# ---- step_ramp_generator ----
`config.mk`:
```
export PLATFORM = sky130hd
export DESIGN_NAME = step_ramp_generator
export DESIGN_NICKNAME = d
export VERILOG_FILES = /design/src/rtl/step_ramp_generator.sv
export SDC_FILE = /design/constraint.sdc
export NUM_CORES = 1
export LEC_CHECK = 0
export ABC_AREA = 1
export CAP_MARGIN = 20
export CORE_UTILIZATION = 60
export CTS_CLUSTER_DIAMETER = 150
export CTS_CLUSTER_SIZE = 12
export DETAILED_ROUTE_END_ITERATION = 6
export GPL_ROUTABILITY_DRIVEN = 0
export PLACE_DENSITY = 0.8
export SLEW_MARGIN = 0
export SYNTH_ARGS = -nofsm -noshare
export SYNTH_HDL_FRONTEND = slang
export SYNTH_SLANG_ARGS = --single-unit
```
`constraint.sdc`:
```
create_clock -name clk -period 11.9 [get_ports clk]
set_clock_uncertainty 0.1 [all_clocks]
set_input_delay 1.785 -clock clk [delete_from_list [all_inputs] [get_ports clk]]
set_output_delay 1.785 -clock clk [all_outputs]
set_load 0.005 [all_outputs]
```
`src/rtl/step_ramp_generator.sv`:
```
// Trapezoidal step-rate generator: accepts a move command and emits step strobes
// whose spacing ramps from START_PERIOD down to a target period and back up.
module step_ramp_generator #(
  parameter int COUNT_W      = 16,
  parameter int PERIOD_W     = 24,
  parameter int START_PERIOD = 100000,
  parameter int MIN_PERIOD   = 20000,
  parameter int ACCEL_STEP   = 1000
) (
  input  logic                clk,
  input  logic                reset,
  input  logic                cmd_valid,
  output logic                cmd_ready,
  input  logic [COUNT_W-1:0]  cmd_steps,
  input  logic                cmd_reverse,
  input  logic [PERIOD_W-1:0] cmd_period,
  input  logic                abort,
  output logic                step_pulse,
  output logic                reverse,
  output logic                busy,
  output logic                done,
  output logic [COUNT_W-1:0]  steps_remaining
);

  typedef enum logic [1:0] {
    IDLE   = 2'd0,
    ACCEL  = 2'd1,
    CRUISE = 2'd2,
    DECEL  = 2'd3
  } state_t;

  // A floor of 2 keeps consecutive strobes at least one idle cycle apart.
  localparam int                MIN_EFF = (MIN_PERIOD < 2) ? 2 : MIN_PERIOD;
  localparam logic [PERIOD_W-1:0] START_P = PERIOD_W'(START_PERIOD);
  localparam logic [PERIOD_W-1:0] MIN_P   = PERIOD_W'(MIN_EFF);
  localparam logic [PERIOD_W:0]   ACC_X   = (PERIOD_W + 1)'(ACCEL_STEP);
  localparam logic [PERIOD_W:0]   START_X = {1'b0, START_P};

  function automatic logic [PERIOD_W-1:0] period_dec(input logic [PERIOD_W-1:0] cur,
                                                     input logic [PERIOD_W-1:0] floor_p);
    logic [PERIOD_W:0] cur_x;
    logic [PERIOD_W:0] floor_x;
    logic [PERIOD_W:0] diff_x;
    cur_x   = {1'b0, cur};
    floor_x = {1'b0, floor_p};
    diff_x  = cur_x - ACC_X;
    if (cur_x >= floor_x + ACC_X) begin
      period_dec = diff_x[PERIOD_W-1:0];
    end else begin
      period_dec = floor_p;
    end
  endfunction

  function automatic logic [PERIOD_W-1:0] period_inc(input logic [PERIOD_W-1:0] cur);
    logic [PERIOD_W:0] sum_x;
    sum_x = {1'b0, cur} + ACC_X;
    if (sum_x >= START_X) begin
      period_inc = START_P;
    end else begin
      period_inc = sum_x[PERIOD_W-1:0];
    end
  endfunction

  state_t              state_q, state_d;
  logic [COUNT_W-1:0]  steps_q, steps_d;
  logic [COUNT_W-1:0]  ramp_q, ramp_d;
  logic [PERIOD_W-1:0] cur_q, cur_d;
  logic [PERIOD_W-1:0] target_q, target_d;
  logic [PERIOD_W-1:0] timer_q, timer_d;
  logic                reverse_q, reverse_d;
  logic                done_q, done_d;

  logic                fire_s;
  logic [PERIOD_W-1:0] clamp_s;
  logic [COUNT_W-1:0]  steps_left_s;
  logic [COUNT_W-1:0]  step_ramp_s;
  logic [PERIOD_W-1:0] step_cur_s;
  state_t              step_state_s;

  // An abort sampled in the due cycle cancels that strobe outright.
  assign fire_s = (state_q != IDLE) && (timer_q == '0) && !abort;

  assign cmd_ready       = (state_q == IDLE);
  assign busy            = (state_q != IDLE);
  assign step_pulse      = fire_s;
  assign done            = done_q | (fire_s && (steps_q == COUNT_W'(1)));
  assign reverse         = reverse_q;
  assign steps_remaining = steps_q;

  // Next-state, profile and timer computation.
  always_comb begin
    state_d      = state_q;
    steps_d      = steps_q;
    ramp_d       = ramp_q;
    cur_d        = cur_q;
    target_d     = target_q;
    timer_d      = timer_q;
    reverse_d    = reverse_q;
    done_d       = 1'b0;
    steps_left_s = steps_q - COUNT_W'(1);
    step_ramp_s  = ramp_q;
    step_cur_s   = cur_q;
    step_state_s = state_q;

    if (cmd_period < MIN_P) begin
      clamp_s = MIN_P;
    end else if (cmd_period > START_P) begin
      clamp_s = START_P;
    end else begin
      clamp_s = cmd_period;
    end

    case (state_q)
      IDLE: begin
        if (cmd_valid) begin
          reverse_d = cmd_reverse;
          steps_d   = cmd_steps;
          ramp_d    = '0;
          cur_d     = START_P;
          target_d  = clamp_s;
          timer_d   = START_P - PERIOD_W'(1);
          if (cmd_steps == '0) begin
            done_d = 1'b1;
          end else if (clamp_s < START_P) begin
            state_d = ACCEL;
          end else begin
            state_d = CRUISE;
          end
        end else begin
          state_d = IDLE;
        end
      end
      default: begin
        if (abort) begin
          state_d = IDLE;
          steps_d = '0;
          done_d  = 1'b1;
        end else if (timer_q != '0) begin
          timer_d = timer_q - PERIOD_W'(1);
        end else begin
          if (state_q == ACCEL) begin
            step_cur_s  = period_dec(cur_q, target_q);
            step_ramp_s = ramp_q + COUNT_W'(1);
            if (step_cur_s == target_q) begin
              step_state_s = CRUISE;
            end else begin
              step_state_s = ACCEL;
            end
          end else begin
            step_state_s = state_q;
          end
          // Start slowing once the remaining steps can just unwind the ramp.
          if (state_q == DECEL) begin
            step_cur_s = period_inc(cur_q);
          end else if ((steps_left_s != '0) && (steps_left_s <= step_ramp_s)) begin
            step_state_s = DECEL;
            step_cur_s   = period_inc(step_cur_s);
          end else begin
            step_state_s = step_state_s;
          end
          if (steps_left_s == '0) begin
            step_state_s = IDLE;
          end else begin
            step_state_s = step_state_s;
          end
          state_d = step_state_s;
          steps_d = steps_left_s;
          ramp_d  = step_ramp_s;
          cur_d   = step_cur_s;
          timer_d = step_cur_s - PERIOD_W'(1);
        end
      end
    endcase
  end

  // State and datapath registers.
  always_ff @(posedge clk or posedge reset) begin
    if (reset) begin
      state_q   <= IDLE;
      steps_q   <= '0;
      ramp_q    <= '0;
      cur_q     <= '0;
      target_q  <= '0;
      timer_q   <= '0;
      reverse_q <= 1'b0;
      done_q    <= 1'b0;
    end else begin
      state_q   <= state_d;
      steps_q   <= steps_d;
      ramp_q    <= ramp_d;
      cur_q     <= cur_d;
      target_q  <= target_d;
      timer_q   <= timer_d;
      reverse_q <= reverse_d;
      done_q    <= done_d;
    end
  end

endmodule

```
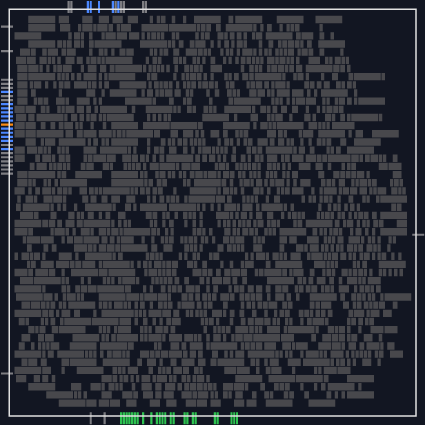
*I/O pins on the die edge, step_ramp_generator*
Scale: 3 px per µm. Pins as bars across the die edge, other pins in gray.
orange -> cmd_valid  # pins 1, direction input, edge west
green -> cmd_period  # pins 24, direction input, edge south
blue -> cmd_steps  # pins 16, direction input, edge 11 west, 5 north
all pins by edge = 27 west, 26 south, 12 north, 1 east
Port Buffers: 65
Die Span Y: 135 µm

==> results.json <==
{
  "drc_errors": 3,
  "post_cts_buffers": 0,
  "ctsHtreeMaxLevel": 3,
  "cts_root_buffer": "clkbuf_16",
  "reg2reg_from": "target_q[3]",
  "ys_sh_simple": 0.395,
  "final.setup.worst_slack_ps": 4620,
  "fp_util": 0.615,
  "path_max_fanout": 34,
  "ys_sh_adder": 0.0565,
  "cp_slowest_stage_delay_ps": 510,
  "grt_pass1_vias": 10900,
  "seq_area_frac_synth": 0.254,
  "syn_avg_cell_area_um2": 6.48,
  "yosysUniqueCellTypes": 59,
  "ctsHoldBuffers": 0,
  "total_power_mw": 2.50,
  "violations": "DRC",
  "warnings": 29,
  "peakVddDrop_uv": 142,
  "critical_path_arrival_ps": 7420,
  "reg2reg_to": "timer_q[8]",
  "p_sw_frac": 0.541,
  "ios": 66,
  "slew_headroom": 0.364,
  "status": "complete, but fails checks",
  "syn_area_um2": 10600,
  "clock-sinks": 108
}
==> cell type report <==
class | instances | area share
multi-input combinational | 1253 | 0.580
sequential | 108 | 0.230
inverter | 233 | 0.0750
timing repair buffer | 76 | 0.0630
tap | 225 | 0.0240
clock buffer | 9 | 0.0192
clock inverter | 7 | 0.00937
==> state kept, by name (all words and copies together), names as in the netlist <==
register and count:
cur_q 24, target_q 24, timer_q 24, ramp_q 16, steps_remaining 16, state_q 2
done_q 1, reverse 1
==> power groups by stage <==
| stage | logic [mW] | clock network [mW] | registers [mW] |
|---|---|---|---|
| final | 1.65 | 0.345 | 0.504 |
| after global routing | 1.83 | 0.360 | 0.514 |
| after CTS | 1.61 | 0.346 | 0.503 |
| after detailed placement | 1.60 | 0 | 0.509 |
| after global placement | 1.57 | 0 | 0.510 |
| after floorplan | 1.23 | 0 | 0.492 |
==> routing by layer <==
metal	global-route usage	share of wire	vias up
li1	-	-	5505
met4	0.187	0.044	0
met1	0.497	0.41	5352
met3	0.0552	0.095	115
met2	0.603	0.46	625
met5	0	0	-

# ---- sync_filter ----
$ cat config.mk
export PLATFORM = sky130hd
export DESIGN_NAME = sync_filter
export DESIGN_NICKNAME = d
export VERILOG_FILES = /design/src/rtl/sync_filter_pkg.sv /design/src/rtl/sync_filter_chan.sv /design/src/rtl/sync_filter.sv
export SDC_FILE = /design/constraint.sdc
export NUM_CORES = 1
export LEC_CHECK = 0
export CAP_MARGIN = 20
export CORE_ASPECT_RATIO = 1.2
export CORE_MARGIN = 5
export CORE_UTILIZATION = 37
export DETAILED_ROUTE_END_ITERATION = 8
export HOLD_SLACK_MARGIN = 0.06
export PLACE_DENSITY_LB_ADDON = 0.15
export SKIP_CTS_REPAIR_TIMING = 1
export SYNTH_ARGS = -nofsm -noshare
export SYNTH_HDL_FRONTEND = slang
export SYNTH_SLANG_ARGS = --single-unit
export TNS_END_PERCENT = 1
$ cat constraint.sdc
create_clock -name clk_i -period 1.25 [get_ports clk_i]
set_input_delay 0.3125 -clock clk_i [delete_from_list [all_inputs] [get_ports clk_i]]
set_output_delay 0.3125 -clock clk_i [all_outputs]
set_load 0.005 [all_outputs]
$ cat src/rtl/sync_filter_pkg.sv
// Shared helpers for the multi-channel synchroniser / glitch filter.
package sync_filter_pkg;

    // Filter counter width: enough to reach FilterCycles-1, never narrower than one bit.
    function automatic int unsigned cnt_width(input int unsigned filter_cycles);
        return (filter_cycles <= 2) ? 32'd1 : 32'($clog2(filter_cycles));
    endfunction

    // Legal parameter combination: at least one channel, two sync stages, one filter cycle.
    function automatic bit params_ok(input int unsigned width,
                                     input int unsigned stages,
                                     input int unsigned filter_cycles);
        return (width >= 1) && (stages >= 2) && (filter_cycles >= 1);
    endfunction

endpackage

$ cat src/rtl/sync_filter_chan.sv
// One channel: synchroniser chain, persistence filter, level flop and edge strobes.
module sync_filter_chan
    import sync_filter_pkg::*;
#(
    parameter int unsigned Stages       = 2,
    parameter int unsigned FilterCycles = 3,
    parameter logic        ResetBit     = 1'b0
) (
    input  logic clk_i,
    input  logic clear_i,
    input  logic serial_i,
    output logic serial_o,
    output logic rise_o,
    output logic fall_o
);

    localparam int unsigned      CntW   = cnt_width(FilterCycles);
    localparam logic [CntW-1:0]  CntMax = CntW'(FilterCycles - 1);

    logic [Stages-1:0] sync_q;
    logic              sync;
    logic [CntW-1:0]   cnt_q, cnt_d;
    logic              out_q, out_d;
    logic              rise_q, rise_d;
    logic              fall_q, fall_d;

    // Plain shift chain into the clock domain; nothing sits between stages.
    always_ff @(posedge clk_i) begin
        if (clear_i) begin
            sync_q <= {Stages{ResetBit}};
        end else begin
            sync_q <= {sync_q[Stages-2:0], serial_i};
        end
    end

    assign sync = sync_q[Stages-1];

    // Accept a new level only after it has disagreed with the output for FilterCycles edges.
    // With FilterCycles=1 CntMax is zero, so the output simply follows sync one edge later.
    always_comb begin
        out_d = out_q;
        cnt_d = cnt_q;
        if (sync == out_q) begin
            cnt_d = '0;
        end else if (cnt_q == CntMax) begin
            out_d = sync;
            cnt_d = '0;
        end else begin
            cnt_d = cnt_q + CntW'(1);
        end
        rise_d = out_d & ~out_q;
        fall_d = ~out_d & out_q;
    end

    // Filter state and strobes; clear never produces a strobe even if the level jumps.
    always_ff @(posedge clk_i) begin
        if (clear_i) begin
            cnt_q  <= '0;
            out_q  <= ResetBit;
            rise_q <= 1'b0;
            fall_q <= 1'b0;
        end else begin
            cnt_q  <= cnt_d;
            out_q  <= out_d;
            rise_q <= rise_d;
            fall_q <= fall_d;
        end
    end

    assign serial_o = out_q;
    assign rise_o   = rise_q;
    assign fall_o   = fall_q;

endmodule

$ cat src/rtl/sync_filter.sv
// Multi-channel input synchroniser with glitch filter and rise/fall strobes.
module sync_filter
    import sync_filter_pkg::*;
#(
    parameter int unsigned     Width        = 4,
    parameter int unsigned     Stages       = 2,
    parameter int unsigned     FilterCycles = 3,
    parameter logic [Width-1:0] ResetValue  = '0
) (
    input  logic             clk_i,
    input  logic             rst_i,
    input  logic             clr_i,
    input  logic [Width-1:0] serial_i,
    output logic [Width-1:0] serial_o,
    output logic [Width-1:0] rise_o,
    output logic [Width-1:0] fall_o
);

    if (!params_ok(Width, Stages, FilterCycles)) begin : g_bad_params
        $error("sync_filter: need Width>=1, Stages>=2, FilterCycles>=1");
    end

    // Reset and clear are interchangeable.
    logic clear;
    assign clear = rst_i | clr_i;

    for (genvar k = 0; k < Width; k++) begin : g_chan
        sync_filter_chan #(
            .Stages       (Stages),
            .FilterCycles (FilterCycles),
            .ResetBit     (ResetValue[k])
        ) u_chan (
            .clk_i    (clk_i),
            .clear_i  (clear),
            .serial_i (serial_i[k]),
            .serial_o (serial_o[k]),
            .rise_o   (rise_o[k]),
            .fall_o   (fall_o[k])
        );
    end

endmodule

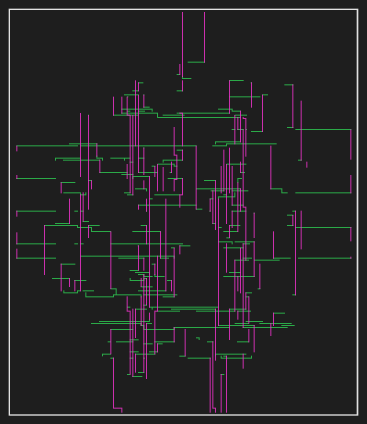
*Wiring by layer, sync_filter*
Scale: 6 px per µm. Two of the layers only.
magenta -> metal 2  # wire length 737 µm
green -> metal 1  # wire length 578 µm

==> results.json <==
{
  "status": "completed",
  "top_cells_by_area": "dfxtp_1, buf_4, and4b_1, and2_1, ha_1",
  "ys_cells": 88,
  "ys_async_sr_fraction": 0,
  "tns_ps": 0,
  "clock-sinks": 28,
  "fp_nets": 99,
  "reg2reg_to": "g_chan[0].u_chan.cnt_q[0]",
  "instances_no_fill": 135,
  "rsz0062_at_grt": "false",
  "seq_area_frac_synth": 0.552,
  "top_cell_area_share": 0.552,
  "clockBufferDepth": 2,
  "die_w_um": 57.8,
  "holdCritPathClass": "reg -> reg",
  "syn_avg_cell_area_um2": 11.5,
  "cts_tree": "yes",
  "worst-path-stages": 1,
  "vias": 615,
  "postLayoutCoreUtil": 0.486,
  "syn_area_um2": 1010,
  "cap_violations": 0,
  "first_pass_iters": 2
}
[power by group]
| part | switching [mW] | internal (mW) |
|---|---|---|
| clock network | 0.244 | 0.178 |
| logic | 0.0176 | 0.0287 |
| registers | 0.00342 | 0.900 |
| total | 0.265 | 1.11 |
[sequential cells by signal, summed over array words and instances, names as in the netlist]
| name | count |
|---|---|
| g_chan.u_chan.serial_o | 4 |
| g_chan.u_chan.cnt_q | 8 |
| g_chan.u_chan.sync_q | 8 |
| g_chan.u_chan.fall_o | 4 |
| g_chan.u_chan.rise_o | 4 |
[cell families (layout without fill, tap and decap cells)]
logic type    after synthesis  after routing  synth area share
simple gates               30             30             0.205
flops                      28             28             0.552
buf+inv                    18             32             0.120
fa+ha+maj                   4              4            0.0493
xor+xnor                    4              4            0.0345
mux                         4              4            0.0395
[per-layer routing]
metal,track usage,up-vias
met5,0,-
met4,0.0522,0
met3,0.0172,2
met2,0.165,12
met1,0.0721,286
li1,-,315
[final cells by class]
cell class                 instances  area, µm²
fill                             240       1320
clock buffer                       4       36.3
inverter                           4       15.0
timing repair buffer              24        255
sequential                        28        573
tap                               33       41.3
multi-input combinational         42        333

# ---- vga_sync_gen ----
===== src/rtl/vga_sync_gen.sv =====
// 640x480@60 VGA raster generator: pixel divider, h/v counters, tick pulses and
// sync/blank outputs delayed to line up with the renderers' registered colour.
module vga_sync_gen #(
  parameter int   CLK_DIV    = 4,
  parameter int   H_ACTIVE   = 640,
  parameter int   H_FP       = 16,
  parameter int   H_SYNC     = 96,
  parameter int   H_BP       = 48,
  parameter int   V_ACTIVE   = 480,
  parameter int   V_FP       = 10,
  parameter int   V_SYNC     = 2,
  parameter int   V_BP       = 33,
  parameter logic SYNC_POL   = 1'b0,
  parameter int   PIPE_DELAY = 1
) (
  input  logic       clk,
  input  logic       reset,
  input  logic [3:0] r_in,
  input  logic [3:0] g_in,
  input  logic [3:0] b_in,
  output logic [9:0] h_cnt,
  output logic [9:0] v_cnt,
  output logic       pix_tick,
  output logic       line_tick,
  output logic       frame_tick,
  output logic       hsync,
  output logic       vsync,
  output logic [3:0] r,
  output logic [3:0] g,
  output logic [3:0] b
);

  localparam int H_TOTAL = H_ACTIVE + H_FP + H_SYNC + H_BP;
  localparam int V_TOTAL = V_ACTIVE + V_FP + V_SYNC + V_BP;
  localparam int DIV_W   = (CLK_DIV > 1) ? $clog2(CLK_DIV) : 1;

  localparam logic [DIV_W-1:0] DIV_LAST = DIV_W'(CLK_DIV - 1);
  localparam logic [9:0] H_LAST  = 10'(H_TOTAL - 1);
  localparam logic [9:0] V_LAST  = 10'(V_TOTAL - 1);
  localparam logic [9:0] H_ACT   = 10'(H_ACTIVE);
  localparam logic [9:0] V_ACT   = 10'(V_ACTIVE);
  localparam logic [9:0] HS_BEG  = 10'(H_ACTIVE + H_FP);
  localparam logic [9:0] HS_END  = 10'(H_ACTIVE + H_FP + H_SYNC);
  localparam logic [9:0] VS_BEG  = 10'(V_ACTIVE + V_FP);
  localparam logic [9:0] VS_END  = 10'(V_ACTIVE + V_FP + V_SYNC);

  logic [DIV_W-1:0] r_div, w_div_nxt;
  logic [9:0]       r_h_cnt, r_v_cnt, w_h_nxt, w_v_nxt;
  logic             r_pix_tick, r_line_tick, r_frame_tick, w_tick_nxt;
  logic             r_hsync, r_vsync;
  logic [3:0]       r_r, r_g, r_b;
  logic [2:0]       w_raw, w_dly;

  // Ticks are registered from the next-state divider so they line up with it.
  always_comb begin
    w_div_nxt  = (r_div == DIV_LAST) ? '0 : r_div + 1'b1;
    w_tick_nxt = (w_div_nxt == DIV_LAST);
    w_h_nxt    = r_h_cnt;
    w_v_nxt    = r_v_cnt;
    if (r_pix_tick) begin
      if (r_h_cnt == H_LAST) begin
        w_h_nxt = '0;
        w_v_nxt = (r_v_cnt == V_LAST) ? '0 : r_v_cnt + 10'd1;
      end else begin
        w_h_nxt = r_h_cnt + 10'd1;
      end
    end
  end

  always_ff @(posedge clk) begin
    if (reset) begin
      r_div        <= '0;
      r_h_cnt      <= '0;
      r_v_cnt      <= '0;
      r_pix_tick   <= 1'b0;
      r_line_tick  <= 1'b0;
      r_frame_tick <= 1'b0;
    end else begin
      r_div        <= w_div_nxt;
      r_h_cnt      <= w_h_nxt;
      r_v_cnt      <= w_v_nxt;
      r_pix_tick   <= w_tick_nxt;
      r_line_tick  <= w_tick_nxt && (w_h_nxt == H_LAST);
      r_frame_tick <= w_tick_nxt && (w_h_nxt == H_LAST) && (w_v_nxt == V_LAST);
    end
  end

  assign w_raw = {(r_h_cnt >= HS_BEG) && (r_h_cnt < HS_END),
                  (r_v_cnt >= VS_BEG) && (r_v_cnt < VS_END),
                  (r_h_cnt < H_ACT) && (r_v_cnt < V_ACT)};

  // Stage p1..pN: {hs,vs,de} delay matching the renderer latency.
  generate
    if (PIPE_DELAY == 0) begin : g_nodly
      assign w_dly = w_raw;
    end else begin : g_dly
      logic [2:0] r_dly_p [PIPE_DELAY];
      always_ff @(posedge clk) begin
        if (reset) begin
          for (int i = 0; i < PIPE_DELAY; i++) r_dly_p[i] <= '0;
        end else begin
          r_dly_p[0] <= w_raw;
          for (int i = 1; i < PIPE_DELAY; i++) r_dly_p[i] <= r_dly_p[i-1];
        end
      end
      assign w_dly = r_dly_p[PIPE_DELAY-1];
    end
  endgenerate

  // Output stage: polarity and blanking applied in the last register.
  always_ff @(posedge clk) begin
    if (reset) begin
      r_hsync <= ~SYNC_POL;
      r_vsync <= ~SYNC_POL;
      r_r     <= '0;
      r_g     <= '0;
      r_b     <= '0;
    end else begin
      r_hsync <= w_dly[2] ? SYNC_POL : ~SYNC_POL;
      r_vsync <= w_dly[1] ? SYNC_POL : ~SYNC_POL;
      r_r     <= w_dly[0] ? r_in : 4'h0;
      r_g     <= w_dly[0] ? g_in : 4'h0;
      r_b     <= w_dly[0] ? b_in : 4'h0;
    end
  end

  assign h_cnt      = r_h_cnt;
  assign v_cnt      = r_v_cnt;
  assign pix_tick   = r_pix_tick;
  assign line_tick  = r_line_tick;
  assign frame_tick = r_frame_tick;
  assign hsync      = r_hsync;
  assign vsync      = r_vsync;
  assign r          = r_r;
  assign g          = r_g;
  assign b          = r_b;

endmodule


===== config.mk =====
export PLATFORM = sky130hd
export DESIGN_NAME = vga_sync_gen
export DESIGN_NICKNAME = d
export VERILOG_FILES = /design/src/rtl/vga_sync_gen.sv
export SDC_FILE = /design/constraint.sdc
export NUM_CORES = 1
export LEC_CHECK = 0
export CORE_ASPECT_RATIO = 1.75
export CORE_MARGIN = 5
export CORE_UTILIZATION = 38
export DETAILED_ROUTE_END_ITERATION = 16
export PLACE_DENSITY = 0.68
export SLEW_MARGIN = 20
export SYNTH_ARGS = -nofsm -noshare
export SYNTH_HDL_FRONTEND = slang
export SYNTH_SLANG_ARGS = --single-unit
export TNS_END_PERCENT = 100

===== constraint.sdc =====
create_clock -name clk -period 2.32 [get_ports clk]
set_clock_uncertainty 0.1 [all_clocks]
set_input_delay 0.464 -clock clk [delete_from_list [all_inputs] [get_ports clk]]
set_output_delay 0.464 -clock clk [all_outputs]
set_load 0.01 [all_outputs]

==> results.json <==
{
  "seqCellArea_um2": 841,
  "reg2reg_to": "frame_tick",
  "antenna_found_initial": 0,
  "hold_path_end": "hsync",
  "grt_pass1_wl_um": 7570,
  "cts_root_buffer": "clkbuf_8",
  "fillers": 450,
  "clk_share": 0.0508,
  "status": "completed",
  "p_per_area_nw_per_um2": 561,
  "rows": 34,
  "total_power_mw": 1.52,
  "ys_cells": 216,
  "yosysUniqueCellTypes": 43,
  "nWellTaps": 54,
  "p_leak_nw": 1.07,
  "path_cells": "inv_1, ha_1, or4b_2, a21oi_2, o211ai_1, nand2_1, nand2_1, nor4b_2",
  "seq_area_frac_synth": 0.436,
  "drtIter0Drc": 42,
  "drc_errors": 0,
  "die_w_um": 63.8
}
[logic make-up (layout without fill, tap and decap cells)]
logic type	Yosys count	after routing
AND/OR/NAND/NOR	107	107
flip-flops	42	42
AND-OR/OR-AND	24	24
buffers and inverters	20	82
XOR/XNOR	14	14
adder cells (fa/ha/maj)	7	7
multiplexers	2	2
[placed cells by master (no fill, tap or decap), drive strengths merged, types with 2 or more instances in the layout]
master	Yosys	routed
clkdlybuf4s50	0	50
dfxtp	42	42
nor2	20	20
buf	5	18
nand2	16	16
and2	13	13
xor2	11	11
nand3	11	11
nor3	11	11
nand4	7	7
ha	7	7
a21oi	7	7
inv	6	6
and3	6	6
nand2b	5	5
o21ai	5	5
nor2b	5	5
clkbuf	9	5
xnor2	3	3
or4b	3	3
nor4	3	3
a211oi	2	2
mux2i	2	2
a22oi	2	2
and4	2	2
bufinv	0	2
[metal layers]
layer  vias up  GRT usage  share of wire
met2        63      0.242           0.51
met4         0     0.0684          0.026
met3         9     0.0357          0.061
met1       772      0.149           0.40
met5         -          0              0
li1        861          -              -
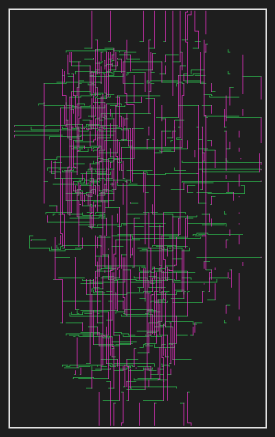
*Wiring by layer, vga_sync_gen*
Scale: 4 px per µm. Two of the layers only.
green -> metal 1  # wire length 1850 µm
magenta -> metal 2  # wire length 2370 µm
via count of the routed design: 1705
GRT Util Overall: 0.139
Total Wirelength: 4620 µm
Avg WL per Cell: 13.9 µm


# ---- multi_channel_event_sync ----
### Placement view, multi_channel_event_sync

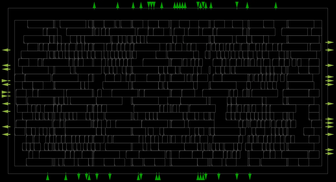
### I/O pins on the die edge, multi_channel_event_sync

Scale: 6 px per µm. Pins as bars across the die edge, other pins in gray.
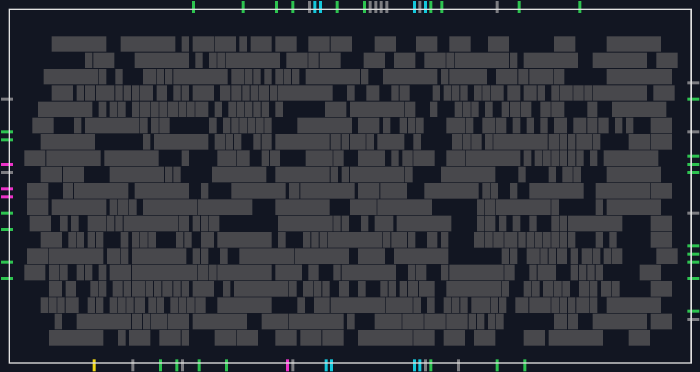
===== src/rtl/event_sync_pkg.sv =====
// Shared encodings for the multi-channel event synchroniser: per-channel
// edge-decode modes and the block-level warm-up state.
package event_sync_pkg;

  typedef enum logic [1:0] {
    MODE_TOGGLE = 2'b00,
    MODE_RISE   = 2'b01,
    MODE_FALL   = 2'b10,
    MODE_OFF    = 2'b11
  } mode_e;

  typedef enum logic {
    ST_WARMUP = 1'b0,
    ST_RUN    = 1'b1
  } warm_state_e;

endpackage


===== src/rtl/event_sync_channel.sv =====
// One channel: synchroniser chain, history flop, mode-qualified edge decode,
// and the pulse / pending / saturating counter / overflow status set.
module event_sync_channel
  import event_sync_pkg::*;
#(
  parameter int SYNC_STAGES = 3,
  parameter int CNT_W       = 8
) (
  input  logic             clk,
  input  logic             rst_n,
  input  logic             async_in,
  input  logic [1:0]       mode,
  input  logic             ack,
  input  logic             run,
  output logic             event_pulse,
  output logic             pending,
  output logic [CNT_W-1:0] event_cnt,
  output logic             overflow
);

  localparam logic [CNT_W-1:0] CNT_MAX = '1;

  logic [SYNC_STAGES-1:0] sync_q, sync_d;
  logic                   hist_q, hist_d;
  logic                   pulse_q, pulse_d;
  logic                   pend_q, pend_d;
  logic [CNT_W-1:0]       cnt_q, cnt_d;
  logic                   ovf_q, ovf_d;

  logic  sync_last;
  logic  rise;
  logic  fall;
  logic  hit;
  mode_e mode_s;

  assign sync_last = sync_q[SYNC_STAGES-1];
  assign mode_s    = mode_e'(mode);

  always_comb begin
    // synchroniser and history always run, even in OFF, so re-enabling a
    // channel never sees a stale level difference as an edge
    sync_d  = {sync_q[SYNC_STAGES-2:0], async_in};
    hist_d  = sync_last;
    rise    = sync_last & ~hist_q;
    fall    = ~sync_last & hist_q;

    hit = 1'b0;
    case (mode_s)
      MODE_TOGGLE: hit = rise | fall;
      MODE_RISE:   hit = rise;
      MODE_FALL:   hit = fall;
      default:     hit = 1'b0;
    endcase
    hit = hit & run;

    // ack clears first; an event in the same cycle is then applied on top
    pend_d  = ack ? 1'b0 : pend_q;
    cnt_d   = ack ? '0 : cnt_q;
    ovf_d   = ack ? 1'b0 : ovf_q;
    pulse_d = hit;
    if (hit) begin
      pend_d = 1'b1;
      if (cnt_d == CNT_MAX) begin
        ovf_d = 1'b1;
      end else begin
        cnt_d = cnt_d + 1'b1;
      end
    end
  end

  always_ff @(posedge clk or negedge rst_n) begin
    if (!rst_n) begin
      sync_q  <= '0;
      hist_q  <= 1'b0;
      pulse_q <= 1'b0;
      pend_q  <= 1'b0;
      cnt_q   <= '0;
      ovf_q   <= 1'b0;
    end else begin
      sync_q  <= sync_d;
      hist_q  <= hist_d;
      pulse_q <= pulse_d;
      pend_q  <= pend_d;
      cnt_q   <= cnt_d;
      ovf_q   <= ovf_d;
    end
  end

  assign event_pulse = pulse_q;
  assign pending     = pend_q;
  assign event_cnt   = cnt_q;
  assign overflow    = ovf_q;

endmodule


===== src/rtl/multi_channel_event_sync.sv =====
// Multi-channel destination-side event synchroniser: warm-up FSM, per-channel
// instances, port slicing and the combined interrupt.
module multi_channel_event_sync
  import event_sync_pkg::*;
#(
  parameter int CH          = 4,
  parameter int SYNC_STAGES = 3,
  parameter int CNT_W       = 8
) (
  input  logic                clk,
  input  logic                rst_n,
  input  logic [CH-1:0]       async_in,
  input  logic [2*CH-1:0]     mode,
  input  logic [CH-1:0]       ack,
  output logic [CH-1:0]       event_pulse,
  output logic [CH-1:0]       pending,
  output logic [CH*CNT_W-1:0] event_cnt,
  output logic [CH-1:0]       overflow,
  output logic                irq
);

  localparam int WCNT_W = $clog2(SYNC_STAGES + 2);
  localparam logic [WCNT_W-1:0] WARM_LAST = WCNT_W'(SYNC_STAGES);

  warm_state_e       state_q, state_d;
  logic [WCNT_W-1:0] wcnt_q, wcnt_d;
  logic              run;

  // Hold off edge detection for SYNC_STAGES+1 cycles so a level that was
  // already high at reset release is absorbed into history, not reported.
  always_comb begin
    state_d = state_q;
    wcnt_d  = wcnt_q;
    case (state_q)
      ST_WARMUP: begin
        if (wcnt_q == WARM_LAST) begin
          state_d = ST_RUN;
        end else begin
          wcnt_d = wcnt_q + 1'b1;
        end
      end
      ST_RUN:  state_d = ST_RUN;
      default: state_d = ST_WARMUP;
    endcase
  end

  always_ff @(posedge clk or negedge rst_n) begin
    if (!rst_n) begin
      state_q <= ST_WARMUP;
      wcnt_q  <= '0;
    end else begin
      state_q <= state_d;
      wcnt_q  <= wcnt_d;
    end
  end

  assign run = (state_q == ST_RUN);

  for (genvar i = 0; i < CH; i++) begin : g_ch
    event_sync_channel #(
      .SYNC_STAGES(SYNC_STAGES),
      .CNT_W      (CNT_W)
    ) u_ch (
      .clk        (clk),
      .rst_n      (rst_n),
      .async_in   (async_in[i]),
      .mode       (mode[2*i +: 2]),
      .ack        (ack[i]),
      .run        (run),
      .event_pulse(event_pulse[i]),
      .pending    (pending[i]),
      .event_cnt  (event_cnt[CNT_W*i +: CNT_W]),
      .overflow   (overflow[i])
    );
  end

  assign irq = |pending;

endmodule


===== config.mk =====
export PLATFORM = sky130hd
export DESIGN_NAME = multi_channel_event_sync
export DESIGN_NICKNAME = d
export VERILOG_FILES = /design/src/rtl/event_sync_pkg.sv /design/src/rtl/event_sync_channel.sv /design/src/rtl/multi_channel_event_sync.sv
export SDC_FILE = /design/constraint.sdc
export NUM_CORES = 1
export LEC_CHECK = 0
export ABC_AREA = 1
export CAP_MARGIN = 20
export CORE_ASPECT_RATIO = 0.5
export CORE_MARGIN = 2
export CORE_UTILIZATION = 56
export DETAILED_ROUTE_END_ITERATION = 10
export MAX_ROUTING_LAYER = met4
export PLACE_DENSITY = 0.85
export RECOVER_POWER = 100
export SETUP_SLACK_MARGIN = 0.3
export SYNTH_ARGS = -nofsm -noshare
export SYNTH_HDL_FRONTEND = slang
export SYNTH_SLANG_ARGS = --single-unit

===== constraint.sdc =====
create_clock -name clk -period 2.92 [get_ports clk]
set_input_delay 0.292 -clock clk [delete_from_list [all_inputs] [get_ports clk]]
set_output_delay 0.292 -clock clk [all_outputs]
set_load 0.01 [all_outputs]

==> results.json <==
{
  "clock_latency_ps": 330,
  "reg2reg_to": "g_ch[1].u_ch.event_cnt[2]",
  "logic_family": "simple AND/OR/NAND/NOR gates",
  "max_freq_mhz": 548,
  "seq_area_frac_synth": 0.478,
  "synth_top_cell_by_count": "nand2_1",
  "combPwrFrac": 0.088,
  "ys_sh_mux": 0,
  "grt_max_degree": 54,
  "seqCellArea_um2": 1600,
  "grt_usage": 0.240,
  "syn_area_um2": 3350,
  "viasPerCell": 4.99,
  "drt_wl_total_um": 6910,
  "ys_sh_aoi": 0.0336,
  "status": "completed",
  "p_clk_mw": 1.15,
  "stdcell_area_um2": 4270,
  "comb_power_mw": 0.202,
  "first_pass_iters": 4,
  "grt_use_met3": 0.0742,
  "nNetsFinal": 518,
  "hold_viol": 0,
  "pwr-share-clk": 0.500,
  "seq_share": 0.375,
  "yosys_warnings": 0,
  "comb_share": 0.313,
  "cp_slowest_stage_delay_ps": 400,
  "crit_path_start_kind": "flop"
}
Notes on 'Placement view' of multi_channel_event_sync above:
CORE AREA: 5630 µm²
Layout Cells excl Fill: 568
Flops: 64

Notes on 'I/O pins on the die edge' of multi_channel_event_sync above:
green -> event_cnt  # pins 32, direction output, edge 10 north, 9 east, 7 south, 6 west
cyan -> mode  # pins 8, direction input, edge 4 south, 4 north
magenta -> async_in  # pins 4, direction input, edge 3 west, 1 south
yellow -> clk  # pins 1, direction input, edge south
Die Wd: 113 µm
Port Buffers: 62
Die Span Y: 58.7 µm

flip-flops by register name, indices dropped and copies added, names as in the netlist:
| register | cells |
|---|---|
| g_ch.u_ch.event_cnt | 32 |
| run | 1 |
| g_ch.u_ch.sync_q | 12 |
| g_ch.u_ch.pending | 4 |
| g_ch.u_ch.hist_q | 4 |
| g_ch.u_ch.overflow | 4 |
| g_ch.u_ch.event_pulse | 4 |
| wcnt_q | 3 |
critical path, delay by kind of cell, from the launching register on:
family	cells	cell delay [ps]
flip-flops	1	400
buffers and inverters	1	400
AND/OR/NAND/NOR	4	670
adder cells (fa/ha/maj)	1	290
worst max-delay path by stage:
stage,slack (ps),cells after the start,to,from
after floorplan,1560,7,g_ch[0].u_ch.event_cnt[2],g_ch[0].u_ch.hist_q
after detailed placement,1080,9,g_ch[3].u_ch.event_cnt[7],ack[3]
after CTS,1220,3,irq,g_ch[0].u_ch.pending
final,1090,6,g_ch[1].u_ch.event_cnt[2],g_ch[1].u_ch.sync_q[2]
after global placement,1100,9,g_ch[3].u_ch.event_cnt[6],ack[3]
after global routing,930,8,g_ch[1].u_ch.event_cnt[2],g_ch[1].u_ch.sync_q[2]

# ---- res4b_serial ----
### Floorplan with the power grid, res4b_serial

Scale: 8 px per µm. Pins as bars on the die edge. Tap cells in gray.
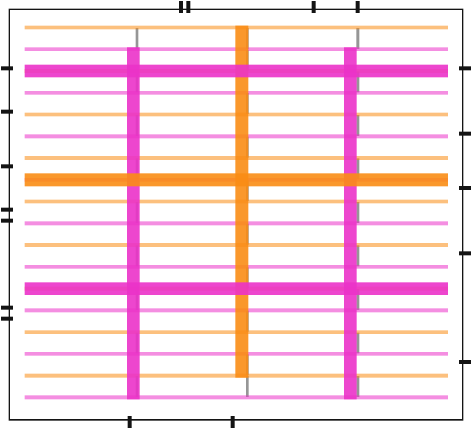
**config.mk**
```make
export PLATFORM = sky130hd
export DESIGN_NAME = res4b_serial
export DESIGN_NICKNAME = d
export VERILOG_FILES = /design/src/rtl/res4b_serial.sv
export SDC_FILE = /design/constraint.sdc
export NUM_CORES = 1
export LEC_CHECK = 0
export CORE_ASPECT_RATIO = 0.9
export CORE_MARGIN = 1.5
export CORE_UTILIZATION = 41
export DETAILED_ROUTE_END_ITERATION = 10
export GPL_ROUTABILITY_DRIVEN = 1
export GPL_TIMING_DRIVEN = 0
export PLACE_DENSITY_LB_ADDON = 0.1
export SYNTH_ARGS = -nofsm -noshare
export SYNTH_HDL_FRONTEND = slang
export SYNTH_SLANG_ARGS = --single-unit
```
**constraint.sdc**
```tcl
create_clock -name clk -period 1.5 [get_ports clk]
set_input_delay 0.3 -clock clk [delete_from_list [all_inputs] [get_ports clk]]
set_output_delay 0.3 -clock clk [all_outputs]
set_load 0.01 [all_outputs]
```
**src/rtl/res4b_serial.sv**
```systemverilog
// Bit-serial WIDTH-bit subtractor: one full-subtractor cell plus a borrow flop, LSB first.
// Define RES4B_ADD_EN to add the op port (op=1 subtract, op=0 add with carry out).
module res4b_serial #(
    parameter int WIDTH = 4
) (
    input  logic             clk,
    input  logic             rst,
    input  logic             init,
    input  logic [WIDTH-1:0] xi,
    input  logic [WIDTH-1:0] yi,
`ifdef RES4B_ADD_EN
    input  logic             op,
`endif
    output logic [WIDTH-1:0] zi,
    output logic             co,
    output logic             busy,
    output logic             done
);

    localparam int CW = $clog2(WIDTH) + 1;

    typedef enum logic [1:0] {
        IDLE  = 2'd0,
        SHIFT = 2'd1,
        DONE  = 2'd2
    } state_t;

    state_t           state_r;
    state_t           state_s;
    logic [WIDTH-1:0] a_r;
    logic [WIDTH-1:0] b_r;
    logic [WIDTH-1:0] r_r;
    logic             br_r;
    logic [CW-1:0]    cnt_r;
    logic             sub_r;
    logic [WIDTH-1:0] zi_r;
    logic             co_r;
    logic             busy_r;
    logic             done_r;
    logic             last_s;
    logic             diff_s;
    logic             br_s;
    logic             sub_s;

    function automatic logic borrow_f(input logic a, input logic b, input logic bin);
        return (~a & b) | (~(a ^ b) & bin);
    endfunction

    function automatic logic carry_f(input logic a, input logic b, input logic cin);
        return (a & b) | ((a ^ b) & cin);
    endfunction

`ifdef RES4B_ADD_EN
    assign sub_s = sub_r;
`else
    assign sub_s = 1'b1;
`endif

    assign last_s = (cnt_r == CW'(WIDTH - 1));

    // Serial cell: difference/sum bit and next borrow/carry from the operand LSBs.
    always_comb begin
        diff_s = a_r[0] ^ b_r[0] ^ br_r;
        if (sub_s) begin
            br_s = borrow_f(a_r[0], b_r[0], br_r);
        end else begin
            br_s = carry_f(a_r[0], b_r[0], br_r);
        end
    end

    // Next-state logic; init only matters in IDLE, DONE always returns to IDLE.
    always_comb begin
        state_s = state_r;
        case (state_r)
            IDLE: begin
                if (init) begin
                    state_s = SHIFT;
                end else begin
                    state_s = IDLE;
                end
            end
            SHIFT: begin
                if (last_s) begin
                    state_s = DONE;
                end else begin
                    state_s = SHIFT;
                end
            end
            DONE:    state_s = IDLE;
            default: state_s = IDLE;
        endcase
    end

    // State register.
    always_ff @(posedge clk or negedge rst) begin
        if (!rst) begin
            state_r <= IDLE;
        end else begin
            state_r <= state_s;
        end
    end

    // Operand capture, serial shifting and result/flag registers.
    always_ff @(posedge clk or negedge rst) begin
        if (!rst) begin
            a_r    <= {WIDTH{1'b0}};
            b_r    <= {WIDTH{1'b0}};
            r_r    <= {WIDTH{1'b0}};
            br_r   <= 1'b0;
            cnt_r  <= {CW{1'b0}};
            sub_r  <= 1'b1;
            zi_r   <= {WIDTH{1'b0}};
            co_r   <= 1'b0;
            busy_r <= 1'b0;
            done_r <= 1'b0;
        end else begin
            // busy/done are registered copies of the upcoming state.
            busy_r <= (state_s == SHIFT);
            done_r <= (state_s == DONE);
            case (state_r)
                IDLE: begin
                    if (init) begin
                        a_r   <= xi;
                        b_r   <= yi;
                        r_r   <= {WIDTH{1'b0}};
                        br_r  <= 1'b0;
                        cnt_r <= {CW{1'b0}};
`ifdef RES4B_ADD_EN
                        sub_r <= op;
`else
                        sub_r <= 1'b1;
`endif
                    end
                end
                SHIFT: begin
                    a_r   <= a_r >> 1;
                    b_r   <= b_r >> 1;
                    r_r   <= {diff_s, r_r[WIDTH-1:1]};
                    br_r  <= br_s;
                    cnt_r <= cnt_r + CW'(1);
                    if (last_s) begin
                        zi_r <= {diff_s, r_r[WIDTH-1:1]};
                        co_r <= br_s;
                    end
                end
                default: ;
            endcase
        end
    end

    assign zi   = zi_r;
    assign co   = co_r;
    assign busy = busy_r;
    assign done = done_r;

endmodule

```
==> results.json <==
{
  "path_max_fanout": 8,
  "clkbuf_count": 3,
  "hold_path_end": "co",
  "clk_share": 0.0402,
  "top_cells_by_area": "dfrtp_1, mux2_4, o32ai_1, o22ai_1, a22o_1",
  "report.final.slew_viol_count": 0,
  "grt_use_met3": 0.0278,
  "status": "completed",
  "fillers": 230,
  "stdcell_area_um2": 1310,
  "warnings": 26,
  "fp_util": 0.432,
  "cts_tree": "yes",
  "top_area_cell": "dfrtp_1",
  "hold_depth": 2
}
## Picture notes: 'Floorplan with the power grid' of res4b_serial
orange -> VDD
magenta -> VSS
tap cells = 28
met4 straps = 3

-- cells by family (layout without fill, tap and decap cells) --
| logic type | Yosys count | count (layout) | share of synthesized area |
|---|---|---|---|
| AND-OR/OR-AND | 25 | 25 | 0.167 |
| adder cells (fa/ha/maj) | 3 | 3 | 0.0427 |
| buffers and inverters | 11 | 32 | 0.0521 |
| flip-flops | 24 | 24 | 0.569 |
| multiplexers | 5 | 5 | 0.0664 |
| AND/OR/NAND/NOR | 21 | 21 | 0.103 |
-- cell usage after synthesis (all sizes together) (2+ instances only) --
master and instances:
dfrtp 24, inv 7, nand2 6, ha 2, nor2 9, o32ai 6
o21ai 8, a22o 4, buf 4, nand2b 2, mux2 4, o22ai 6
-- power by group through the flow --
stage / combinational (mW) / sequential, mW / clock, mW
floorplan: 0.789 / 1.15 / 0
global placement: 1.15 / 1.14 / 0
detailed placement: 1.18 / 1.15 / 0
CTS: 1.13 / 1.14 / 0.486
global route: 1.28 / 1.18 / 0.509
finish: 1.10 / 1.13 / 0.468
-- flip-flops by register name, summed over array words and instances (netlist names) --
name,flops
a_r,4
b_r,4
zi,4
cnt_r,3
r_r,3
state_r,2
br_r,1
busy,1
co,1
done,1

# ---- seq_multiplier_nbit_flat ----
[src/rtl/seq_multiplier_nbit_if.sv]
// Operand/product handshake bundle for seq_multiplier_nbit.
// master drives operands and out_ready; slave is the multiplier.
interface seq_multiplier_nbit_if #(
    parameter int WIDTH = 8
);
    logic                 in_valid;
    logic                 in_ready;
    logic [WIDTH-1:0]     a;
    logic [WIDTH-1:0]     b;
    logic                 signed_mode;
    logic                 out_valid;
    logic                 out_ready;
    logic [2*WIDTH-1:0]   p;
    logic                 busy;

    modport master (
        output in_valid, a, b, signed_mode, out_ready,
        input  in_ready, out_valid, p, busy
    );

    modport slave (
        input  in_valid, a, b, signed_mode, out_ready,
        output in_ready, out_valid, p, busy
    );
endinterface

[src/rtl/seq_multiplier_nbit.sv]
// Shift-add multiplier, unsigned or two's-complement per transaction.
// Latency: out_valid high the cycle after accept edge + WIDTH edges.
// Backpressure: product held in DONE until out_ready; no accept outside IDLE.
module seq_multiplier_nbit #(
    parameter int WIDTH = 8
) (
    input  logic               clk,
    input  logic               rst,
    seq_multiplier_nbit_if.slave bus
);
    localparam int CW = (WIDTH > 1) ? $clog2(WIDTH) : 1;

    typedef enum logic [1:0] {
        IDLE = 2'd0,
        CALC = 2'd1,
        DONE = 2'd2
    } state_t;

    state_t               state, state_nxt;
    logic [WIDTH-1:0]     mcand;
    logic [WIDTH-1:0]     mplier;
    logic [2*WIDTH-1:0]   acc;
    logic [2*WIDTH-1:0]   acc_nxt;
    logic [2*WIDTH-1:0]   p_r;
    logic [WIDTH:0]       sum;
    logic [CW-1:0]        cnt;
    logic                 neg;
    logic                 last;
    logic [WIDTH-1:0]     a_mag;
    logic [WIDTH-1:0]     b_mag;

    // Most-negative input's magnitude still fits as unsigned WIDTH bits.
    assign a_mag = (bus.signed_mode && bus.a[WIDTH-1]) ? (~bus.a + 1'b1) : bus.a;
    assign b_mag = (bus.signed_mode && bus.b[WIDTH-1]) ? (~bus.b + 1'b1) : bus.b;
    assign last  = (cnt == CW'(WIDTH-1));

    always_comb begin
        sum     = {1'b0, acc[2*WIDTH-1:WIDTH]} + (mplier[0] ? {1'b0, mcand} : '0);
        acc_nxt = {sum, acc[WIDTH-1:1]};
    end

    always_ff @(posedge clk or posedge rst) begin
        if (rst) begin
            state <= IDLE;
        end else begin
            state <= state_nxt;
        end
    end

    always_comb begin
        state_nxt = state;
        case (state)
            IDLE:    if (bus.in_valid) state_nxt = CALC;
            CALC:    if (last)         state_nxt = DONE;
            DONE:    if (bus.out_ready) state_nxt = IDLE;
            default: state_nxt = IDLE;
        endcase
    end

    always_ff @(posedge clk or posedge rst) begin
        if (rst) begin
            mcand  <= '0;
            mplier <= '0;
            acc    <= '0;
            p_r    <= '0;
            cnt    <= '0;
            neg    <= 1'b0;
        end else begin
            case (state)
                IDLE: begin
                    if (bus.in_valid) begin
                        mcand  <= a_mag;
                        mplier <= b_mag;
                        neg    <= bus.signed_mode & (bus.a[WIDTH-1] ^ bus.b[WIDTH-1]);
                        acc    <= '0;
                        cnt    <= '0;
                    end
                end
                CALC: begin
                    acc    <= acc_nxt;
                    mplier <= mplier >> 1;
                    cnt    <= cnt + 1'b1;
                    if (last) begin
                        p_r <= neg ? (~acc_nxt + 1'b1) : acc_nxt;
                    end
                end
                default: ;
            endcase
        end
    end

    assign bus.in_ready  = (state == IDLE);
    assign bus.out_valid = (state == DONE);
    assign bus.busy      = (state != IDLE);
    assign bus.p         = p_r;
endmodule
[src/flat_wrapper.sv]
// flat-port wrapper written by rule: the top's interface ports become plain ports
module seq_multiplier_nbit_flat 
#(
    parameter int WIDTH = 8
)
  (clk, rst, bus_in_valid, bus_a, bus_b, bus_signed_mode, bus_out_ready, bus_in_ready, bus_out_valid, bus_p, bus_busy);
  seq_multiplier_nbit_if #(.WIDTH(WIDTH)) bus_i ();
  input  logic clk;
  input  logic rst;
  input wire logic [$bits(bus_i.in_valid)-1:0] bus_in_valid;
  input wire logic [$bits(bus_i.a)-1:0] bus_a;
  input wire logic [$bits(bus_i.b)-1:0] bus_b;
  input wire logic [$bits(bus_i.signed_mode)-1:0] bus_signed_mode;
  input wire logic [$bits(bus_i.out_ready)-1:0] bus_out_ready;
  output wire logic [$bits(bus_i.in_ready)-1:0] bus_in_ready;
  output wire logic [$bits(bus_i.out_valid)-1:0] bus_out_valid;
  output wire logic [$bits(bus_i.p)-1:0] bus_p;
  output wire logic [$bits(bus_i.busy)-1:0] bus_busy;
  assign bus_i.in_valid = bus_in_valid;
  assign bus_i.a = bus_a;
  assign bus_i.b = bus_b;
  assign bus_i.signed_mode = bus_signed_mode;
  assign bus_i.out_ready = bus_out_ready;
  assign bus_in_ready = bus_i.in_ready;
  assign bus_out_valid = bus_i.out_valid;
  assign bus_p = bus_i.p;
  assign bus_busy = bus_i.busy;
  seq_multiplier_nbit #(.WIDTH(WIDTH)) u_core (.clk(clk), .rst(rst), .bus(bus_i));
endmodule
[config.mk]
export PLATFORM = sky130hd
export DESIGN_NAME = seq_multiplier_nbit_flat
export DESIGN_NICKNAME = d
export VERILOG_FILES = /design/src/rtl/seq_multiplier_nbit_if.sv /design/src/rtl/seq_multiplier_nbit.sv /design/src/flat_wrapper.sv
export SDC_FILE = /design/constraint.sdc
export NUM_CORES = 1
export LEC_CHECK = 0
export CORE_AREA = 8 8 64 121
export CTS_CLUSTER_DIAMETER = 120
export DETAILED_ROUTE_END_ITERATION = 10
export DIE_AREA = 0 0 72 129
export HOLD_SLACK_MARGIN = 0.15
export PLACE_DENSITY = 0.75
export SYNTH_ARGS = -nofsm -noshare
export SYNTH_HDL_FRONTEND = slang
export SYNTH_SLANG_ARGS = --single-unit
export TNS_END_PERCENT = 20
[constraint.sdc]
create_clock -name clk -period 2.7 [get_ports clk]
set_input_delay 0.405 -clock clk [delete_from_list [all_inputs] [get_ports clk]]
set_output_delay 0.405 -clock clk [all_outputs]
set_load 0.01 [all_outputs]
==> results.json <==
{
  "status": "complete, but fails checks",
  "violations": "setup timing",
  "grt_use_met3": 0.0405,
  "seq_area_frac_synth": 0.440,
  "pwr-share-clk": 0.154,
  "postLayoutCoreUtil": 0.598,
  "warnings": 29,
  "clockBufferDepth": 2,
  "cp-end-kind": "flop",
  "combPwrFrac": 0.515,
  "logic_family": "simple AND/OR/NAND/NOR gates",
  "antenna_found_initial": 0,
  "clock-sinks": 53,
  "yosys_warnings": 0,
  "setup_viol": 1,
  "dpl.hpwl_um": 4780,
  "syn_inst": 332,
  "holdWs_ps": 479,
  "r2r_cells": 10,
  "ios": 40,
  "finClkSkew_ps": 6.34,
  "final.setup.worst_slack_ps": -92.5
}
[cell usage in the layout, fill, tap and decap left out, drive strengths merged, types with 8 or more instances in the layout]
| cell type | netlist | layout |
|---|---|---|
| nand2 | 67 | 67 |
| dfrtp | 53 | 53 |
| o21ai | 44 | 44 |
| clkdlybuf4s50 | 0 | 39 |
| nand3 | 22 | 22 |
| xnor2 | 17 | 17 |
| buf | 3 | 16 |
| nor2 | 13 | 13 |
| ha | 13 | 13 |
| inv | 12 | 13 |
| xor2 | 12 | 12 |
| a21oi | 10 | 10 |
| and2 | 8 | 8 |
[final cells by class]
type	instances	area, µm²	share of cell area
Multi-Input combinational cell	253	1570	0.423
Clock buffer	5	125	0.0337
Timing Repair Buffer	55	510	0.138
Sequential cell	53	1330	0.357
Inverter	12	45.0	0.0121
Clock inverter	3	26.3	0.00708
Tap cell	86	108	0.0290
[power by group through the flow]
stage | Sequential (mW) | Clock, mW | Combinational [mW]
3_5_place_dp | 1.41 | 0 | 2.08
2_1_floorplan | 1.38 | 0 | 1.40
5_1_grt | 1.44 | 0.691 | 2.43
4_1_cts | 1.39 | 0.662 | 2.18
6_report | 1.39 | 0.650 | 2.17
3_3_place_gp | 1.39 | 0 | 2.02
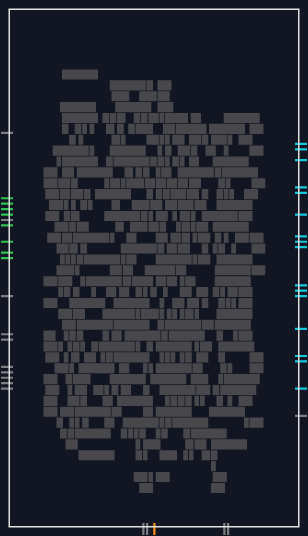
*I/O pins on the die edge, seq_multiplier_nbit_flat*
Scale: 4 px per µm. Pins as bars across the die edge, other pins in gray.
green -> bus_a  # pins 8, direction input, edge west
cyan -> bus_p  # pins 16, direction output, edge east
orange -> bus_busy  # pins 1, direction output, edge south
all pins by edge = 18 west, 17 east, 5 south
Die Wd: 72 µm
Port Buffers: 39
Die Span Y: 129 µm


# ---- cabin_status_tx ----
`src/rtl/cabin_status_pkg.sv`:
```
// Shared FSM encoding, frame geometry and payload field layout for cabin_status_tx.
// Frame length depends on STATUS_TX_PARITY_EN.
package cabin_status_pkg;

  typedef enum logic [2:0] {IDLE, START, SEQ, DATA, PARITY, STOP} tx_state_t;

  localparam int unsigned SEQ_BITS     = 4;
  localparam int unsigned PAYLOAD_BITS = 10;

  localparam int unsigned OFF_SEATBELT = 0;
  localparam int unsigned OFF_LIGHTING = 1;
  localparam int unsigned OFF_LOCKED   = 3;
  localparam int unsigned OFF_FAULT    = 4;
  localparam int unsigned OFF_PHASE    = 5;
  localparam int unsigned OFF_DEBUG    = 6;

`ifdef STATUS_TX_PARITY_EN
  localparam int unsigned PARITY_BITS = 1;
`else
  localparam int unsigned PARITY_BITS = 0;
`endif
  // start + seq + payload + optional parity + stop
  localparam int unsigned FRAME_BITS = 2 + SEQ_BITS + PAYLOAD_BITS + PARITY_BITS;

  function automatic logic [PAYLOAD_BITS-1:0] pack_payload(
    input logic       seatbelt_on,
    input logic [1:0] lighting_mode,
    input logic       system_locked,
    input logic       fault_alert,
    input logic       phase_stable,
    input logic [3:0] state_debug
  );
    logic [PAYLOAD_BITS-1:0] p;
    p = '0;
    p[OFF_SEATBELT]      = seatbelt_on;
    p[OFF_LIGHTING +: 2] = lighting_mode;
    p[OFF_LOCKED]        = system_locked;
    p[OFF_FAULT]         = fault_alert;
    p[OFF_PHASE]         = phase_stable;
    p[OFF_DEBUG +: 4]    = state_debug;
    return p;
  endfunction

endpackage

```
`src/rtl/tx_bit_timer.sv`:
```
// Per-bit cycle counter for cabin_status_tx: strobes on the last and the
// second-to-last cycle of each serial bit while the transmitter is busy.
module tx_bit_timer #(
  parameter int unsigned BIT_CYCLES = 8
) (
  input  logic clk,
  input  logic reset,
  input  logic clear,
  input  logic run,
  output logic bit_done,
  output logic bit_pre_done
);
  localparam int unsigned CW = (BIT_CYCLES > 2) ? $clog2(BIT_CYCLES) : 1;
  localparam logic [CW-1:0] LAST = CW'(BIT_CYCLES - 1);
  localparam logic [CW-1:0] PRE  = CW'(BIT_CYCLES - 2);

  logic [CW-1:0] cnt;

  always_ff @(posedge clk) begin
    if (reset || clear) cnt <= '0;
    else if (run)       cnt <= bit_done ? '0 : cnt + 1'b1;
  end

  always_comb begin
    bit_done     = run && (cnt == LAST);
    bit_pre_done = run && (cnt == PRE);
  end

endmodule

```
`src/rtl/cabin_status_tx.sv`:
```
// Serial cabin status transmitter: sends on change, on heartbeat expiry, or after reset.
// Define STATUS_TX_PARITY_EN to append an even-parity bit before STOP.
module cabin_status_tx
  import cabin_status_pkg::*;
#(
  parameter int unsigned BIT_CYCLES       = 8,
  parameter int unsigned HEARTBEAT_CYCLES = 1000
) (
  input  logic       clk,
  input  logic       reset,
  input  logic       en,
  input  logic       seatbelt_on,
  input  logic [1:0] lighting_mode,
  input  logic       system_locked,
  input  logic       fault_alert,
  input  logic       phase_stable,
  input  logic [3:0] state_debug,
  output logic       tx_line,
  output logic       tx_busy,
  output logic       frame_sent,
  output logic [3:0] seq_num
);
  localparam int unsigned HBW = (HEARTBEAT_CYCLES > 1) ? $clog2(HEARTBEAT_CYCLES) : 1;
  localparam logic [HBW-1:0] HB_MAX = HBW'(HEARTBEAT_CYCLES - 1);
  localparam int unsigned SR_BITS = FRAME_BITS - 2;

  tx_state_t               state;
  logic [PAYLOAD_BITS-1:0] payload, snapshot;
  logic [SEQ_BITS-1:0]     seq_next;
  logic [SR_BITS-1:0]      sr, frame_load;
  logic [3:0]              bit_idx;
  logic [HBW-1:0]          hb_cnt;
  logic                    first_pending, launch, bit_done, bit_pre_done;

  always_comb begin
    payload  = pack_payload(seatbelt_on, lighting_mode, system_locked,
                            fault_alert, phase_stable, state_debug);
    seq_next = seq_num + 1'b1;
    launch   = (state == IDLE) && en &&
               ((payload != snapshot) || (hb_cnt == HB_MAX) || first_pending);
`ifdef STATUS_TX_PARITY_EN
    frame_load = {^{seq_next, payload}, payload, seq_next};
`else
    frame_load = {payload, seq_next};
`endif
  end

  tx_bit_timer #(.BIT_CYCLES(BIT_CYCLES)) u_bit_timer (
    .clk          (clk),
    .reset        (reset),
    .clear        (launch),
    .run          (tx_busy),
    .bit_done     (bit_done),
    .bit_pre_done (bit_pre_done)
  );

  // sr holds every bit after START, LSB next; each bit_done moves sr[0] onto the line
  always_ff @(posedge clk) begin
    if (reset) begin
      state         <= IDLE;
      tx_line       <= 1'b1;
      tx_busy       <= 1'b0;
      frame_sent    <= 1'b0;
      seq_num       <= 4'hF;
      bit_idx       <= '0;
      hb_cnt        <= '0;
      snapshot      <= '0;
      first_pending <= 1'b1;
      sr            <= '0;
    end else begin
      frame_sent <= 1'b0;
      case (state)
        IDLE: begin
          if (launch) begin
            state         <= START;
            tx_line       <= 1'b0;
            tx_busy       <= 1'b1;
            snapshot      <= payload;
            seq_num       <= seq_next;
            first_pending <= 1'b0;
            hb_cnt        <= '0;
            sr            <= frame_load;
          end else if (en && (hb_cnt != HB_MAX)) begin
            hb_cnt <= hb_cnt + 1'b1;
          end
        end
        START: if (bit_done) begin
          state   <= SEQ;
          bit_idx <= '0;
          tx_line <= sr[0];
          sr      <= sr >> 1;
        end
        SEQ: if (bit_done) begin
          tx_line <= sr[0];
          sr      <= sr >> 1;
          if (bit_idx == 4'(SEQ_BITS - 1)) begin
            state   <= DATA;
            bit_idx <= '0;
          end else begin
            bit_idx <= bit_idx + 1'b1;
          end
        end
        DATA: if (bit_done) begin
          if (bit_idx == 4'(PAYLOAD_BITS - 1)) begin
`ifdef STATUS_TX_PARITY_EN
            state   <= PARITY;
            tx_line <= sr[0];
`else
            state   <= STOP;
            tx_line <= 1'b1;
`endif
          end else begin
            bit_idx <= bit_idx + 1'b1;
            tx_line <= sr[0];
            sr      <= sr >> 1;
          end
        end
        PARITY: if (bit_done) begin
          state   <= STOP;
          tx_line <= 1'b1;
        end
        STOP: begin
          if (bit_pre_done) frame_sent <= 1'b1;
          if (bit_done) begin
            state   <= IDLE;
            tx_busy <= 1'b0;
          end
        end
        default: state <= IDLE;
      endcase
    end
  end

endmodule

```
`config.mk`:
```
export PLATFORM = sky130hd
export DESIGN_NAME = cabin_status_tx
export DESIGN_NICKNAME = d
export VERILOG_FILES = /design/src/rtl/cabin_status_pkg.sv /design/src/rtl/tx_bit_timer.sv /design/src/rtl/cabin_status_tx.sv
export SDC_FILE = /design/constraint.sdc
export NUM_CORES = 1
export LEC_CHECK = 0
export CAP_MARGIN = 20
export CORE_ASPECT_RATIO = 1.4
export CORE_MARGIN = 3
export CORE_UTILIZATION = 57
export DETAILED_ROUTE_END_ITERATION = 8
export PLACE_DENSITY = 0.88
export REMOVE_ABC_BUFFERS = 1
export SLEW_MARGIN = 30
export SYNTH_ARGS = -nofsm -noshare
export SYNTH_HDL_FRONTEND = slang
export SYNTH_HIERARCHICAL = 1
export SYNTH_SLANG_ARGS = --single-unit
```
`constraint.sdc`:
```
create_clock -name clk -period 2.66 [get_ports clk]
set_input_delay 0.399 -clock clk [delete_from_list [all_inputs] [get_ports clk]]
set_output_delay 0.399 -clock clk [all_outputs]
set_load 0.01 [all_outputs]
```
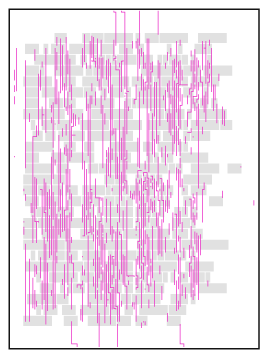
*Met2 routing, cabin_status_tx*
Scale: 4 px per µm.
wire length on this layer = 2690 µm
nets with wire on the layer = 275
share of all routed wire = 52%
longest straight run = 38.1 µm
main direction = vertical

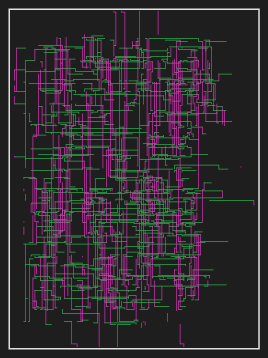
*Wiring by layer, cabin_status_tx*
Scale: 4 px per µm. Two of the layers only.
magenta -> metal 2  # wire length 2690 µm
green -> metal 1  # wire length 2160 µm
Avg WL per Cell: 14.7 µm
Total Wirelength: 5220 µm
GRT Util Overall: 0.223
via count of the routed design: 2042

==> results.json <==
{
  "status": "completed",
  "logic_family": "simple AND/OR/NAND/NOR gates",
  "largest_reg_flops": 14,
  "fillers": 317,
  "p_seq_mw": 0.866,
  "antenna_found_initial": 0,
  "comb_power_mw": 0.278,
  "cp.required_ps": 2860,
  "place.gp.congestion": 0.794,
  "cts_buffers": 5,
  "ys.flop_type": "dfxtp_1",
  "yosys_warnings": 6,
  "ys_cells": 276,
  "rows": 27,
  "chipArea_um2": 5250,
  "ys_area_um2": 2510,
  "clk_pin_slew_worst_paths_ps": 100,
  "largest_registers": "sr x14, hb_cnt x10, snapshot x10",
  "nNetsFinal": 317,
  "combPwrFrac": 0.171,
  "p_clk_mw": 0.482
}
[layer usage]
layer	routed length, µm	global-route usage	vias to the layer above	part of all wire
li1	-	-	1010	-
met1	2160	0.257	970	0.41
met2	2690	0.360	47	0.52
met3	187	0.0569	15	0.036
met4	180	0.125	0	0.034
met5	0	0	-	0
[final cells by class]
cell class	instances	area [µm²]	area share
clock inverter	2	13.8	0.00482
multi-input combinational	202	1360	0.476
inverter	8	30.0	0.0105
sequential	52	1040	0.364
clock buffer	6	82.6	0.0289
tap	58	72.6	0.0254
timing repair buffer	28	258	0.0902
[worst max-delay path, delay by kind of cell (launching register included)]
kind | cells | cell delay, ps
AOI/OAI and AO/OA | 2 | 740
DFF | 1 | 350
adders and majority gates | 1 | 250
and+or+nand+nor | 4 | 880
[cells in the final DEF, fill, tap and decap left out, types with 9 or more instances in the layout]
cell,netlist,layout
nor2_1,36,36
a21oi_1,14,14
dfxtp_1,52,52
clkdlybuf4s50_1,0,19
nand2_1,18,18
buf_4,2,9
o21ai_0,9,9
nand3_1,15,15
mux2i_1,20,20
o2bb2ai_1,12,12
xor2_1,15,15

# ---- serial_addsub ----
<file path="src/rtl/serial_addsub_pkg.sv">
`default_nettype none
// ============================================================================
//  Module      : serial_addsub_pkg
//  Description : Shared types and constants for the bit-serial adder /
//                subtractor: FSM state encoding and legal WIDTH range.
//  Ports       : none (package)
//  Revision    : 1.0 - initial release
// ============================================================================
package serial_addsub_pkg;

    // Legal operand width range for serial_addsub
    localparam int WIDTH_MIN = 2;
    localparam int WIDTH_MAX = 32;

    typedef enum logic [1:0] {
        IDLE  = 2'd0,
        SHIFT = 2'd1,
        DONE  = 2'd2
    } state_t;

endpackage
`default_nettype wire

</file>
<file path="src/rtl/full_adder_cell.sv">
`default_nettype none
// ============================================================================
//  Module      : full_adder_cell
//  Description : Single-bit full adder used as the combinational slice of
//                the serial adder/subtractor.
//  Ports       : a, b, cin  - addend bits and carry in
//                s, cout    - sum bit and carry out
//  Revision    : 1.0 - initial release
// ============================================================================
module full_adder_cell (
    input  logic a,
    input  logic b,
    input  logic cin,
    output logic s,
    output logic cout
);

    assign s    = a ^ b ^ cin;
    assign cout = (a & b) | (a & cin) | (b & cin);

endmodule
`default_nettype wire

</file>
<file path="src/rtl/serial_addsub.sv">
`default_nettype none
// ============================================================================
//  Module      : serial_addsub
//  Description : Bit-serial adder/subtractor. One operand bit pair is
//                processed per clock, LSB first; a WIDTH-bit operation
//                takes WIDTH SHIFT cycles followed by one DONE cycle.
//  Ports       : clk, reset        - clock, synchronous active-high reset
//                start, sub, a, b  - request, operation select, operands
//                busy, done        - SHIFT in progress, one-cycle result pulse
//                result            - registered sum/difference
//                cout, ovf, zero   - carry out of MSB, signed overflow, result==0
//  Revision    : 1.0 - initial release
// ============================================================================
module serial_addsub
    import serial_addsub_pkg::*;
#(
    parameter int WIDTH = 8
) (
    input  logic             clk,
    input  logic             reset,
    input  logic             start,
    input  logic             sub,
    input  logic [WIDTH-1:0] a,
    input  logic [WIDTH-1:0] b,
    output logic             busy,
    output logic             done,
    output logic [WIDTH-1:0] result,
    output logic             cout,
    output logic             ovf,
    output logic             zero
);

    localparam int CNT_W = $clog2(WIDTH);
    localparam logic [CNT_W-1:0] C_LAST = CNT_W'(WIDTH - 1);

    state_t r_state;
    state_t w_state_next;

    logic [WIDTH-1:0] r_a;
    logic [WIDTH-1:0] r_b;
    logic             r_carry;
    logic [CNT_W-1:0] r_count;
    // Holds the sum bits produced so far; the newest bit enters at the top
    // so that after WIDTH-1 shifts bit 0 of the sum sits at position 0.
    logic [WIDTH-2:0] r_acc;

    logic             w_accept;
    logic             w_last;
    logic             w_sum;
    logic             w_carry_out;
    logic [WIDTH-1:0] w_acc_next;

    // ------------------------------------------------------------------
    // Bit slice
    // ------------------------------------------------------------------
    full_adder_cell u_fa (
        .a    (r_a[0]),
        .b    (r_b[0]),
        .cin  (r_carry),
        .s    (w_sum),
        .cout (w_carry_out)
    );

    assign w_acc_next = {w_sum, r_acc};
    assign w_accept   = start && ((r_state == IDLE) || (r_state == DONE));
    assign w_last     = (r_state == SHIFT) && (r_count == C_LAST);

    // ------------------------------------------------------------------
    // FSM: state register
    // ------------------------------------------------------------------
    always_ff @(posedge clk) begin
        if (reset) begin
            r_state <= IDLE;
        end else begin
            r_state <= w_state_next;
        end
    end

    // ------------------------------------------------------------------
    // FSM: next state and status outputs
    // ------------------------------------------------------------------
    always_comb begin
        w_state_next = r_state;
        busy         = 1'b0;
        done         = 1'b0;
        case (r_state)
            IDLE: begin
                if (start) begin
                    w_state_next = SHIFT;
                end
            end
            SHIFT: begin
                busy = 1'b1;
                if (r_count == C_LAST) begin
                    w_state_next = DONE;
                end
            end
            DONE: begin
                done = 1'b1;
                if (start) begin
                    w_state_next = SHIFT;
                end else begin
                    w_state_next = IDLE;
                end
            end
            default: begin
                w_state_next = IDLE;
            end
        endcase
    end

    // ------------------------------------------------------------------
    // Datapath
    // ------------------------------------------------------------------
    always_ff @(posedge clk) begin
        if (reset) begin
            r_a     <= '0;
            r_b     <= '0;
            r_carry <= 1'b0;
            r_count <= '0;
            r_acc   <= '0;
            result  <= '0;
            cout    <= 1'b0;
            ovf     <= 1'b0;
            zero    <= 1'b0;
        end else if (w_accept) begin
            // Subtraction is a + ~b + 1: invert b and seed the carry with 1.
            r_a     <= a;
            r_b     <= b ^ {WIDTH{sub}};
            r_carry <= sub;
            r_count <= '0;
        end else if (r_state == SHIFT) begin
            r_a     <= r_a >> 1;
            r_b     <= r_b >> 1;
            r_carry <= w_carry_out;
            r_count <= r_count + 1'b1;
            r_acc   <= w_acc_next[WIDTH-1:1];
            if (w_last) begin
                // r_carry is the carry into the MSB on this final cycle.
                result <= w_acc_next;
                cout   <= w_carry_out;
                ovf    <= r_carry ^ w_carry_out;
                zero   <= (w_acc_next == '0);
            end
        end
    end

endmodule
`default_nettype wire

</file>
<file path="config.mk">
export PLATFORM = sky130hd
export DESIGN_NAME = serial_addsub
export DESIGN_NICKNAME = d
export VERILOG_FILES = /design/src/rtl/serial_addsub_pkg.sv /design/src/rtl/full_adder_cell.sv /design/src/rtl/serial_addsub.sv
export SDC_FILE = /design/constraint.sdc
export NUM_CORES = 1
export LEC_CHECK = 0
export CAP_MARGIN = 5
export CORE_AREA = 5 5 46 78
export DETAILED_ROUTE_END_ITERATION = 8
export DIE_AREA = 0 0 51 83
export DONT_BUFFER_PORTS = 1
export GPL_ROUTABILITY_DRIVEN = 0
export PLACE_DENSITY_LB_ADDON = 0.25
export SLEW_MARGIN = 40
export SYNTH_ARGS = -nofsm -noshare
export SYNTH_HDL_FRONTEND = slang
export SYNTH_SLANG_ARGS = --single-unit
</file>
<file path="constraint.sdc">
create_clock -name clk -period 1.5 [get_ports clk]
set_input_delay 0.15 -clock clk [delete_from_list [all_inputs] [get_ports clk]]
set_output_delay 0.15 -clock clk [all_outputs]
set_load 0.02 [all_outputs]
</file>
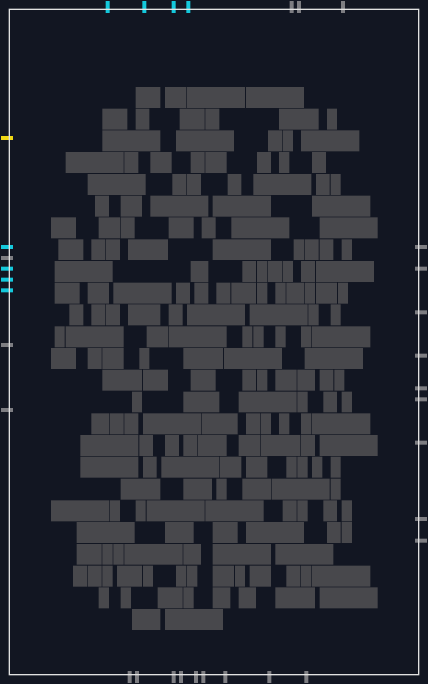
*I/O pins on the die edge, serial_addsub*
Scale: 8 px per µm. Pins as bars across the die edge, other pins in gray.
yellow -> clk  # pins 1, direction input, edge west
cyan -> b  # pins 8, direction input, edge 4 north, 4 west

==> results.json <==
{
  "status": "completed",
  "layout_top_cells": "nand2_1, dfxtp_1, a21oi_1",
  "holdCritPathClass": "in -> reg",
  "path_max_fanout": 3,
  "ctsHtreeMaxLevel": 2,
  "grt_usage": 0.174,
  "seqCellArea_um2": 801,
  "grt_max_degree": 41,
  "drtIter0Drc": 59,
  "worstSetupPathType": "reg -> reg",
  "yosys_warnings": 0,
  "p_leak_nw": 0.634,
  "peakVddDrop_uv": 686,
  "cp_slowest_cell": "fa_1",
  "ys_sh_simple": 0.207,
  "clkbuf_count": 7,
  "ys.flop_type": "dfxtp_1",
  "viasPerCell": 6.09
}
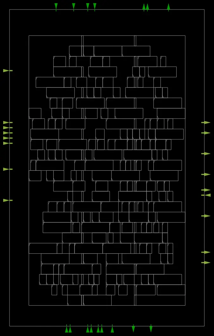
*Placement view, serial_addsub*
Layout Cells excl Fill: 219
Fill cells: 271
row cnt: 26
fraction of area in registers: 0.449

## Yosys cell counts (4+ instances only)
cell / instances
clkbuf_1: 4
a22oi_1: 8
nor2_1: 7
dfxtp_1: 40
nor3_1: 8
nand3_1: 11
nand2_1: 43
xor2_1: 8
a21oi_1: 27
a311oi_1: 4
## repair_timing
item | in CTS | in global routing
resized | 0 | 1
hold buffers | 2 | 0
buffers inserted | 0 | 2
setup endpoints to repair | 0 | 11
endpoints found under the hold margin | 40 | 0
## path summary, 6_finish.rpt
path | to | slack, ps
setup / recovery | zero | 110
hold / removal | r_a[4] | 30
setup reg to reg | zero | 110
hold reg to reg | r_b[4] | 470
## routing by layer
metal	GRT usage	part of all wire
met5	0	0
met4	0.105	0.034
met3	0.0430	0.053
met2	0.308	0.54
met1	0.173	0.37
## per-stage QoR
step	area [µm²]	setup slack (ps)	util
finish	1780	113	0.616
global route	1780	6.88	0.616
CTS	1770	45.3	0.611
detailed placement	1640	67.2	0.567
global placement	1640	139	0.567
floorplan	1700	225	-
## power by group
part           switching [mW]  internal [mW]
logic                   0.134         0.0927
clock network           0.351          0.409
registers              0.0309           1.11

# ---- pwm_multi_avalon_flat ----
===== config.mk =====
export PLATFORM = sky130hd
export DESIGN_NAME = pwm_multi_avalon_flat
export DESIGN_NICKNAME = d
export VERILOG_FILES = /design/src/rtl/pwm_multi_avalon_if.sv /design/src/rtl/pwm_multi_avalon.sv /design/src/flat_wrapper.sv
export SDC_FILE = /design/constraint.sdc
export NUM_CORES = 1
export LEC_CHECK = 0
export CAP_MARGIN = 5
export CORE_UTILIZATION = 55
export DETAILED_ROUTE_END_ITERATION = 12
export PLACE_DENSITY = 0.85
export SYNTH_ARGS = -nofsm -noshare
export SYNTH_HDL_FRONTEND = slang
export SYNTH_SLANG_ARGS = --single-unit

===== constraint.sdc =====
create_clock -name clk -period 4.9 [get_ports clk]
set_input_delay 0.49 -clock clk [delete_from_list [all_inputs] [get_ports clk]]
set_output_delay 0.49 -clock clk [all_outputs]
set_load 0.01 [all_outputs]

===== src/rtl/pwm_multi_avalon_if.sv =====
// Avalon-MM slave bus bundle for pwm_multi_avalon.
//   avs_address   : word address (4 bits)
//   avs_read      : read strobe
//   avs_write     : write strobe
//   avs_writedata : write data (32 bits)
//   avs_readdata  : read data, valid the cycle after avs_read (32 bits)
interface pwm_multi_avalon_if;
  localparam int unsigned ADDR_W = 4;
  localparam int unsigned DATA_W = 32;

  logic [ADDR_W-1:0] avs_address;
  logic              avs_read;
  logic              avs_write;
  logic [DATA_W-1:0] avs_writedata;
  logic [DATA_W-1:0] avs_readdata;

  modport master (
    output avs_address, avs_read, avs_write, avs_writedata,
    input  avs_readdata
  );

  modport slave (
    input  avs_address, avs_read, avs_write, avs_writedata,
    output avs_readdata
  );
endinterface


===== src/rtl/pwm_multi_avalon.sv =====
// Multi-channel PWM generator with a shared timebase and an Avalon-MM
// register interface. Period, mode, polarity and duties are double-buffered:
// writes land in staging registers and are copied into the active set on a
// period boundary, on the rising edge of CTRL.en, or on a CTRL.force write.
//   clk     : system clock
//   reset   : synchronous active-high reset
//   avs     : Avalon-MM slave (address/read/write/writedata/readdata)
//   pwm_out : registered PWM outputs, one per channel
//   irq     : registered level interrupt, STATUS.pend & CTRL.irq_en
module pwm_multi_avalon #(
  parameter int unsigned NUM_CH = 8,
  parameter int unsigned CNT_W  = 16,
  parameter int unsigned PRE_W  = 16
) (
  input  logic              clk,
  input  logic              reset,
  pwm_multi_avalon_if.slave avs,
  output logic [NUM_CH-1:0] pwm_out,
  output logic              irq
);

  localparam int unsigned ADDR_W = 4;
  localparam int unsigned DATA_W = 32;

  localparam logic [ADDR_W-1:0] A_CTRL     = 4'h0;
  localparam logic [ADDR_W-1:0] A_PRESCALE = 4'h1;
  localparam logic [ADDR_W-1:0] A_PERIOD   = 4'h2;
  localparam logic [ADDR_W-1:0] A_POLARITY = 4'h3;
  localparam logic [ADDR_W-1:0] A_STATUS   = 4'h4;
  localparam int unsigned       A_DUTY0    = 8;

  // Staging / control registers
  logic                         ctrl_en;
  logic                         ctrl_mode;
  logic                         ctrl_irq_en;
  logic [PRE_W-1:0]             prescale;
  logic [CNT_W-1:0]             period_stg;
  logic [NUM_CH-1:0]            pol_stg;
  logic [NUM_CH-1:0][CNT_W-1:0] duty_stg;
  logic                         pend;

  // Active set
  logic [CNT_W-1:0]             period_act;
  logic                         mode_act;
  logic [NUM_CH-1:0]            pol_act;
  logic [NUM_CH-1:0][CNT_W-1:0] duty_act;

  // Timebase
  logic [PRE_W-1:0]             pre_cnt;
  logic [CNT_W-1:0]             cnt;
  logic                         dir_down;

  // Combinational helpers
  logic                         wr_ctrl;
  logic                         force_wr;
  logic                         en_nxt;
  logic                         en_rise;
  logic                         w1c;
  logic                         tick;
  logic                         bnd_raw;
  logic                         boundary;
  logic                         update;
  logic [PRE_W-1:0]             pre_nxt;
  logic [CNT_W-1:0]             cnt_nxt;
  logic                         dir_nxt;
  logic [NUM_CH-1:0]            raw;
  logic [DATA_W-1:0]            rdata;
  logic                         unused_wdata;

  // No register field is wider than 16 bits.
  assign unused_wdata = ^avs.avs_writedata[DATA_W-1:16];

  // Write decode and update-event sources
  always_comb begin
    wr_ctrl  = avs.avs_write && (avs.avs_address == A_CTRL);
    force_wr = wr_ctrl && avs.avs_writedata[3];
    en_nxt   = wr_ctrl ? avs.avs_writedata[0] : ctrl_en;
    en_rise  = en_nxt && !ctrl_en;
    w1c      = avs.avs_write && (avs.avs_address == A_STATUS) && avs.avs_writedata[0];
    tick     = ctrl_en && (pre_cnt >= prescale);
  end

  // Prescaler and edge/center counter next state
  always_comb begin
    pre_nxt = pre_cnt;
    cnt_nxt = cnt;
    dir_nxt = dir_down;
    bnd_raw = 1'b0;
    if (tick) begin
      pre_nxt = '0;
      if (!mode_act) begin
        if (cnt >= period_act) begin
          cnt_nxt = '0;
          bnd_raw = 1'b1;
        end else begin
          cnt_nxt = cnt + 1'b1;
        end
      end else if (!dir_down && (cnt < period_act)) begin
        cnt_nxt = cnt + 1'b1;
      end else if (cnt <= CNT_W'(1)) begin
        // Bottom of the down slope (also covers PERIOD of 0 or 1).
        cnt_nxt = '0;
        dir_nxt = 1'b0;
        bnd_raw = 1'b1;
      end else begin
        cnt_nxt = cnt - 1'b1;
        dir_nxt = 1'b1;
      end
    end else if (ctrl_en) begin
      pre_nxt = pre_cnt + 1'b1;
    end
    // Disabled or forced: timebase restarts from zero, counting up.
    if (force_wr || !en_nxt) begin
      pre_nxt = '0;
      cnt_nxt = '0;
      dir_nxt = 1'b0;
    end
  end

  // A force write supersedes a coincident boundary.
  assign boundary = bnd_raw && !force_wr;
  assign update   = boundary || force_wr || en_rise;

  // Per-channel compare
  always_comb begin
    raw = '0;
    for (int i = 0; i < NUM_CH; i++) begin
      raw[i] = cnt < duty_act[i];
    end
  end

  // Read mux
  always_comb begin
    rdata = '0;
    case (avs.avs_address)
      A_CTRL:     rdata = DATA_W'({ctrl_irq_en, ctrl_mode, ctrl_en});
      A_PRESCALE: rdata = DATA_W'(prescale);
      A_PERIOD:   rdata = DATA_W'(period_stg);
      A_POLARITY: rdata = DATA_W'(pol_stg);
      A_STATUS:   rdata = {16'(cnt), 15'b0, pend};
      default: begin
        for (int i = 0; i < NUM_CH; i++) begin
          if (avs.avs_address == ADDR_W'(A_DUTY0 + i)) rdata = DATA_W'(duty_stg[i]);
        end
      end
    endcase
  end

  // Register file, active set, timebase and outputs
  always_ff @(posedge clk) begin
    if (reset) begin
      ctrl_en          <= 1'b0;
      ctrl_mode        <= 1'b0;
      ctrl_irq_en      <= 1'b0;
      prescale         <= '0;
      period_stg       <= '0;
      pol_stg          <= '0;
      duty_stg         <= '0;
      pend             <= 1'b0;
      period_act       <= '0;
      mode_act         <= 1'b0;
      pol_act          <= '0;
      duty_act         <= '0;
      pre_cnt          <= '0;
      cnt              <= '0;
      dir_down         <= 1'b0;
      pwm_out          <= '0;
      irq              <= 1'b0;
      avs.avs_readdata <= '0;
    end else begin
      if (avs.avs_write) begin
        case (avs.avs_address)
          A_CTRL: begin
            ctrl_en     <= avs.avs_writedata[0];
            ctrl_mode   <= avs.avs_writedata[1];
            ctrl_irq_en <= avs.avs_writedata[2];
          end
          A_PRESCALE: prescale   <= avs.avs_writedata[PRE_W-1:0];
          A_PERIOD:   period_stg <= avs.avs_writedata[CNT_W-1:0];
          A_POLARITY: pol_stg    <= avs.avs_writedata[NUM_CH-1:0];
          default: begin
            for (int i = 0; i < NUM_CH; i++) begin
              if (avs.avs_address == ADDR_W'(A_DUTY0 + i)) begin
                duty_stg[i] <= avs.avs_writedata[CNT_W-1:0];
              end
            end
          end
        endcase
      end

      // Set wins over a coincident clear.
      if (boundary) begin
        pend <= 1'b1;
      end else if (w1c) begin
        pend <= 1'b0;
      end

      // Active set takes the pre-edge staging values.
      if (update) begin
        period_act <= period_stg;
        mode_act   <= ctrl_mode;
        pol_act    <= pol_stg;
        duty_act   <= duty_stg;
      end

      pre_cnt  <= pre_nxt;
      cnt      <= cnt_nxt;
      dir_down <= dir_nxt;

      pwm_out          <= ctrl_en ? (raw ^ pol_act) : pol_act;
      irq              <= pend & ctrl_irq_en;
      avs.avs_readdata <= avs.avs_read ? rdata : '0;
    end
  end

endmodule

===== src/flat_wrapper.sv =====
// flat-port wrapper written by rule: the top's interface ports become plain ports
module pwm_multi_avalon_flat 
#(
  parameter int unsigned NUM_CH = 8,
  parameter int unsigned CNT_W  = 16,
  parameter int unsigned PRE_W  = 16
)
  (clk, reset, pwm_out, irq, avs_avs_address, avs_avs_read, avs_avs_write, avs_avs_writedata, avs_avs_readdata);
  pwm_multi_avalon_if avs_i ();
  input  logic clk;
  input  logic reset;
  output logic [NUM_CH-1:0] pwm_out;
  output logic irq;
  input wire logic [$bits(avs_i.avs_address)-1:0] avs_avs_address;
  input wire logic [$bits(avs_i.avs_read)-1:0] avs_avs_read;
  input wire logic [$bits(avs_i.avs_write)-1:0] avs_avs_write;
  input wire logic [$bits(avs_i.avs_writedata)-1:0] avs_avs_writedata;
  output wire logic [$bits(avs_i.avs_readdata)-1:0] avs_avs_readdata;
  assign avs_i.avs_address = avs_avs_address;
  assign avs_i.avs_read = avs_avs_read;
  assign avs_i.avs_write = avs_avs_write;
  assign avs_i.avs_writedata = avs_avs_writedata;
  assign avs_avs_readdata = avs_i.avs_readdata;
  pwm_multi_avalon #(.NUM_CH(NUM_CH), .CNT_W(CNT_W), .PRE_W(PRE_W)) u_core (.clk(clk), .reset(reset), .avs(avs_i), .pwm_out(pwm_out), .irq(irq));
endmodule

==> results.json <==
{
  "status": "completed",
  "grt_util_met1": 0.430,
  "drc_errors": 0,
  "antenna_found_initial": 4,
  "cap_violations": 0,
  "grt_pass1_vias": 17400,
  "setup_viol": 0,
  "p_per_area_nw_per_um2": 313,
  "clock-sinks": 399,
  "intPower_mw": 5.30,
  "holdCritPathClass": "reg -> reg",
  "slew_headroom": 0.158,
  "enable_flop_cells": 0,
  "sequentialPowerShare": 0.480,
  "p_leak_nw": 7.84,
  "first_pass_iters": 8,
  "cp-end-kind": "flop",
  "wl_met2_um": 27000,
  "fp_nets": 2733,
  "drt_wl_total_um": 62400,
  "cts_resized": 0,
  "top_cells_by_count": "nand2_1, dfxtp_1, a21oi_1",
  "grt_pass1_wl_um": 94900,
  "logic_family": "simple AND/OR/NAND/NOR gates",
  "ctsHtreeMaxLevel": 2,
  "chipArea_um2": 36300,
  "cp_slowest_stage_delay_ps": 1140
}
-- registers in the layout (all words and copies together) (netlist names), 16 cells and up --
name                     flops
u_core.period_act           16
u_core.cnt                  16
u_core.duty_stg            128
u_core.duty_act            128
u_core.avs.avs_readdata     32
u_core.prescale             16
u_core.pre_cnt              16
u_core.period_stg           16
-- final timing paths --
kind	slack, ps	cells after the start	from	end
max reg2reg	730	10	u_core.cnt[3]	u_core.duty_act[80]
min	450	2	u_core.duty_act[103]	u_core.duty_act[103]
min reg2reg	450	2	u_core.duty_act[103]	u_core.duty_act[103]
max	730	10	u_core.cnt[3]	u_core.duty_act[80]
-- cell type report --
| type | instances | area [µm²] |
|---|---|---|
| inverter | 168 | 631 |
| fill | 2829 | 12900 |
| multi-input combinational | 1810 | 10300 |
| clock buffer | 60 | 1240 |
| clock inverter | 13 | 171 |
| timing repair buffer | 101 | 968 |
| antenna | 2 | 5.00 |
| sequential | 399 | 7990 |
| tap | 455 | 569 |
-- tightest hold or removal path, stage by stage, from the launching register on --
cell and delay [ps]:
dfxtp_1 310, nand2_1 50, a21oi_1 50
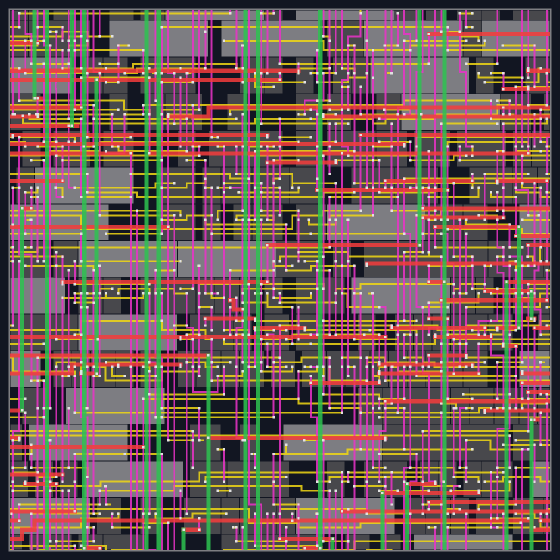
*Zoomed window, pwm_multi_avalon_flat*
Window x 75 to 115, y 75 to 115 µm. Cells in gray, sequential cells in the stronger gray; small squares are vias.
red -> metal 3
green -> metal 4
yellow -> metal 1
magenta -> metal 2
most frequent = nand2_1 (44), a21oi_1 (22), dfxtp_1 (21)
cells with their middle in the window = 161
netlist names of flops here include = u_core.duty_stg (11), u_core.duty_act (6), u_core.prescale (4)
sequential cells in the window = 21

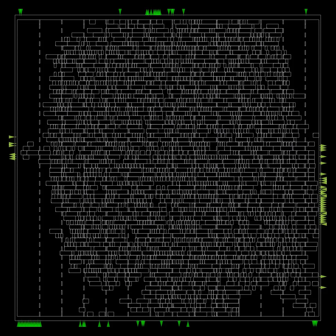
*Placement view, pwm_multi_avalon_flat*
final core occ: 0.628
CORE AREA: 34800 µm²
fraction of area in registers: 0.365
Tap Count: 455

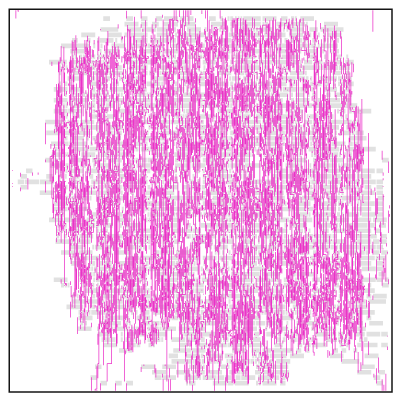
*Met2 routing, pwm_multi_avalon_flat*
Scale: 2 px per µm.
wire length on this layer = 27.0 mm
share of all routed wire = 43%
routing usage on met2: 0.513
via count of the routed design: 18600


# ---- operand_entry ----
### Wiring by layer, operand_entry

Scale: 4 px per µm. Two of the layers only.
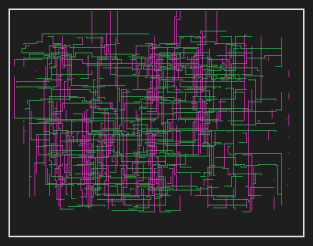
### src/rtl/operand_entry.sv
// ---------------------------------------------------------------------------
// operand_entry
//
// Keypad operand-entry front end for the calculator. Digits arrive one per
// strobe in decimal or hex (radix latched at the first digit of an entry),
// are accumulated into a two-digit magnitude, and an optional sign is toggled
// while typing. On enter the magnitude is range-checked and committed to the
// ALU as a 6-bit two's-complement operand; an out-of-range entry parks the
// block in ERROR until clear.
//
// Ports
//   clk           system clock, all state on rising edge
//   rst           asynchronous, active-high reset
//   display_mode  0 decimal, 1 hex; sampled only at the first digit
//   digit_valid   one-cycle strobe, digit present
//   digit         key value 0x0-0xF
//   neg_toggle    one-cycle strobe, flip sign of the current entry
//   enter         one-cycle strobe, commit entry
//   clear         one-cycle strobe, abandon entry / leave ERROR
//   value         committed signed operand, held until next commit
//   value_valid   one-cycle pulse, first cycle value holds a new operand
//   ent_digit0    most recently entered digit (ones / low nibble)
//   ent_digit1    previously entered digit (tens / high nibble)
//   ent_negative  sign of the current entry
//   error         high while in ERROR
//   busy          high while in ENTRY
//
// Strobe priority within one cycle: clear > enter > neg_toggle > digit_valid.
// Only the highest-priority asserted strobe acts.
// ---------------------------------------------------------------------------
module operand_entry #(
   parameter int MAX_DIGITS = 2
) (
   input  logic       clk,
   input  logic       rst,
   input  logic       display_mode,
   input  logic       digit_valid,
   input  logic [3:0] digit,
   input  logic       neg_toggle,
   input  logic       enter,
   input  logic       clear,
   output logic [5:0] value,
   output logic       value_valid,
   output logic [3:0] ent_digit0,
   output logic [3:0] ent_digit1,
   output logic       ent_negative,
   output logic       error,
   output logic       busy
);

   // State encoding
   localparam logic [1:0] S_IDLE  = 2'd0;   // no digits yet
   localparam logic [1:0] S_ENTRY = 2'd1;   // 1..MAX_DIGITS digits held
   localparam logic [1:0] S_DONE  = 2'd2;   // operand committed
   localparam logic [1:0] S_ERROR = 2'd3;   // out-of-range entry, wait for clear

   localparam logic [1:0] MAX_CNT = 2'(MAX_DIGITS);

   // Largest committable magnitudes for each sign (6-bit two's complement)
   localparam logic [7:0] MAX_POS = 8'd31;
   localparam logic [7:0] MAX_NEG = 8'd32;

   // -----------------------------------------------------------------------
   // State registers
   // -----------------------------------------------------------------------
   logic [1:0] state_q,       state_d;
   logic [7:0] mag_q,         mag_d;
   logic [1:0] count_q,       count_d;
   logic       radix_hex_q,   radix_hex_d;
   logic       neg_q,         neg_d;
   logic [3:0] dig0_q,        dig0_d;
   logic [3:0] dig1_q,        dig1_d;
   logic [5:0] value_q,       value_d;
   logic       value_valid_q, value_valid_d;
   logic       error_q,       error_d;
   logic       busy_q,        busy_d;

   // -----------------------------------------------------------------------
   // Digit datapath helpers
   // -----------------------------------------------------------------------
   logic        fresh_entry;   // digit would start a new entry (IDLE/DONE)
   logic        hex_sel;       // radix that applies to the incoming digit
   logic        digit_legal;   // digit < radix
   logic [7:0]  mag_base;      // magnitude the digit is appended to
   logic [1:0]  count_base;
   logic [3:0]  dig0_base;
   logic [7:0]  radix_mult;
   logic [15:0] mag_prod;
   logic [7:0]  mag_next;

   // Commit datapath helpers
   logic        in_range;
   logic [5:0]  mag_lo;
   logic [5:0]  signed_mag;

   // NOTE: every signal written in an always_comb gets a default at the top
   // of the block, so no path can leave it unassigned and infer a latch.
   always_comb begin
      fresh_entry = (state_q != S_ENTRY);
      hex_sel     = fresh_entry ? display_mode : radix_hex_q;
      digit_legal = hex_sel || (digit <= 4'd9);

      // A new entry starts from an empty accumulator; the clear of mag,
      // count and the digit registers happens before the append.
      mag_base    = fresh_entry ? 8'd0 : mag_q;
      count_base  = fresh_entry ? 2'd0 : count_q;
      dig0_base   = fresh_entry ? 4'd0 : dig0_q;

      radix_mult  = hex_sel ? 8'd16 : 8'd10;
      mag_prod    = mag_base * radix_mult;
      // Two digits max: 15*16+15 = 255 still fits in the low byte.
      mag_next    = mag_prod[7:0] + {4'd0, digit};
   end

   always_comb begin
      in_range   = neg_q ? (mag_q <= MAX_NEG) : (mag_q <= MAX_POS);
      mag_lo     = mag_q[5:0];
      // Magnitude 32 negates to 6'b100000, and -0 folds to 0.
      signed_mag = neg_q ? (6'd0 - mag_lo) : mag_lo;
   end

   // -----------------------------------------------------------------------
   // Next-state logic
   // -----------------------------------------------------------------------
   always_comb begin
      state_d       = state_q;
      mag_d         = mag_q;
      count_d       = count_q;
      radix_hex_d   = radix_hex_q;
      neg_d         = neg_q;
      dig0_d        = dig0_q;
      dig1_d        = dig1_q;
      value_d       = value_q;
      value_valid_d = 1'b0;

      if (clear) begin
         // Abandon from any state; the last committed operand is kept.
         state_d = S_IDLE;
         mag_d   = 8'd0;
         count_d = 2'd0;
         neg_d   = 1'b0;
         dig0_d  = 4'd0;
         dig1_d  = 4'd0;
      end else if (enter) begin
         if (state_q == S_IDLE || state_q == S_ENTRY) begin
            if (in_range) begin
               value_d       = signed_mag;
               value_valid_d = 1'b1;
               state_d       = S_DONE;
            end else begin
               state_d = S_ERROR;
            end
         end
      end else if (neg_toggle) begin
         if (state_q == S_IDLE || state_q == S_ENTRY) begin
            neg_d = ~neg_q;
         end
      end else if (digit_valid) begin
         // Illegal digits and anything in ERROR leave all state untouched.
         if (state_q != S_ERROR && digit_legal) begin
            if (fresh_entry) begin
               radix_hex_d = display_mode;
               mag_d       = 8'd0;
               count_d     = 2'd0;
               dig0_d      = 4'd0;
               dig1_d      = 4'd0;
               state_d     = S_ENTRY;
               // A sign chosen in IDLE carries into the entry; a sign left
               // over from the previous committed operand does not.
               if (state_q == S_DONE) begin
                  neg_d = 1'b0;
               end
            end
            if (count_base < MAX_CNT) begin
               mag_d   = mag_next;
               count_d = count_base + 2'd1;
               dig1_d  = dig0_base;
               dig0_d  = digit;
            end
         end
      end

      // Status flags are registered straight from the next state so they
      // line up with the state they describe.
      error_d = (state_d == S_ERROR);
      busy_d  = (state_d == S_ENTRY);
   end

   // -----------------------------------------------------------------------
   // Registers
   // -----------------------------------------------------------------------
   // NOTE: sequential state uses non-blocking assignments so every flop
   // samples the pre-edge value of its neighbours, independent of order.
   always_ff @(posedge clk or posedge rst) begin
      if (rst) begin
         state_q       <= S_IDLE;
         mag_q         <= 8'd0;
         count_q       <= 2'd0;
         radix_hex_q   <= 1'b0;
         neg_q         <= 1'b0;
         dig0_q        <= 4'd0;
         dig1_q        <= 4'd0;
         value_q       <= 6'd0;
         value_valid_q <= 1'b0;
         error_q       <= 1'b0;
         busy_q        <= 1'b0;
      end else begin
         state_q       <= state_d;
         mag_q         <= mag_d;
         count_q       <= count_d;
         radix_hex_q   <= radix_hex_d;
         neg_q         <= neg_d;
         dig0_q        <= dig0_d;
         dig1_q        <= dig1_d;
         value_q       <= value_d;
         value_valid_q <= value_valid_d;
         error_q       <= error_d;
         busy_q        <= busy_d;
      end
   end

   assign value        = value_q;
   assign value_valid  = value_valid_q;
   assign ent_digit0   = dig0_q;
   assign ent_digit1   = dig1_q;
   assign ent_negative = neg_q;
   assign error        = error_q;
   assign busy         = busy_q;

endmodule

### config.mk
export PLATFORM = sky130hd
export DESIGN_NAME = operand_entry
export DESIGN_NICKNAME = d
export VERILOG_FILES = /design/src/rtl/operand_entry.sv
export SDC_FILE = /design/constraint.sdc
export NUM_CORES = 1
export LEC_CHECK = 0
export CORE_ASPECT_RATIO = 0.75
export CORE_MARGIN = 3
export CORE_UTILIZATION = 58
export DETAILED_ROUTE_END_ITERATION = 16
export PLACE_DENSITY = 0.87
export SYNTH_ARGS = -nofsm -noshare
export SYNTH_HDL_FRONTEND = slang
export SYNTH_SLANG_ARGS = --single-unit
### constraint.sdc
create_clock -name clk -period 8.2 [get_ports clk]
set_clock_uncertainty 0.2 [all_clocks]
set_input_delay 1.64 -clock clk [delete_from_list [all_inputs] [get_ports clk]]
set_output_delay 1.64 -clock clk [all_outputs]
set_load 0.005 [all_outputs]
==> results.json <==
{
  "place.gp.congestion": 0.854,
  "grt_overflow": 0,
  "grt_busiest_layer": "met2",
  "grt_pass1_wl_um": 7170,
  "drt_wl_total_um": 4080,
  "grt_max_degree": 32,
  "antenna_cells": 0,
  "ys_sh_mux": 0.0674,
  "cts_resized": 0,
  "drc_errors": 0,
  "crit_path_start_kind": "input pin",
  "grt_use_met3": 0.0644,
  "holdWs_ps": 312,
  "r2r_cells": 12,
  "cts_tree": "yes",
  "holdCritPathClass": "reg -> reg",
  "status": "completed",
  "nNetsFinal": 254,
  "antenna_found_initial": 0,
  "chipArea_um2": 4130,
  "coreArea_um2": 3080,
  "io_buffers": 28,
  "dieHeight_um": 56.4,
  "peakVddDrop_uv": 99.0,
  "grt_pass1_vias": 1560,
  "fp_nets": 229
}
About 'Wiring by layer' of operand_entry:
magenta -> metal 2  # wire length 1920 µm
green -> metal 1  # wire length 1890 µm

critical path, delay by kind of cell:
kind            cells  cell delay [ps]
xor+xnor            2              230
buf+inv             1              460
compound gates      3              590
fa+ha+maj           4             1580
cells in the mapped netlist, drive strengths merged, types with 3 or more instances:
cell,number,area (µm²)
nand2b,3,18.8
dfrtp,31,776
a21oi,15,75.1
xnor2,9,78.8
and2,4,26.3
clkbuf,5,18.8
a211oi,6,45.0
ha,15,188
buf,5,30.0
nor2,18,70.1
inv,8,30.0
nor3,3,15.0
fa,4,80.1
nand2,27,101
nor2b,3,18.8
a22oi,4,30.0
mux2,8,113
o21ai,7,35.0
power by group:
group / total (mW) / internal [mW] / leakage [nW] / switching [mW]
Sequential: 0.172 / 0.161 / 0.423 / 0.0115
Clock: 0.115 / 0.0594 / 0.0422 / 0.0552
Combinational: 0.0563 / 0.0295 / 0.608 / 0.0268
sequential cells by signal, summed over array words and instances, names as in the netlist:
signal,flops
busy,1
count_q,2
ent_digit0,4
ent_digit1,4
ent_negative,1
error,1
mag_q,8
radix_hex_q,1
state_q,2
value,6
value_valid,1

# ---- scatter_wr_engine_flat ----
### Wiring by layer, scatter_wr_engine_flat

Scale: 1 px per µm. Two of the layers only.
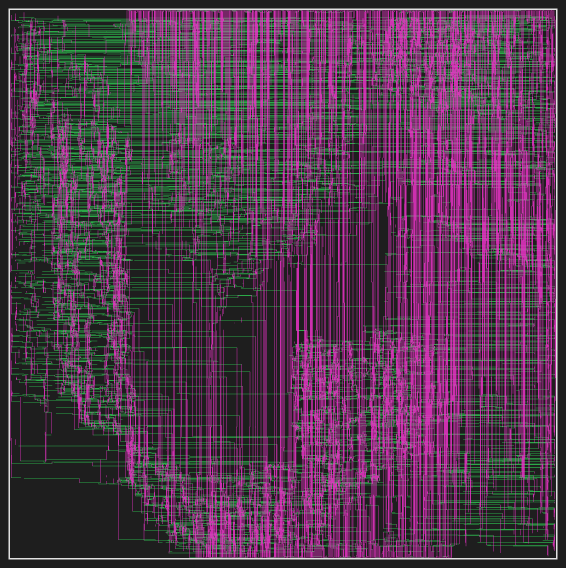
### Floorplan with the power grid, scatter_wr_engine_flat

Pins as bars on the die edge. Tap cells in gray.
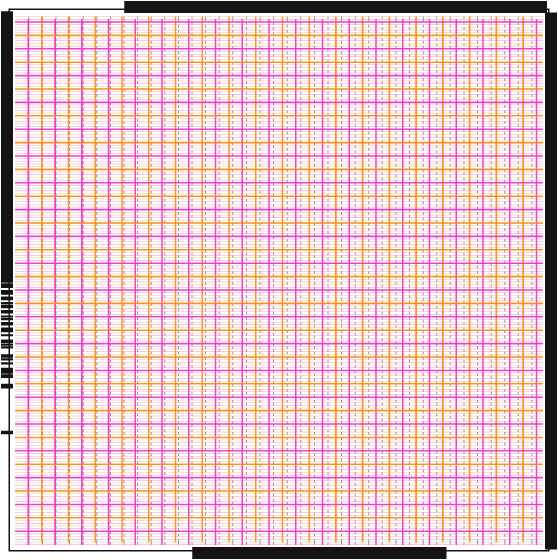
<file path="config.mk">
export PLATFORM = sky130hd
export DESIGN_NAME = scatter_wr_engine_flat
export DESIGN_NICKNAME = d
export VERILOG_FILES = /design/src/rtl/scatter_wr_engine_pkg.sv /design/src/rtl/scatter_wr_engine_if.sv /design/src/rtl/scatter_wr_engine_addr_gen.sv /design/src/rtl/scatter_wr_engine.sv /design/src/flat_wrapper.sv
export SDC_FILE = /design/constraint.sdc
export NUM_CORES = 1
export LEC_CHECK = 0
export CAP_MARGIN = 15
export CORE_AREA = 5 5 541 543
export CTS_CLUSTER_DIAMETER = 50
export DETAILED_ROUTE_END_ITERATION = 16
export DIE_AREA = 0 0 546 548
export HOLD_SLACK_MARGIN = 0.1
export PLACE_DENSITY = 0.35
export SYNTH_ARGS = -nofsm -noshare
export SYNTH_HDL_FRONTEND = slang
export SYNTH_HIERARCHICAL = 1
export SYNTH_SLANG_ARGS = --single-unit
</file>
<file path="constraint.sdc">
create_clock -name axi_clk -period 16.8 [get_ports axi_clk]
set_input_delay 3.36 -clock axi_clk [delete_from_list [all_inputs] [get_ports axi_clk]]
set_output_delay 3.36 -clock axi_clk [all_outputs]
set_load 0.01 [all_outputs]
</file>
<file path="src/rtl/scatter_wr_engine_pkg.sv">
// Shared encodings and helpers for the scatter write engine.
// lane_swap is only used when SCATTER_WR_BYTESWAP_EN is defined.
package scatter_wr_engine_pkg;

    localparam logic [2:0] ST_IDLE     = 3'd0;
    localparam logic [2:0] ST_GET_ADDR = 3'd1;
    localparam logic [2:0] ST_ADDR     = 3'd2;
    localparam logic [2:0] ST_DATA     = 3'd3;
    localparam logic [2:0] ST_DRAIN    = 3'd4;
    localparam logic [2:0] ST_DONE     = 3'd5;

    localparam logic [2:0] SIZE_64B   = 3'b110;
    localparam logic [1:0] BURST_INCR = 2'b01;
    localparam logic [1:0] OKAY       = 2'b00;

    localparam int LANE_W  = 64;
    localparam int SWAP_DW = 512;

    // Reverse the order of the 64-bit lanes so lane0 lands in the top lane.
    function automatic logic [SWAP_DW-1:0] lane_swap(input logic [SWAP_DW-1:0] d);
        logic [SWAP_DW-1:0] r;
        r = '0;
        for (int i = 0; i < SWAP_DW / LANE_W; i++) begin
            r[i*LANE_W +: LANE_W] = d[(SWAP_DW/LANE_W - 1 - i)*LANE_W +: LANE_W];
        end
        return r;
    endfunction

endpackage

</file>
<file path="src/rtl/scatter_wr_engine_if.sv">
// gen_m0 write-master bus: address request, write-data beats and B response.
interface scatter_wr_engine_if #(
    parameter int AW   = 64,
    parameter int DW   = 512,
    parameter int MIDW = 1
);
    logic [AW-1:0]   maddr;
    logic [7:0]      mlen;
    logic [MIDW-1:0] mid;
    logic [2:0]      msize;
    logic [1:0]      mburst;
    logic [3:0]      mcache;
    logic [2:0]      mprot;
    logic            mlock;
    logic            mwrite;
    logic            saccept;
    logic [DW-1:0]   mdata;
    logic [DW/8-1:0] mwstrb;
    logic            mwvalid;
    logic            swready;
    logic            mwlast;
    logic            sbvalid;
    logic [1:0]      sbresp;
    logic            mbready;

    modport master (
        output maddr, mlen, mid, msize, mburst, mcache, mprot, mlock, mwrite,
        output mdata, mwstrb, mwvalid, mwlast, mbready,
        input  saccept, swready, sbvalid, sbresp
    );

    modport slave (
        input  maddr, mlen, mid, msize, mburst, mcache, mprot, mlock, mwrite,
        input  mdata, mwstrb, mwvalid, mwlast, mbready,
        output saccept, swready, sbvalid, sbresp
    );
endinterface

</file>
<file path="src/rtl/scatter_wr_engine_addr_gen.sv">
// Block address source: contiguous base+offset counter (mode 0) or address-stream pop (mode 1).
// addr_vld_o is a single-cycle strobe taken by the engine while it waits in GET_ADDR.
module scatter_wr_addr_gen
    import scatter_wr_engine_pkg::*;
#(
    parameter int AXI_AW = 64
) (
    input  logic              clk_i,
    input  logic              rstn_i,
    input  logic              clear_i,
    input  logic              active_i,
    input  logic              stall_i,
    input  logic              mode_i,
    input  logic [AXI_AW-1:0] base_i,
    input  logic [31:0]       block_size_i,
    input  logic              s_addr_valid_i,
    output logic              s_addr_ready_o,
    input  logic [AXI_AW-1:0] s_addr_data_i,
    output logic              addr_vld_o,
    output logic [AXI_AW-1:0] addr_o
);

    logic [AXI_AW-1:0] offset_q, offset_d;
    logic              take;

    assign take           = active_i && !stall_i;
    assign s_addr_ready_o = take && mode_i;
    assign addr_vld_o     = mode_i ? (s_addr_valid_i && s_addr_ready_o) : take;
    assign addr_o         = mode_i ? s_addr_data_i : (base_i + offset_q);

    // Running offset replaces blk_cnt*block_size so no multiplier is needed.
    always_comb begin
        offset_d = offset_q;
        if (clear_i) begin
            offset_d = '0;
        end else if (addr_vld_o && !mode_i) begin
            offset_d = offset_q + {{(AXI_AW-32){1'b0}}, block_size_i};
        end
    end

    always_ff @(posedge clk_i) begin
        if (!rstn_i) begin
            offset_q <= '0;
        end else begin
            offset_q <= offset_d;
        end
    end

endmodule

</file>
<file path="src/rtl/scatter_wr_engine.sv">
// Scatter write engine: writes a 512-bit beat stream to host memory as block_num bursts of block_size bytes.
// Define SCATTER_WR_BYTESWAP_EN to reverse the 64-bit lanes of every beat on its way to gen_m0_mdata.
module scatter_wr_engine
    import scatter_wr_engine_pkg::*;
#(
    parameter int                   AXI_DW    = 512,
    parameter int                   AXI_AW    = 64,
    parameter int                   AXI_MIDW  = 1,
    parameter logic [AXI_MIDW-1:0]  AXI_WID   = '0,
    parameter int                   MAX_OUTST = 8
) (
    input  logic              axi_clk,
    input  logic              axi_rstn,
    input  logic              i_start,
    input  logic              i_mode,
    input  logic [AXI_AW-1:0] i_wb_addr,
    input  logic [31:0]       i_block_size,
    input  logic [31:0]       i_block_num,
    input  logic              s_addr_valid,
    output logic              s_addr_ready,
    input  logic [AXI_AW-1:0] s_addr_data,
    input  logic              s_data_valid,
    output logic              s_data_ready,
    input  logic [AXI_DW-1:0] s_data_data,
    scatter_wr_engine_if.master gen_m0,
    output logic              o_done,
    output logic              o_error,
    output logic              o_busy
);

    localparam int OW = $clog2(MAX_OUTST + 1);
    localparam logic [OW-1:0] OUTST_MAX = OW'(MAX_OUTST);

    logic [2:0]        state_q, state_d;
    logic [31:0]       blk_cnt_q, blk_cnt_d;
    logic [31:0]       resp_cnt_q, resp_cnt_d;
    logic [OW-1:0]     outst_q, outst_d;
    logic [7:0]        beat_q, beat_d;
    logic [AXI_AW-1:0] maddr_q, maddr_d;
    logic [7:0]        mlen_q, mlen_d;
    logic              mwrite_q, mwrite_d;
    logic              done_q, done_d;
    logic              error_q, error_d;

    logic              mode_q;
    logic [AXI_AW-1:0] base_q;
    logic [31:0]       size_q;
    logic [31:0]       num_q;

    logic              start_ok, in_data, w_hs, last_hs, b_spur, b_ok;
    logic              addr_vld;
    logic [AXI_AW-1:0] addr;
    logic [AXI_DW-1:0] beat_data;

    assign start_ok = i_start && (state_q == ST_IDLE || state_q == ST_DONE);
    assign in_data  = (state_q == ST_DATA);
    assign w_hs     = in_data && s_data_valid && gen_m0.swready;
    assign last_hs  = w_hs && (beat_q == mlen_q);
    assign b_spur   = gen_m0.sbvalid && (outst_q == '0);
    assign b_ok     = gen_m0.sbvalid && (outst_q != '0);

    scatter_wr_addr_gen #(
        .AXI_AW (AXI_AW)
    ) u_addr_gen (
        .clk_i          (axi_clk),
        .rstn_i         (axi_rstn),
        .clear_i        (start_ok),
        .active_i       (state_q == ST_GET_ADDR),
        .stall_i        (outst_q == OUTST_MAX),
        .mode_i         (mode_q),
        .base_i         (base_q),
        .block_size_i   (size_q),
        .s_addr_valid_i (s_addr_valid),
        .s_addr_ready_o (s_addr_ready),
        .s_addr_data_i  (s_addr_data),
        .addr_vld_o     (addr_vld),
        .addr_o         (addr)
    );

    always_comb begin
        state_d    = state_q;
        blk_cnt_d  = blk_cnt_q;
        resp_cnt_d = resp_cnt_q;
        outst_d    = outst_q;
        beat_d     = beat_q;
        maddr_d    = maddr_q;
        mlen_d     = mlen_q;
        mwrite_d   = mwrite_q;
        done_d     = done_q;
        error_d    = error_q;

        // B responses are tracked in every state so late or spurious ones still flag an error.
        if (b_spur) begin
            error_d = 1'b1;
        end
        if (b_ok) begin
            resp_cnt_d = resp_cnt_q + 32'd1;
            if (gen_m0.sbresp != OKAY) begin
                error_d = 1'b1;
            end
        end
        if (last_hs && !b_ok) begin
            outst_d = outst_q + OW'(1);
        end else if (!last_hs && b_ok) begin
            outst_d = outst_q - OW'(1);
        end

        case (state_q)
            ST_IDLE, ST_DONE: begin
                if (i_start) begin
                    state_d    = ST_GET_ADDR;
                    blk_cnt_d  = '0;
                    resp_cnt_d = '0;
                    outst_d    = '0;
                    beat_d     = '0;
                    done_d     = 1'b0;
                    error_d    = 1'b0;
                end
            end
            ST_GET_ADDR: begin
                if (addr_vld) begin
                    maddr_d  = addr;
                    mlen_d   = size_q[13:6] - 8'd1;
                    mwrite_d = 1'b1;
                    state_d  = ST_ADDR;
                end
            end
            ST_ADDR: begin
                if (gen_m0.saccept) begin
                    mwrite_d = 1'b0;
                    state_d  = ST_DATA;
                end
            end
            ST_DATA: begin
                if (w_hs) begin
                    if (beat_q == mlen_q) begin
                        beat_d    = '0;
                        blk_cnt_d = blk_cnt_q + 32'd1;
                        state_d   = (blk_cnt_q + 32'd1 < num_q) ? ST_GET_ADDR : ST_DRAIN;
                    end else begin
                        beat_d = beat_q + 8'd1;
                    end
                end
            end
            ST_DRAIN: begin
                if (outst_q == '0 && resp_cnt_q == num_q) begin
                    state_d = ST_DONE;
                    done_d  = 1'b1;
                end
            end
            default: state_d = ST_IDLE;
        endcase
    end

    always_ff @(posedge axi_clk) begin
        if (!axi_rstn) begin
            state_q    <= ST_IDLE;
            blk_cnt_q  <= '0;
            resp_cnt_q <= '0;
            outst_q    <= '0;
            beat_q     <= '0;
            maddr_q    <= '0;
            mlen_q     <= '0;
            mwrite_q   <= 1'b0;
            done_q     <= 1'b0;
            error_q    <= 1'b0;
        end else begin
            state_q    <= state_d;
            blk_cnt_q  <= blk_cnt_d;
            resp_cnt_q <= resp_cnt_d;
            outst_q    <= outst_d;
            beat_q     <= beat_d;
            maddr_q    <= maddr_d;
            mlen_q     <= mlen_d;
            mwrite_q   <= mwrite_d;
            done_q     <= done_d;
            error_q    <= error_d;
        end
    end

    // Transfer parameters are only meaningful after a start, so they carry no reset.
    always_ff @(posedge axi_clk) begin
        if (start_ok) begin
            mode_q <= i_mode;
            base_q <= i_wb_addr;
            size_q <= i_block_size;
            num_q  <= i_block_num;
        end
    end

`ifdef SCATTER_WR_BYTESWAP_EN
    assign beat_data = lane_swap(s_data_data);
`else
    assign beat_data = s_data_data;
`endif

    assign s_data_ready   = in_data && gen_m0.swready;
    assign gen_m0.mwvalid = in_data && s_data_valid;
    assign gen_m0.mdata   = in_data ? beat_data : '0;
    assign gen_m0.mwlast  = in_data && (beat_q == mlen_q);
    assign gen_m0.mwstrb  = '1;
    assign gen_m0.mbready = 1'b1;
    assign gen_m0.maddr   = maddr_q;
    assign gen_m0.mlen    = mlen_q;
    assign gen_m0.mwrite  = mwrite_q;
    assign gen_m0.mid     = AXI_WID;
    assign gen_m0.msize   = SIZE_64B;
    assign gen_m0.mburst  = BURST_INCR;
    assign gen_m0.mcache  = 4'b0000;
    assign gen_m0.mprot   = 3'b000;
    assign gen_m0.mlock   = 1'b0;

    assign o_done  = done_q;
    assign o_error = error_q;
    assign o_busy  = (state_q != ST_IDLE) && (state_q != ST_DONE);

endmodule

</file>
<file path="src/flat_wrapper.sv">
// flat-port wrapper written by rule: the top's interface ports become plain ports
module scatter_wr_engine_flat import scatter_wr_engine_pkg::*;
#(
    parameter int                   AXI_DW    = 512,
    parameter int                   AXI_AW    = 64,
    parameter int                   AXI_MIDW  = 1,
    parameter logic [AXI_MIDW-1:0]  AXI_WID   = '0,
    parameter int                   MAX_OUTST = 8
)
  (axi_clk, axi_rstn, i_start, i_mode, i_wb_addr, i_block_size, i_block_num, s_addr_valid, s_addr_ready, s_addr_data, s_data_valid, s_data_ready, s_data_data, o_done, o_error, o_busy, gen_m0_maddr, gen_m0_mlen, gen_m0_mid, gen_m0_msize, gen_m0_mburst, gen_m0_mcache, gen_m0_mprot, gen_m0_mlock, gen_m0_mwrite, gen_m0_mdata, gen_m0_mwstrb, gen_m0_mwvalid, gen_m0_mwlast, gen_m0_mbready, gen_m0_saccept, gen_m0_swready, gen_m0_sbvalid, gen_m0_sbresp);
  scatter_wr_engine_if #(.AW(64), .DW(512), .MIDW(1)) gen_m0_i ();
  input  logic axi_clk;
  input  logic axi_rstn;
  input  logic i_start;
  input  logic i_mode;
  input  logic [AXI_AW-1:0] i_wb_addr;
  input  logic [31:0] i_block_size;
  input  logic [31:0] i_block_num;
  input  logic s_addr_valid;
  output logic s_addr_ready;
  input  logic [AXI_AW-1:0] s_addr_data;
  input  logic s_data_valid;
  output logic s_data_ready;
  input  logic [AXI_DW-1:0] s_data_data;
  output logic o_done;
  output logic o_error;
  output logic o_busy;
  output wire logic [$bits(gen_m0_i.maddr)-1:0] gen_m0_maddr;
  output wire logic [$bits(gen_m0_i.mlen)-1:0] gen_m0_mlen;
  output wire logic [$bits(gen_m0_i.mid)-1:0] gen_m0_mid;
  output wire logic [$bits(gen_m0_i.msize)-1:0] gen_m0_msize;
  output wire logic [$bits(gen_m0_i.mburst)-1:0] gen_m0_mburst;
  output wire logic [$bits(gen_m0_i.mcache)-1:0] gen_m0_mcache;
  output wire logic [$bits(gen_m0_i.mprot)-1:0] gen_m0_mprot;
  output wire logic [$bits(gen_m0_i.mlock)-1:0] gen_m0_mlock;
  output wire logic [$bits(gen_m0_i.mwrite)-1:0] gen_m0_mwrite;
  output wire logic [$bits(gen_m0_i.mdata)-1:0] gen_m0_mdata;
  output wire logic [$bits(gen_m0_i.mwstrb)-1:0] gen_m0_mwstrb;
  output wire logic [$bits(gen_m0_i.mwvalid)-1:0] gen_m0_mwvalid;
  output wire logic [$bits(gen_m0_i.mwlast)-1:0] gen_m0_mwlast;
  output wire logic [$bits(gen_m0_i.mbready)-1:0] gen_m0_mbready;
  input wire logic [$bits(gen_m0_i.saccept)-1:0] gen_m0_saccept;
  input wire logic [$bits(gen_m0_i.swready)-1:0] gen_m0_swready;
  input wire logic [$bits(gen_m0_i.sbvalid)-1:0] gen_m0_sbvalid;
  input wire logic [$bits(gen_m0_i.sbresp)-1:0] gen_m0_sbresp;
  assign gen_m0_maddr = gen_m0_i.maddr;
  assign gen_m0_mlen = gen_m0_i.mlen;
  assign gen_m0_mid = gen_m0_i.mid;
  assign gen_m0_msize = gen_m0_i.msize;
  assign gen_m0_mburst = gen_m0_i.mburst;
  assign gen_m0_mcache = gen_m0_i.mcache;
  assign gen_m0_mprot = gen_m0_i.mprot;
  assign gen_m0_mlock = gen_m0_i.mlock;
  assign gen_m0_mwrite = gen_m0_i.mwrite;
  assign gen_m0_mdata = gen_m0_i.mdata;
  assign gen_m0_mwstrb = gen_m0_i.mwstrb;
  assign gen_m0_mwvalid = gen_m0_i.mwvalid;
  assign gen_m0_mwlast = gen_m0_i.mwlast;
  assign gen_m0_mbready = gen_m0_i.mbready;
  assign gen_m0_i.saccept = gen_m0_saccept;
  assign gen_m0_i.swready = gen_m0_swready;
  assign gen_m0_i.sbvalid = gen_m0_sbvalid;
  assign gen_m0_i.sbresp = gen_m0_sbresp;
  scatter_wr_engine #(.AXI_DW(AXI_DW), .AXI_AW(AXI_AW), .AXI_MIDW(AXI_MIDW), .AXI_WID(AXI_WID), .MAX_OUTST(MAX_OUTST)) u_core (.axi_clk(axi_clk), .axi_rstn(axi_rstn), .i_start(i_start), .i_mode(i_mode), .i_wb_addr(i_wb_addr), .i_block_size(i_block_size), .i_block_num(i_block_num), .s_addr_valid(s_addr_valid), .s_addr_ready(s_addr_ready), .s_addr_data(s_addr_data), .s_data_valid(s_data_valid), .s_data_ready(s_data_ready), .s_data_data(s_data_data), .gen_m0(gen_m0_i), .o_done(o_done), .o_error(o_error), .o_busy(o_busy));
endmodule
</file>
==> results.json <==
{
  "status": "completed",
  "fp_util": 0.0868,
  "ios": 1386,
  "ys_ff": 347,
  "top_area_cell": "dfxtp_1",
  "finClkSkew_ps": 74.0,
  "cts_buffers": 75,
  "drt_wl_total_um": 382000,
  "holdWs_ps": 452,
  "first_pass_iters": 5,
  "cap_violations": 0,
  "worstSetupPathType": "in -> out",
  "postLayoutCoreUtil": 0.160,
  "comb_cells": 2447,
  "dpl.cell_count": 7977,
  "syn_avg_cell_area_um2": 8.07,
  "antenna_found_initial": 324,
  "cp.required_ps": 13440,
  "vias": 31600,
  "p_per_area_nw_per_um2": 104,
  "cp-endpoint": "gen_m0_mdata[70]",
  "slew_headroom": 0.181,
  "ctsHoldBuffers": 0
}
Notes on 'Wiring by layer' of scatter_wr_engine_flat above:
magenta -> metal 2  # wire length 194 mm
green -> metal 1  # wire length 141 mm

Notes on 'Floorplan with the power grid' of scatter_wr_engine_flat above:
orange -> VDD
magenta -> VSS
met5 straps = 39
met1 rails = 198

where the power goes:
part           total (mW)  switching, mW  internal, mW
sequential           1.13          0.122          1.00
clock                1.58          0.576          1.00
combinational        2.10           1.46         0.647
total                4.81           2.16          2.65
layer usage:
| layer | track usage | vias up | part of all wire |
|---|---|---|---|
| met1 | 0.260 | 15300 | 0.37 |
| met5 | 0 | - | 0.0017 |
| li1 | - | 14000 | - |
| met4 | 0.140 | 94 | 0.067 |
| met2 | 0.443 | 1594 | 0.51 |
| met3 | 0.0548 | 536 | 0.055 |
flip-flops by register name, summed over array words and instances, names as in the netlist, 3 cells and up:
register and count:
u_core/num_q 32, u_core/size_q 32, u_core/gen_m0.mlen 8, u_core/resp_cnt_q 32, u_core/u_addr_gen/offset_q 64, u_core/blk_cnt_q 32, u_core/outst_q 4, u_core/gen_m0.maddr 64
u_core/state_q 3, u_core/base_q 64, u_core/beat_q 8
critical path, cell delays in order:
cell and delay, ps:
clkdlybuf4s50_1 1280, and3_1 440, clkdlybuf4s50_1 600


==> layout pictures side by side <==
Met2 routing.
Plate I
Scale: 6 px per µm.
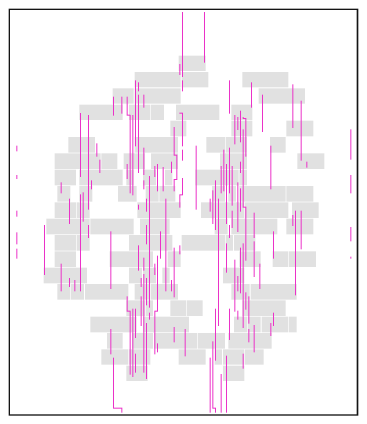
Plate II
Scale: 6 px per µm.
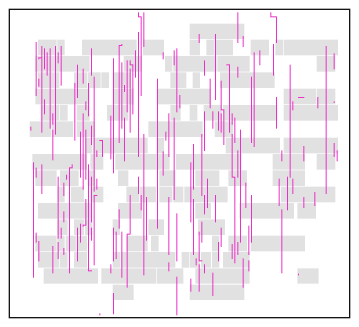
Plate III
Scale: 4 px per µm.
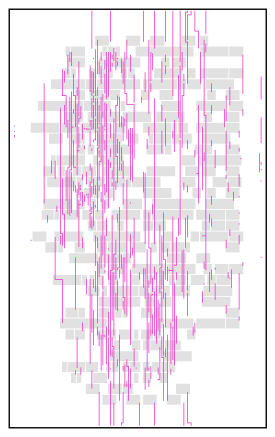
Plate IV
Scale: 6 px per µm.
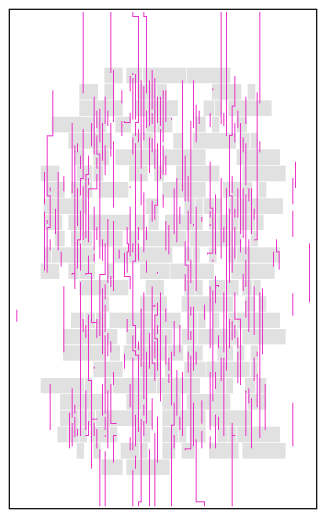
Plate V
Scale: 4 px per µm.
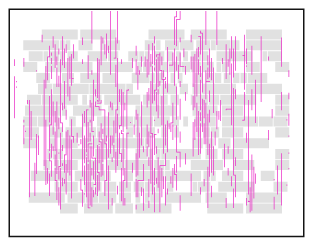
Plate VI
Scale: 4 px per µm.
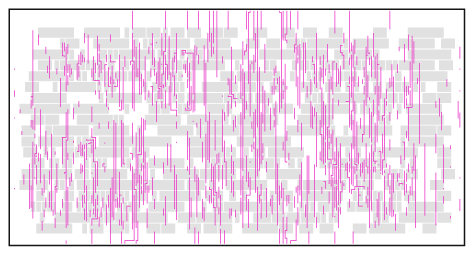
multi_channel_event_sync: Plate VI
operand_entry: Plate V
serial_addsub: Plate IV
sync_filter: Plate I
res4b_serial: Plate II
vga_sync_gen: Plate III
- smallest die: Plate II

Key to Plate II:
nets with wire on the layer = 99
main direction = vertical


==> gallery <==
Floorplan with the power grid.
image #1
Scale: 8 px per µm. Pins as bars on the die edge. Tap cells in gray.
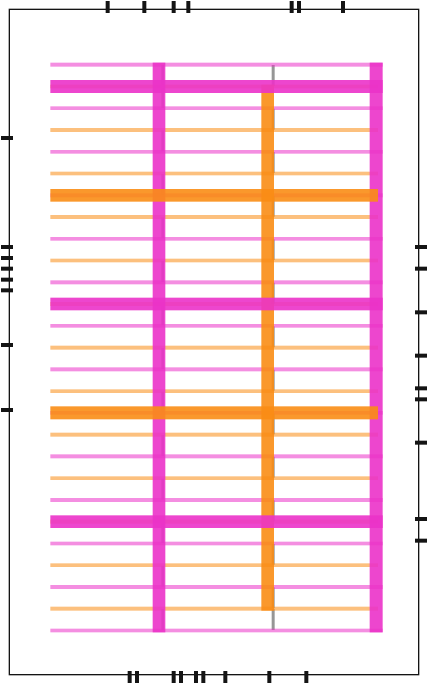
image #2
Scale: 8 px per µm. Pins as bars on the die edge. Tap cells in gray.
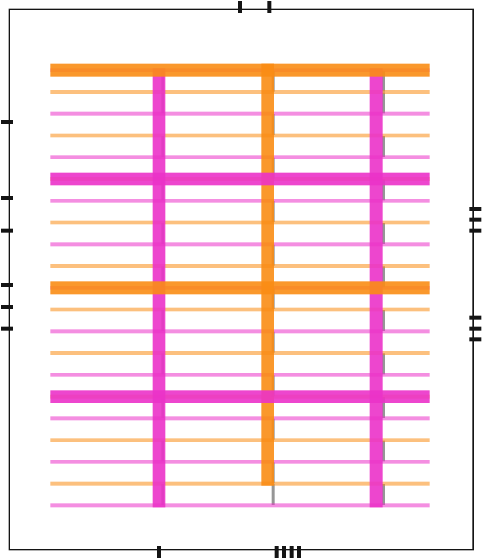
image #3
Scale: 6 px per µm. Pins as bars on the die edge. Tap cells in gray.
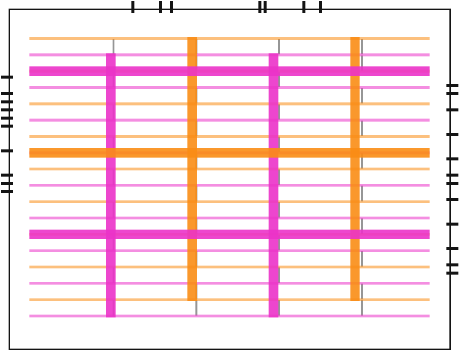
image #4
Scale: 6 px per µm. Pins as bars on the die edge. Tap cells in gray.
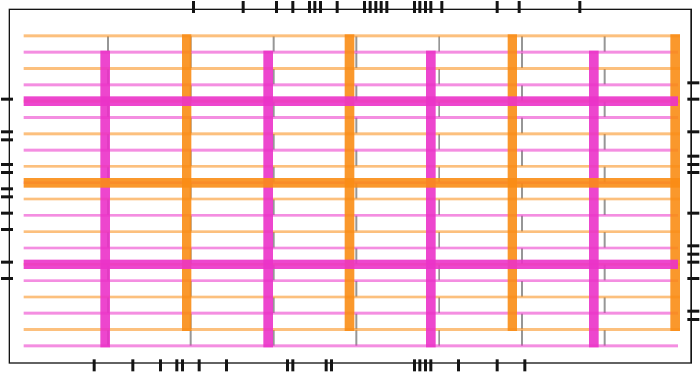
image #2: sync_filter
image #3: operand_entry
image #1: serial_addsub
image #4: multi_channel_event_sync

Key to image #4:
orange -> VDD
magenta -> VSS
met1 rails = 20
rows = 19
met4 straps = 8
met5 straps = 3

Power is estimated from default activity; no workload was simulated.
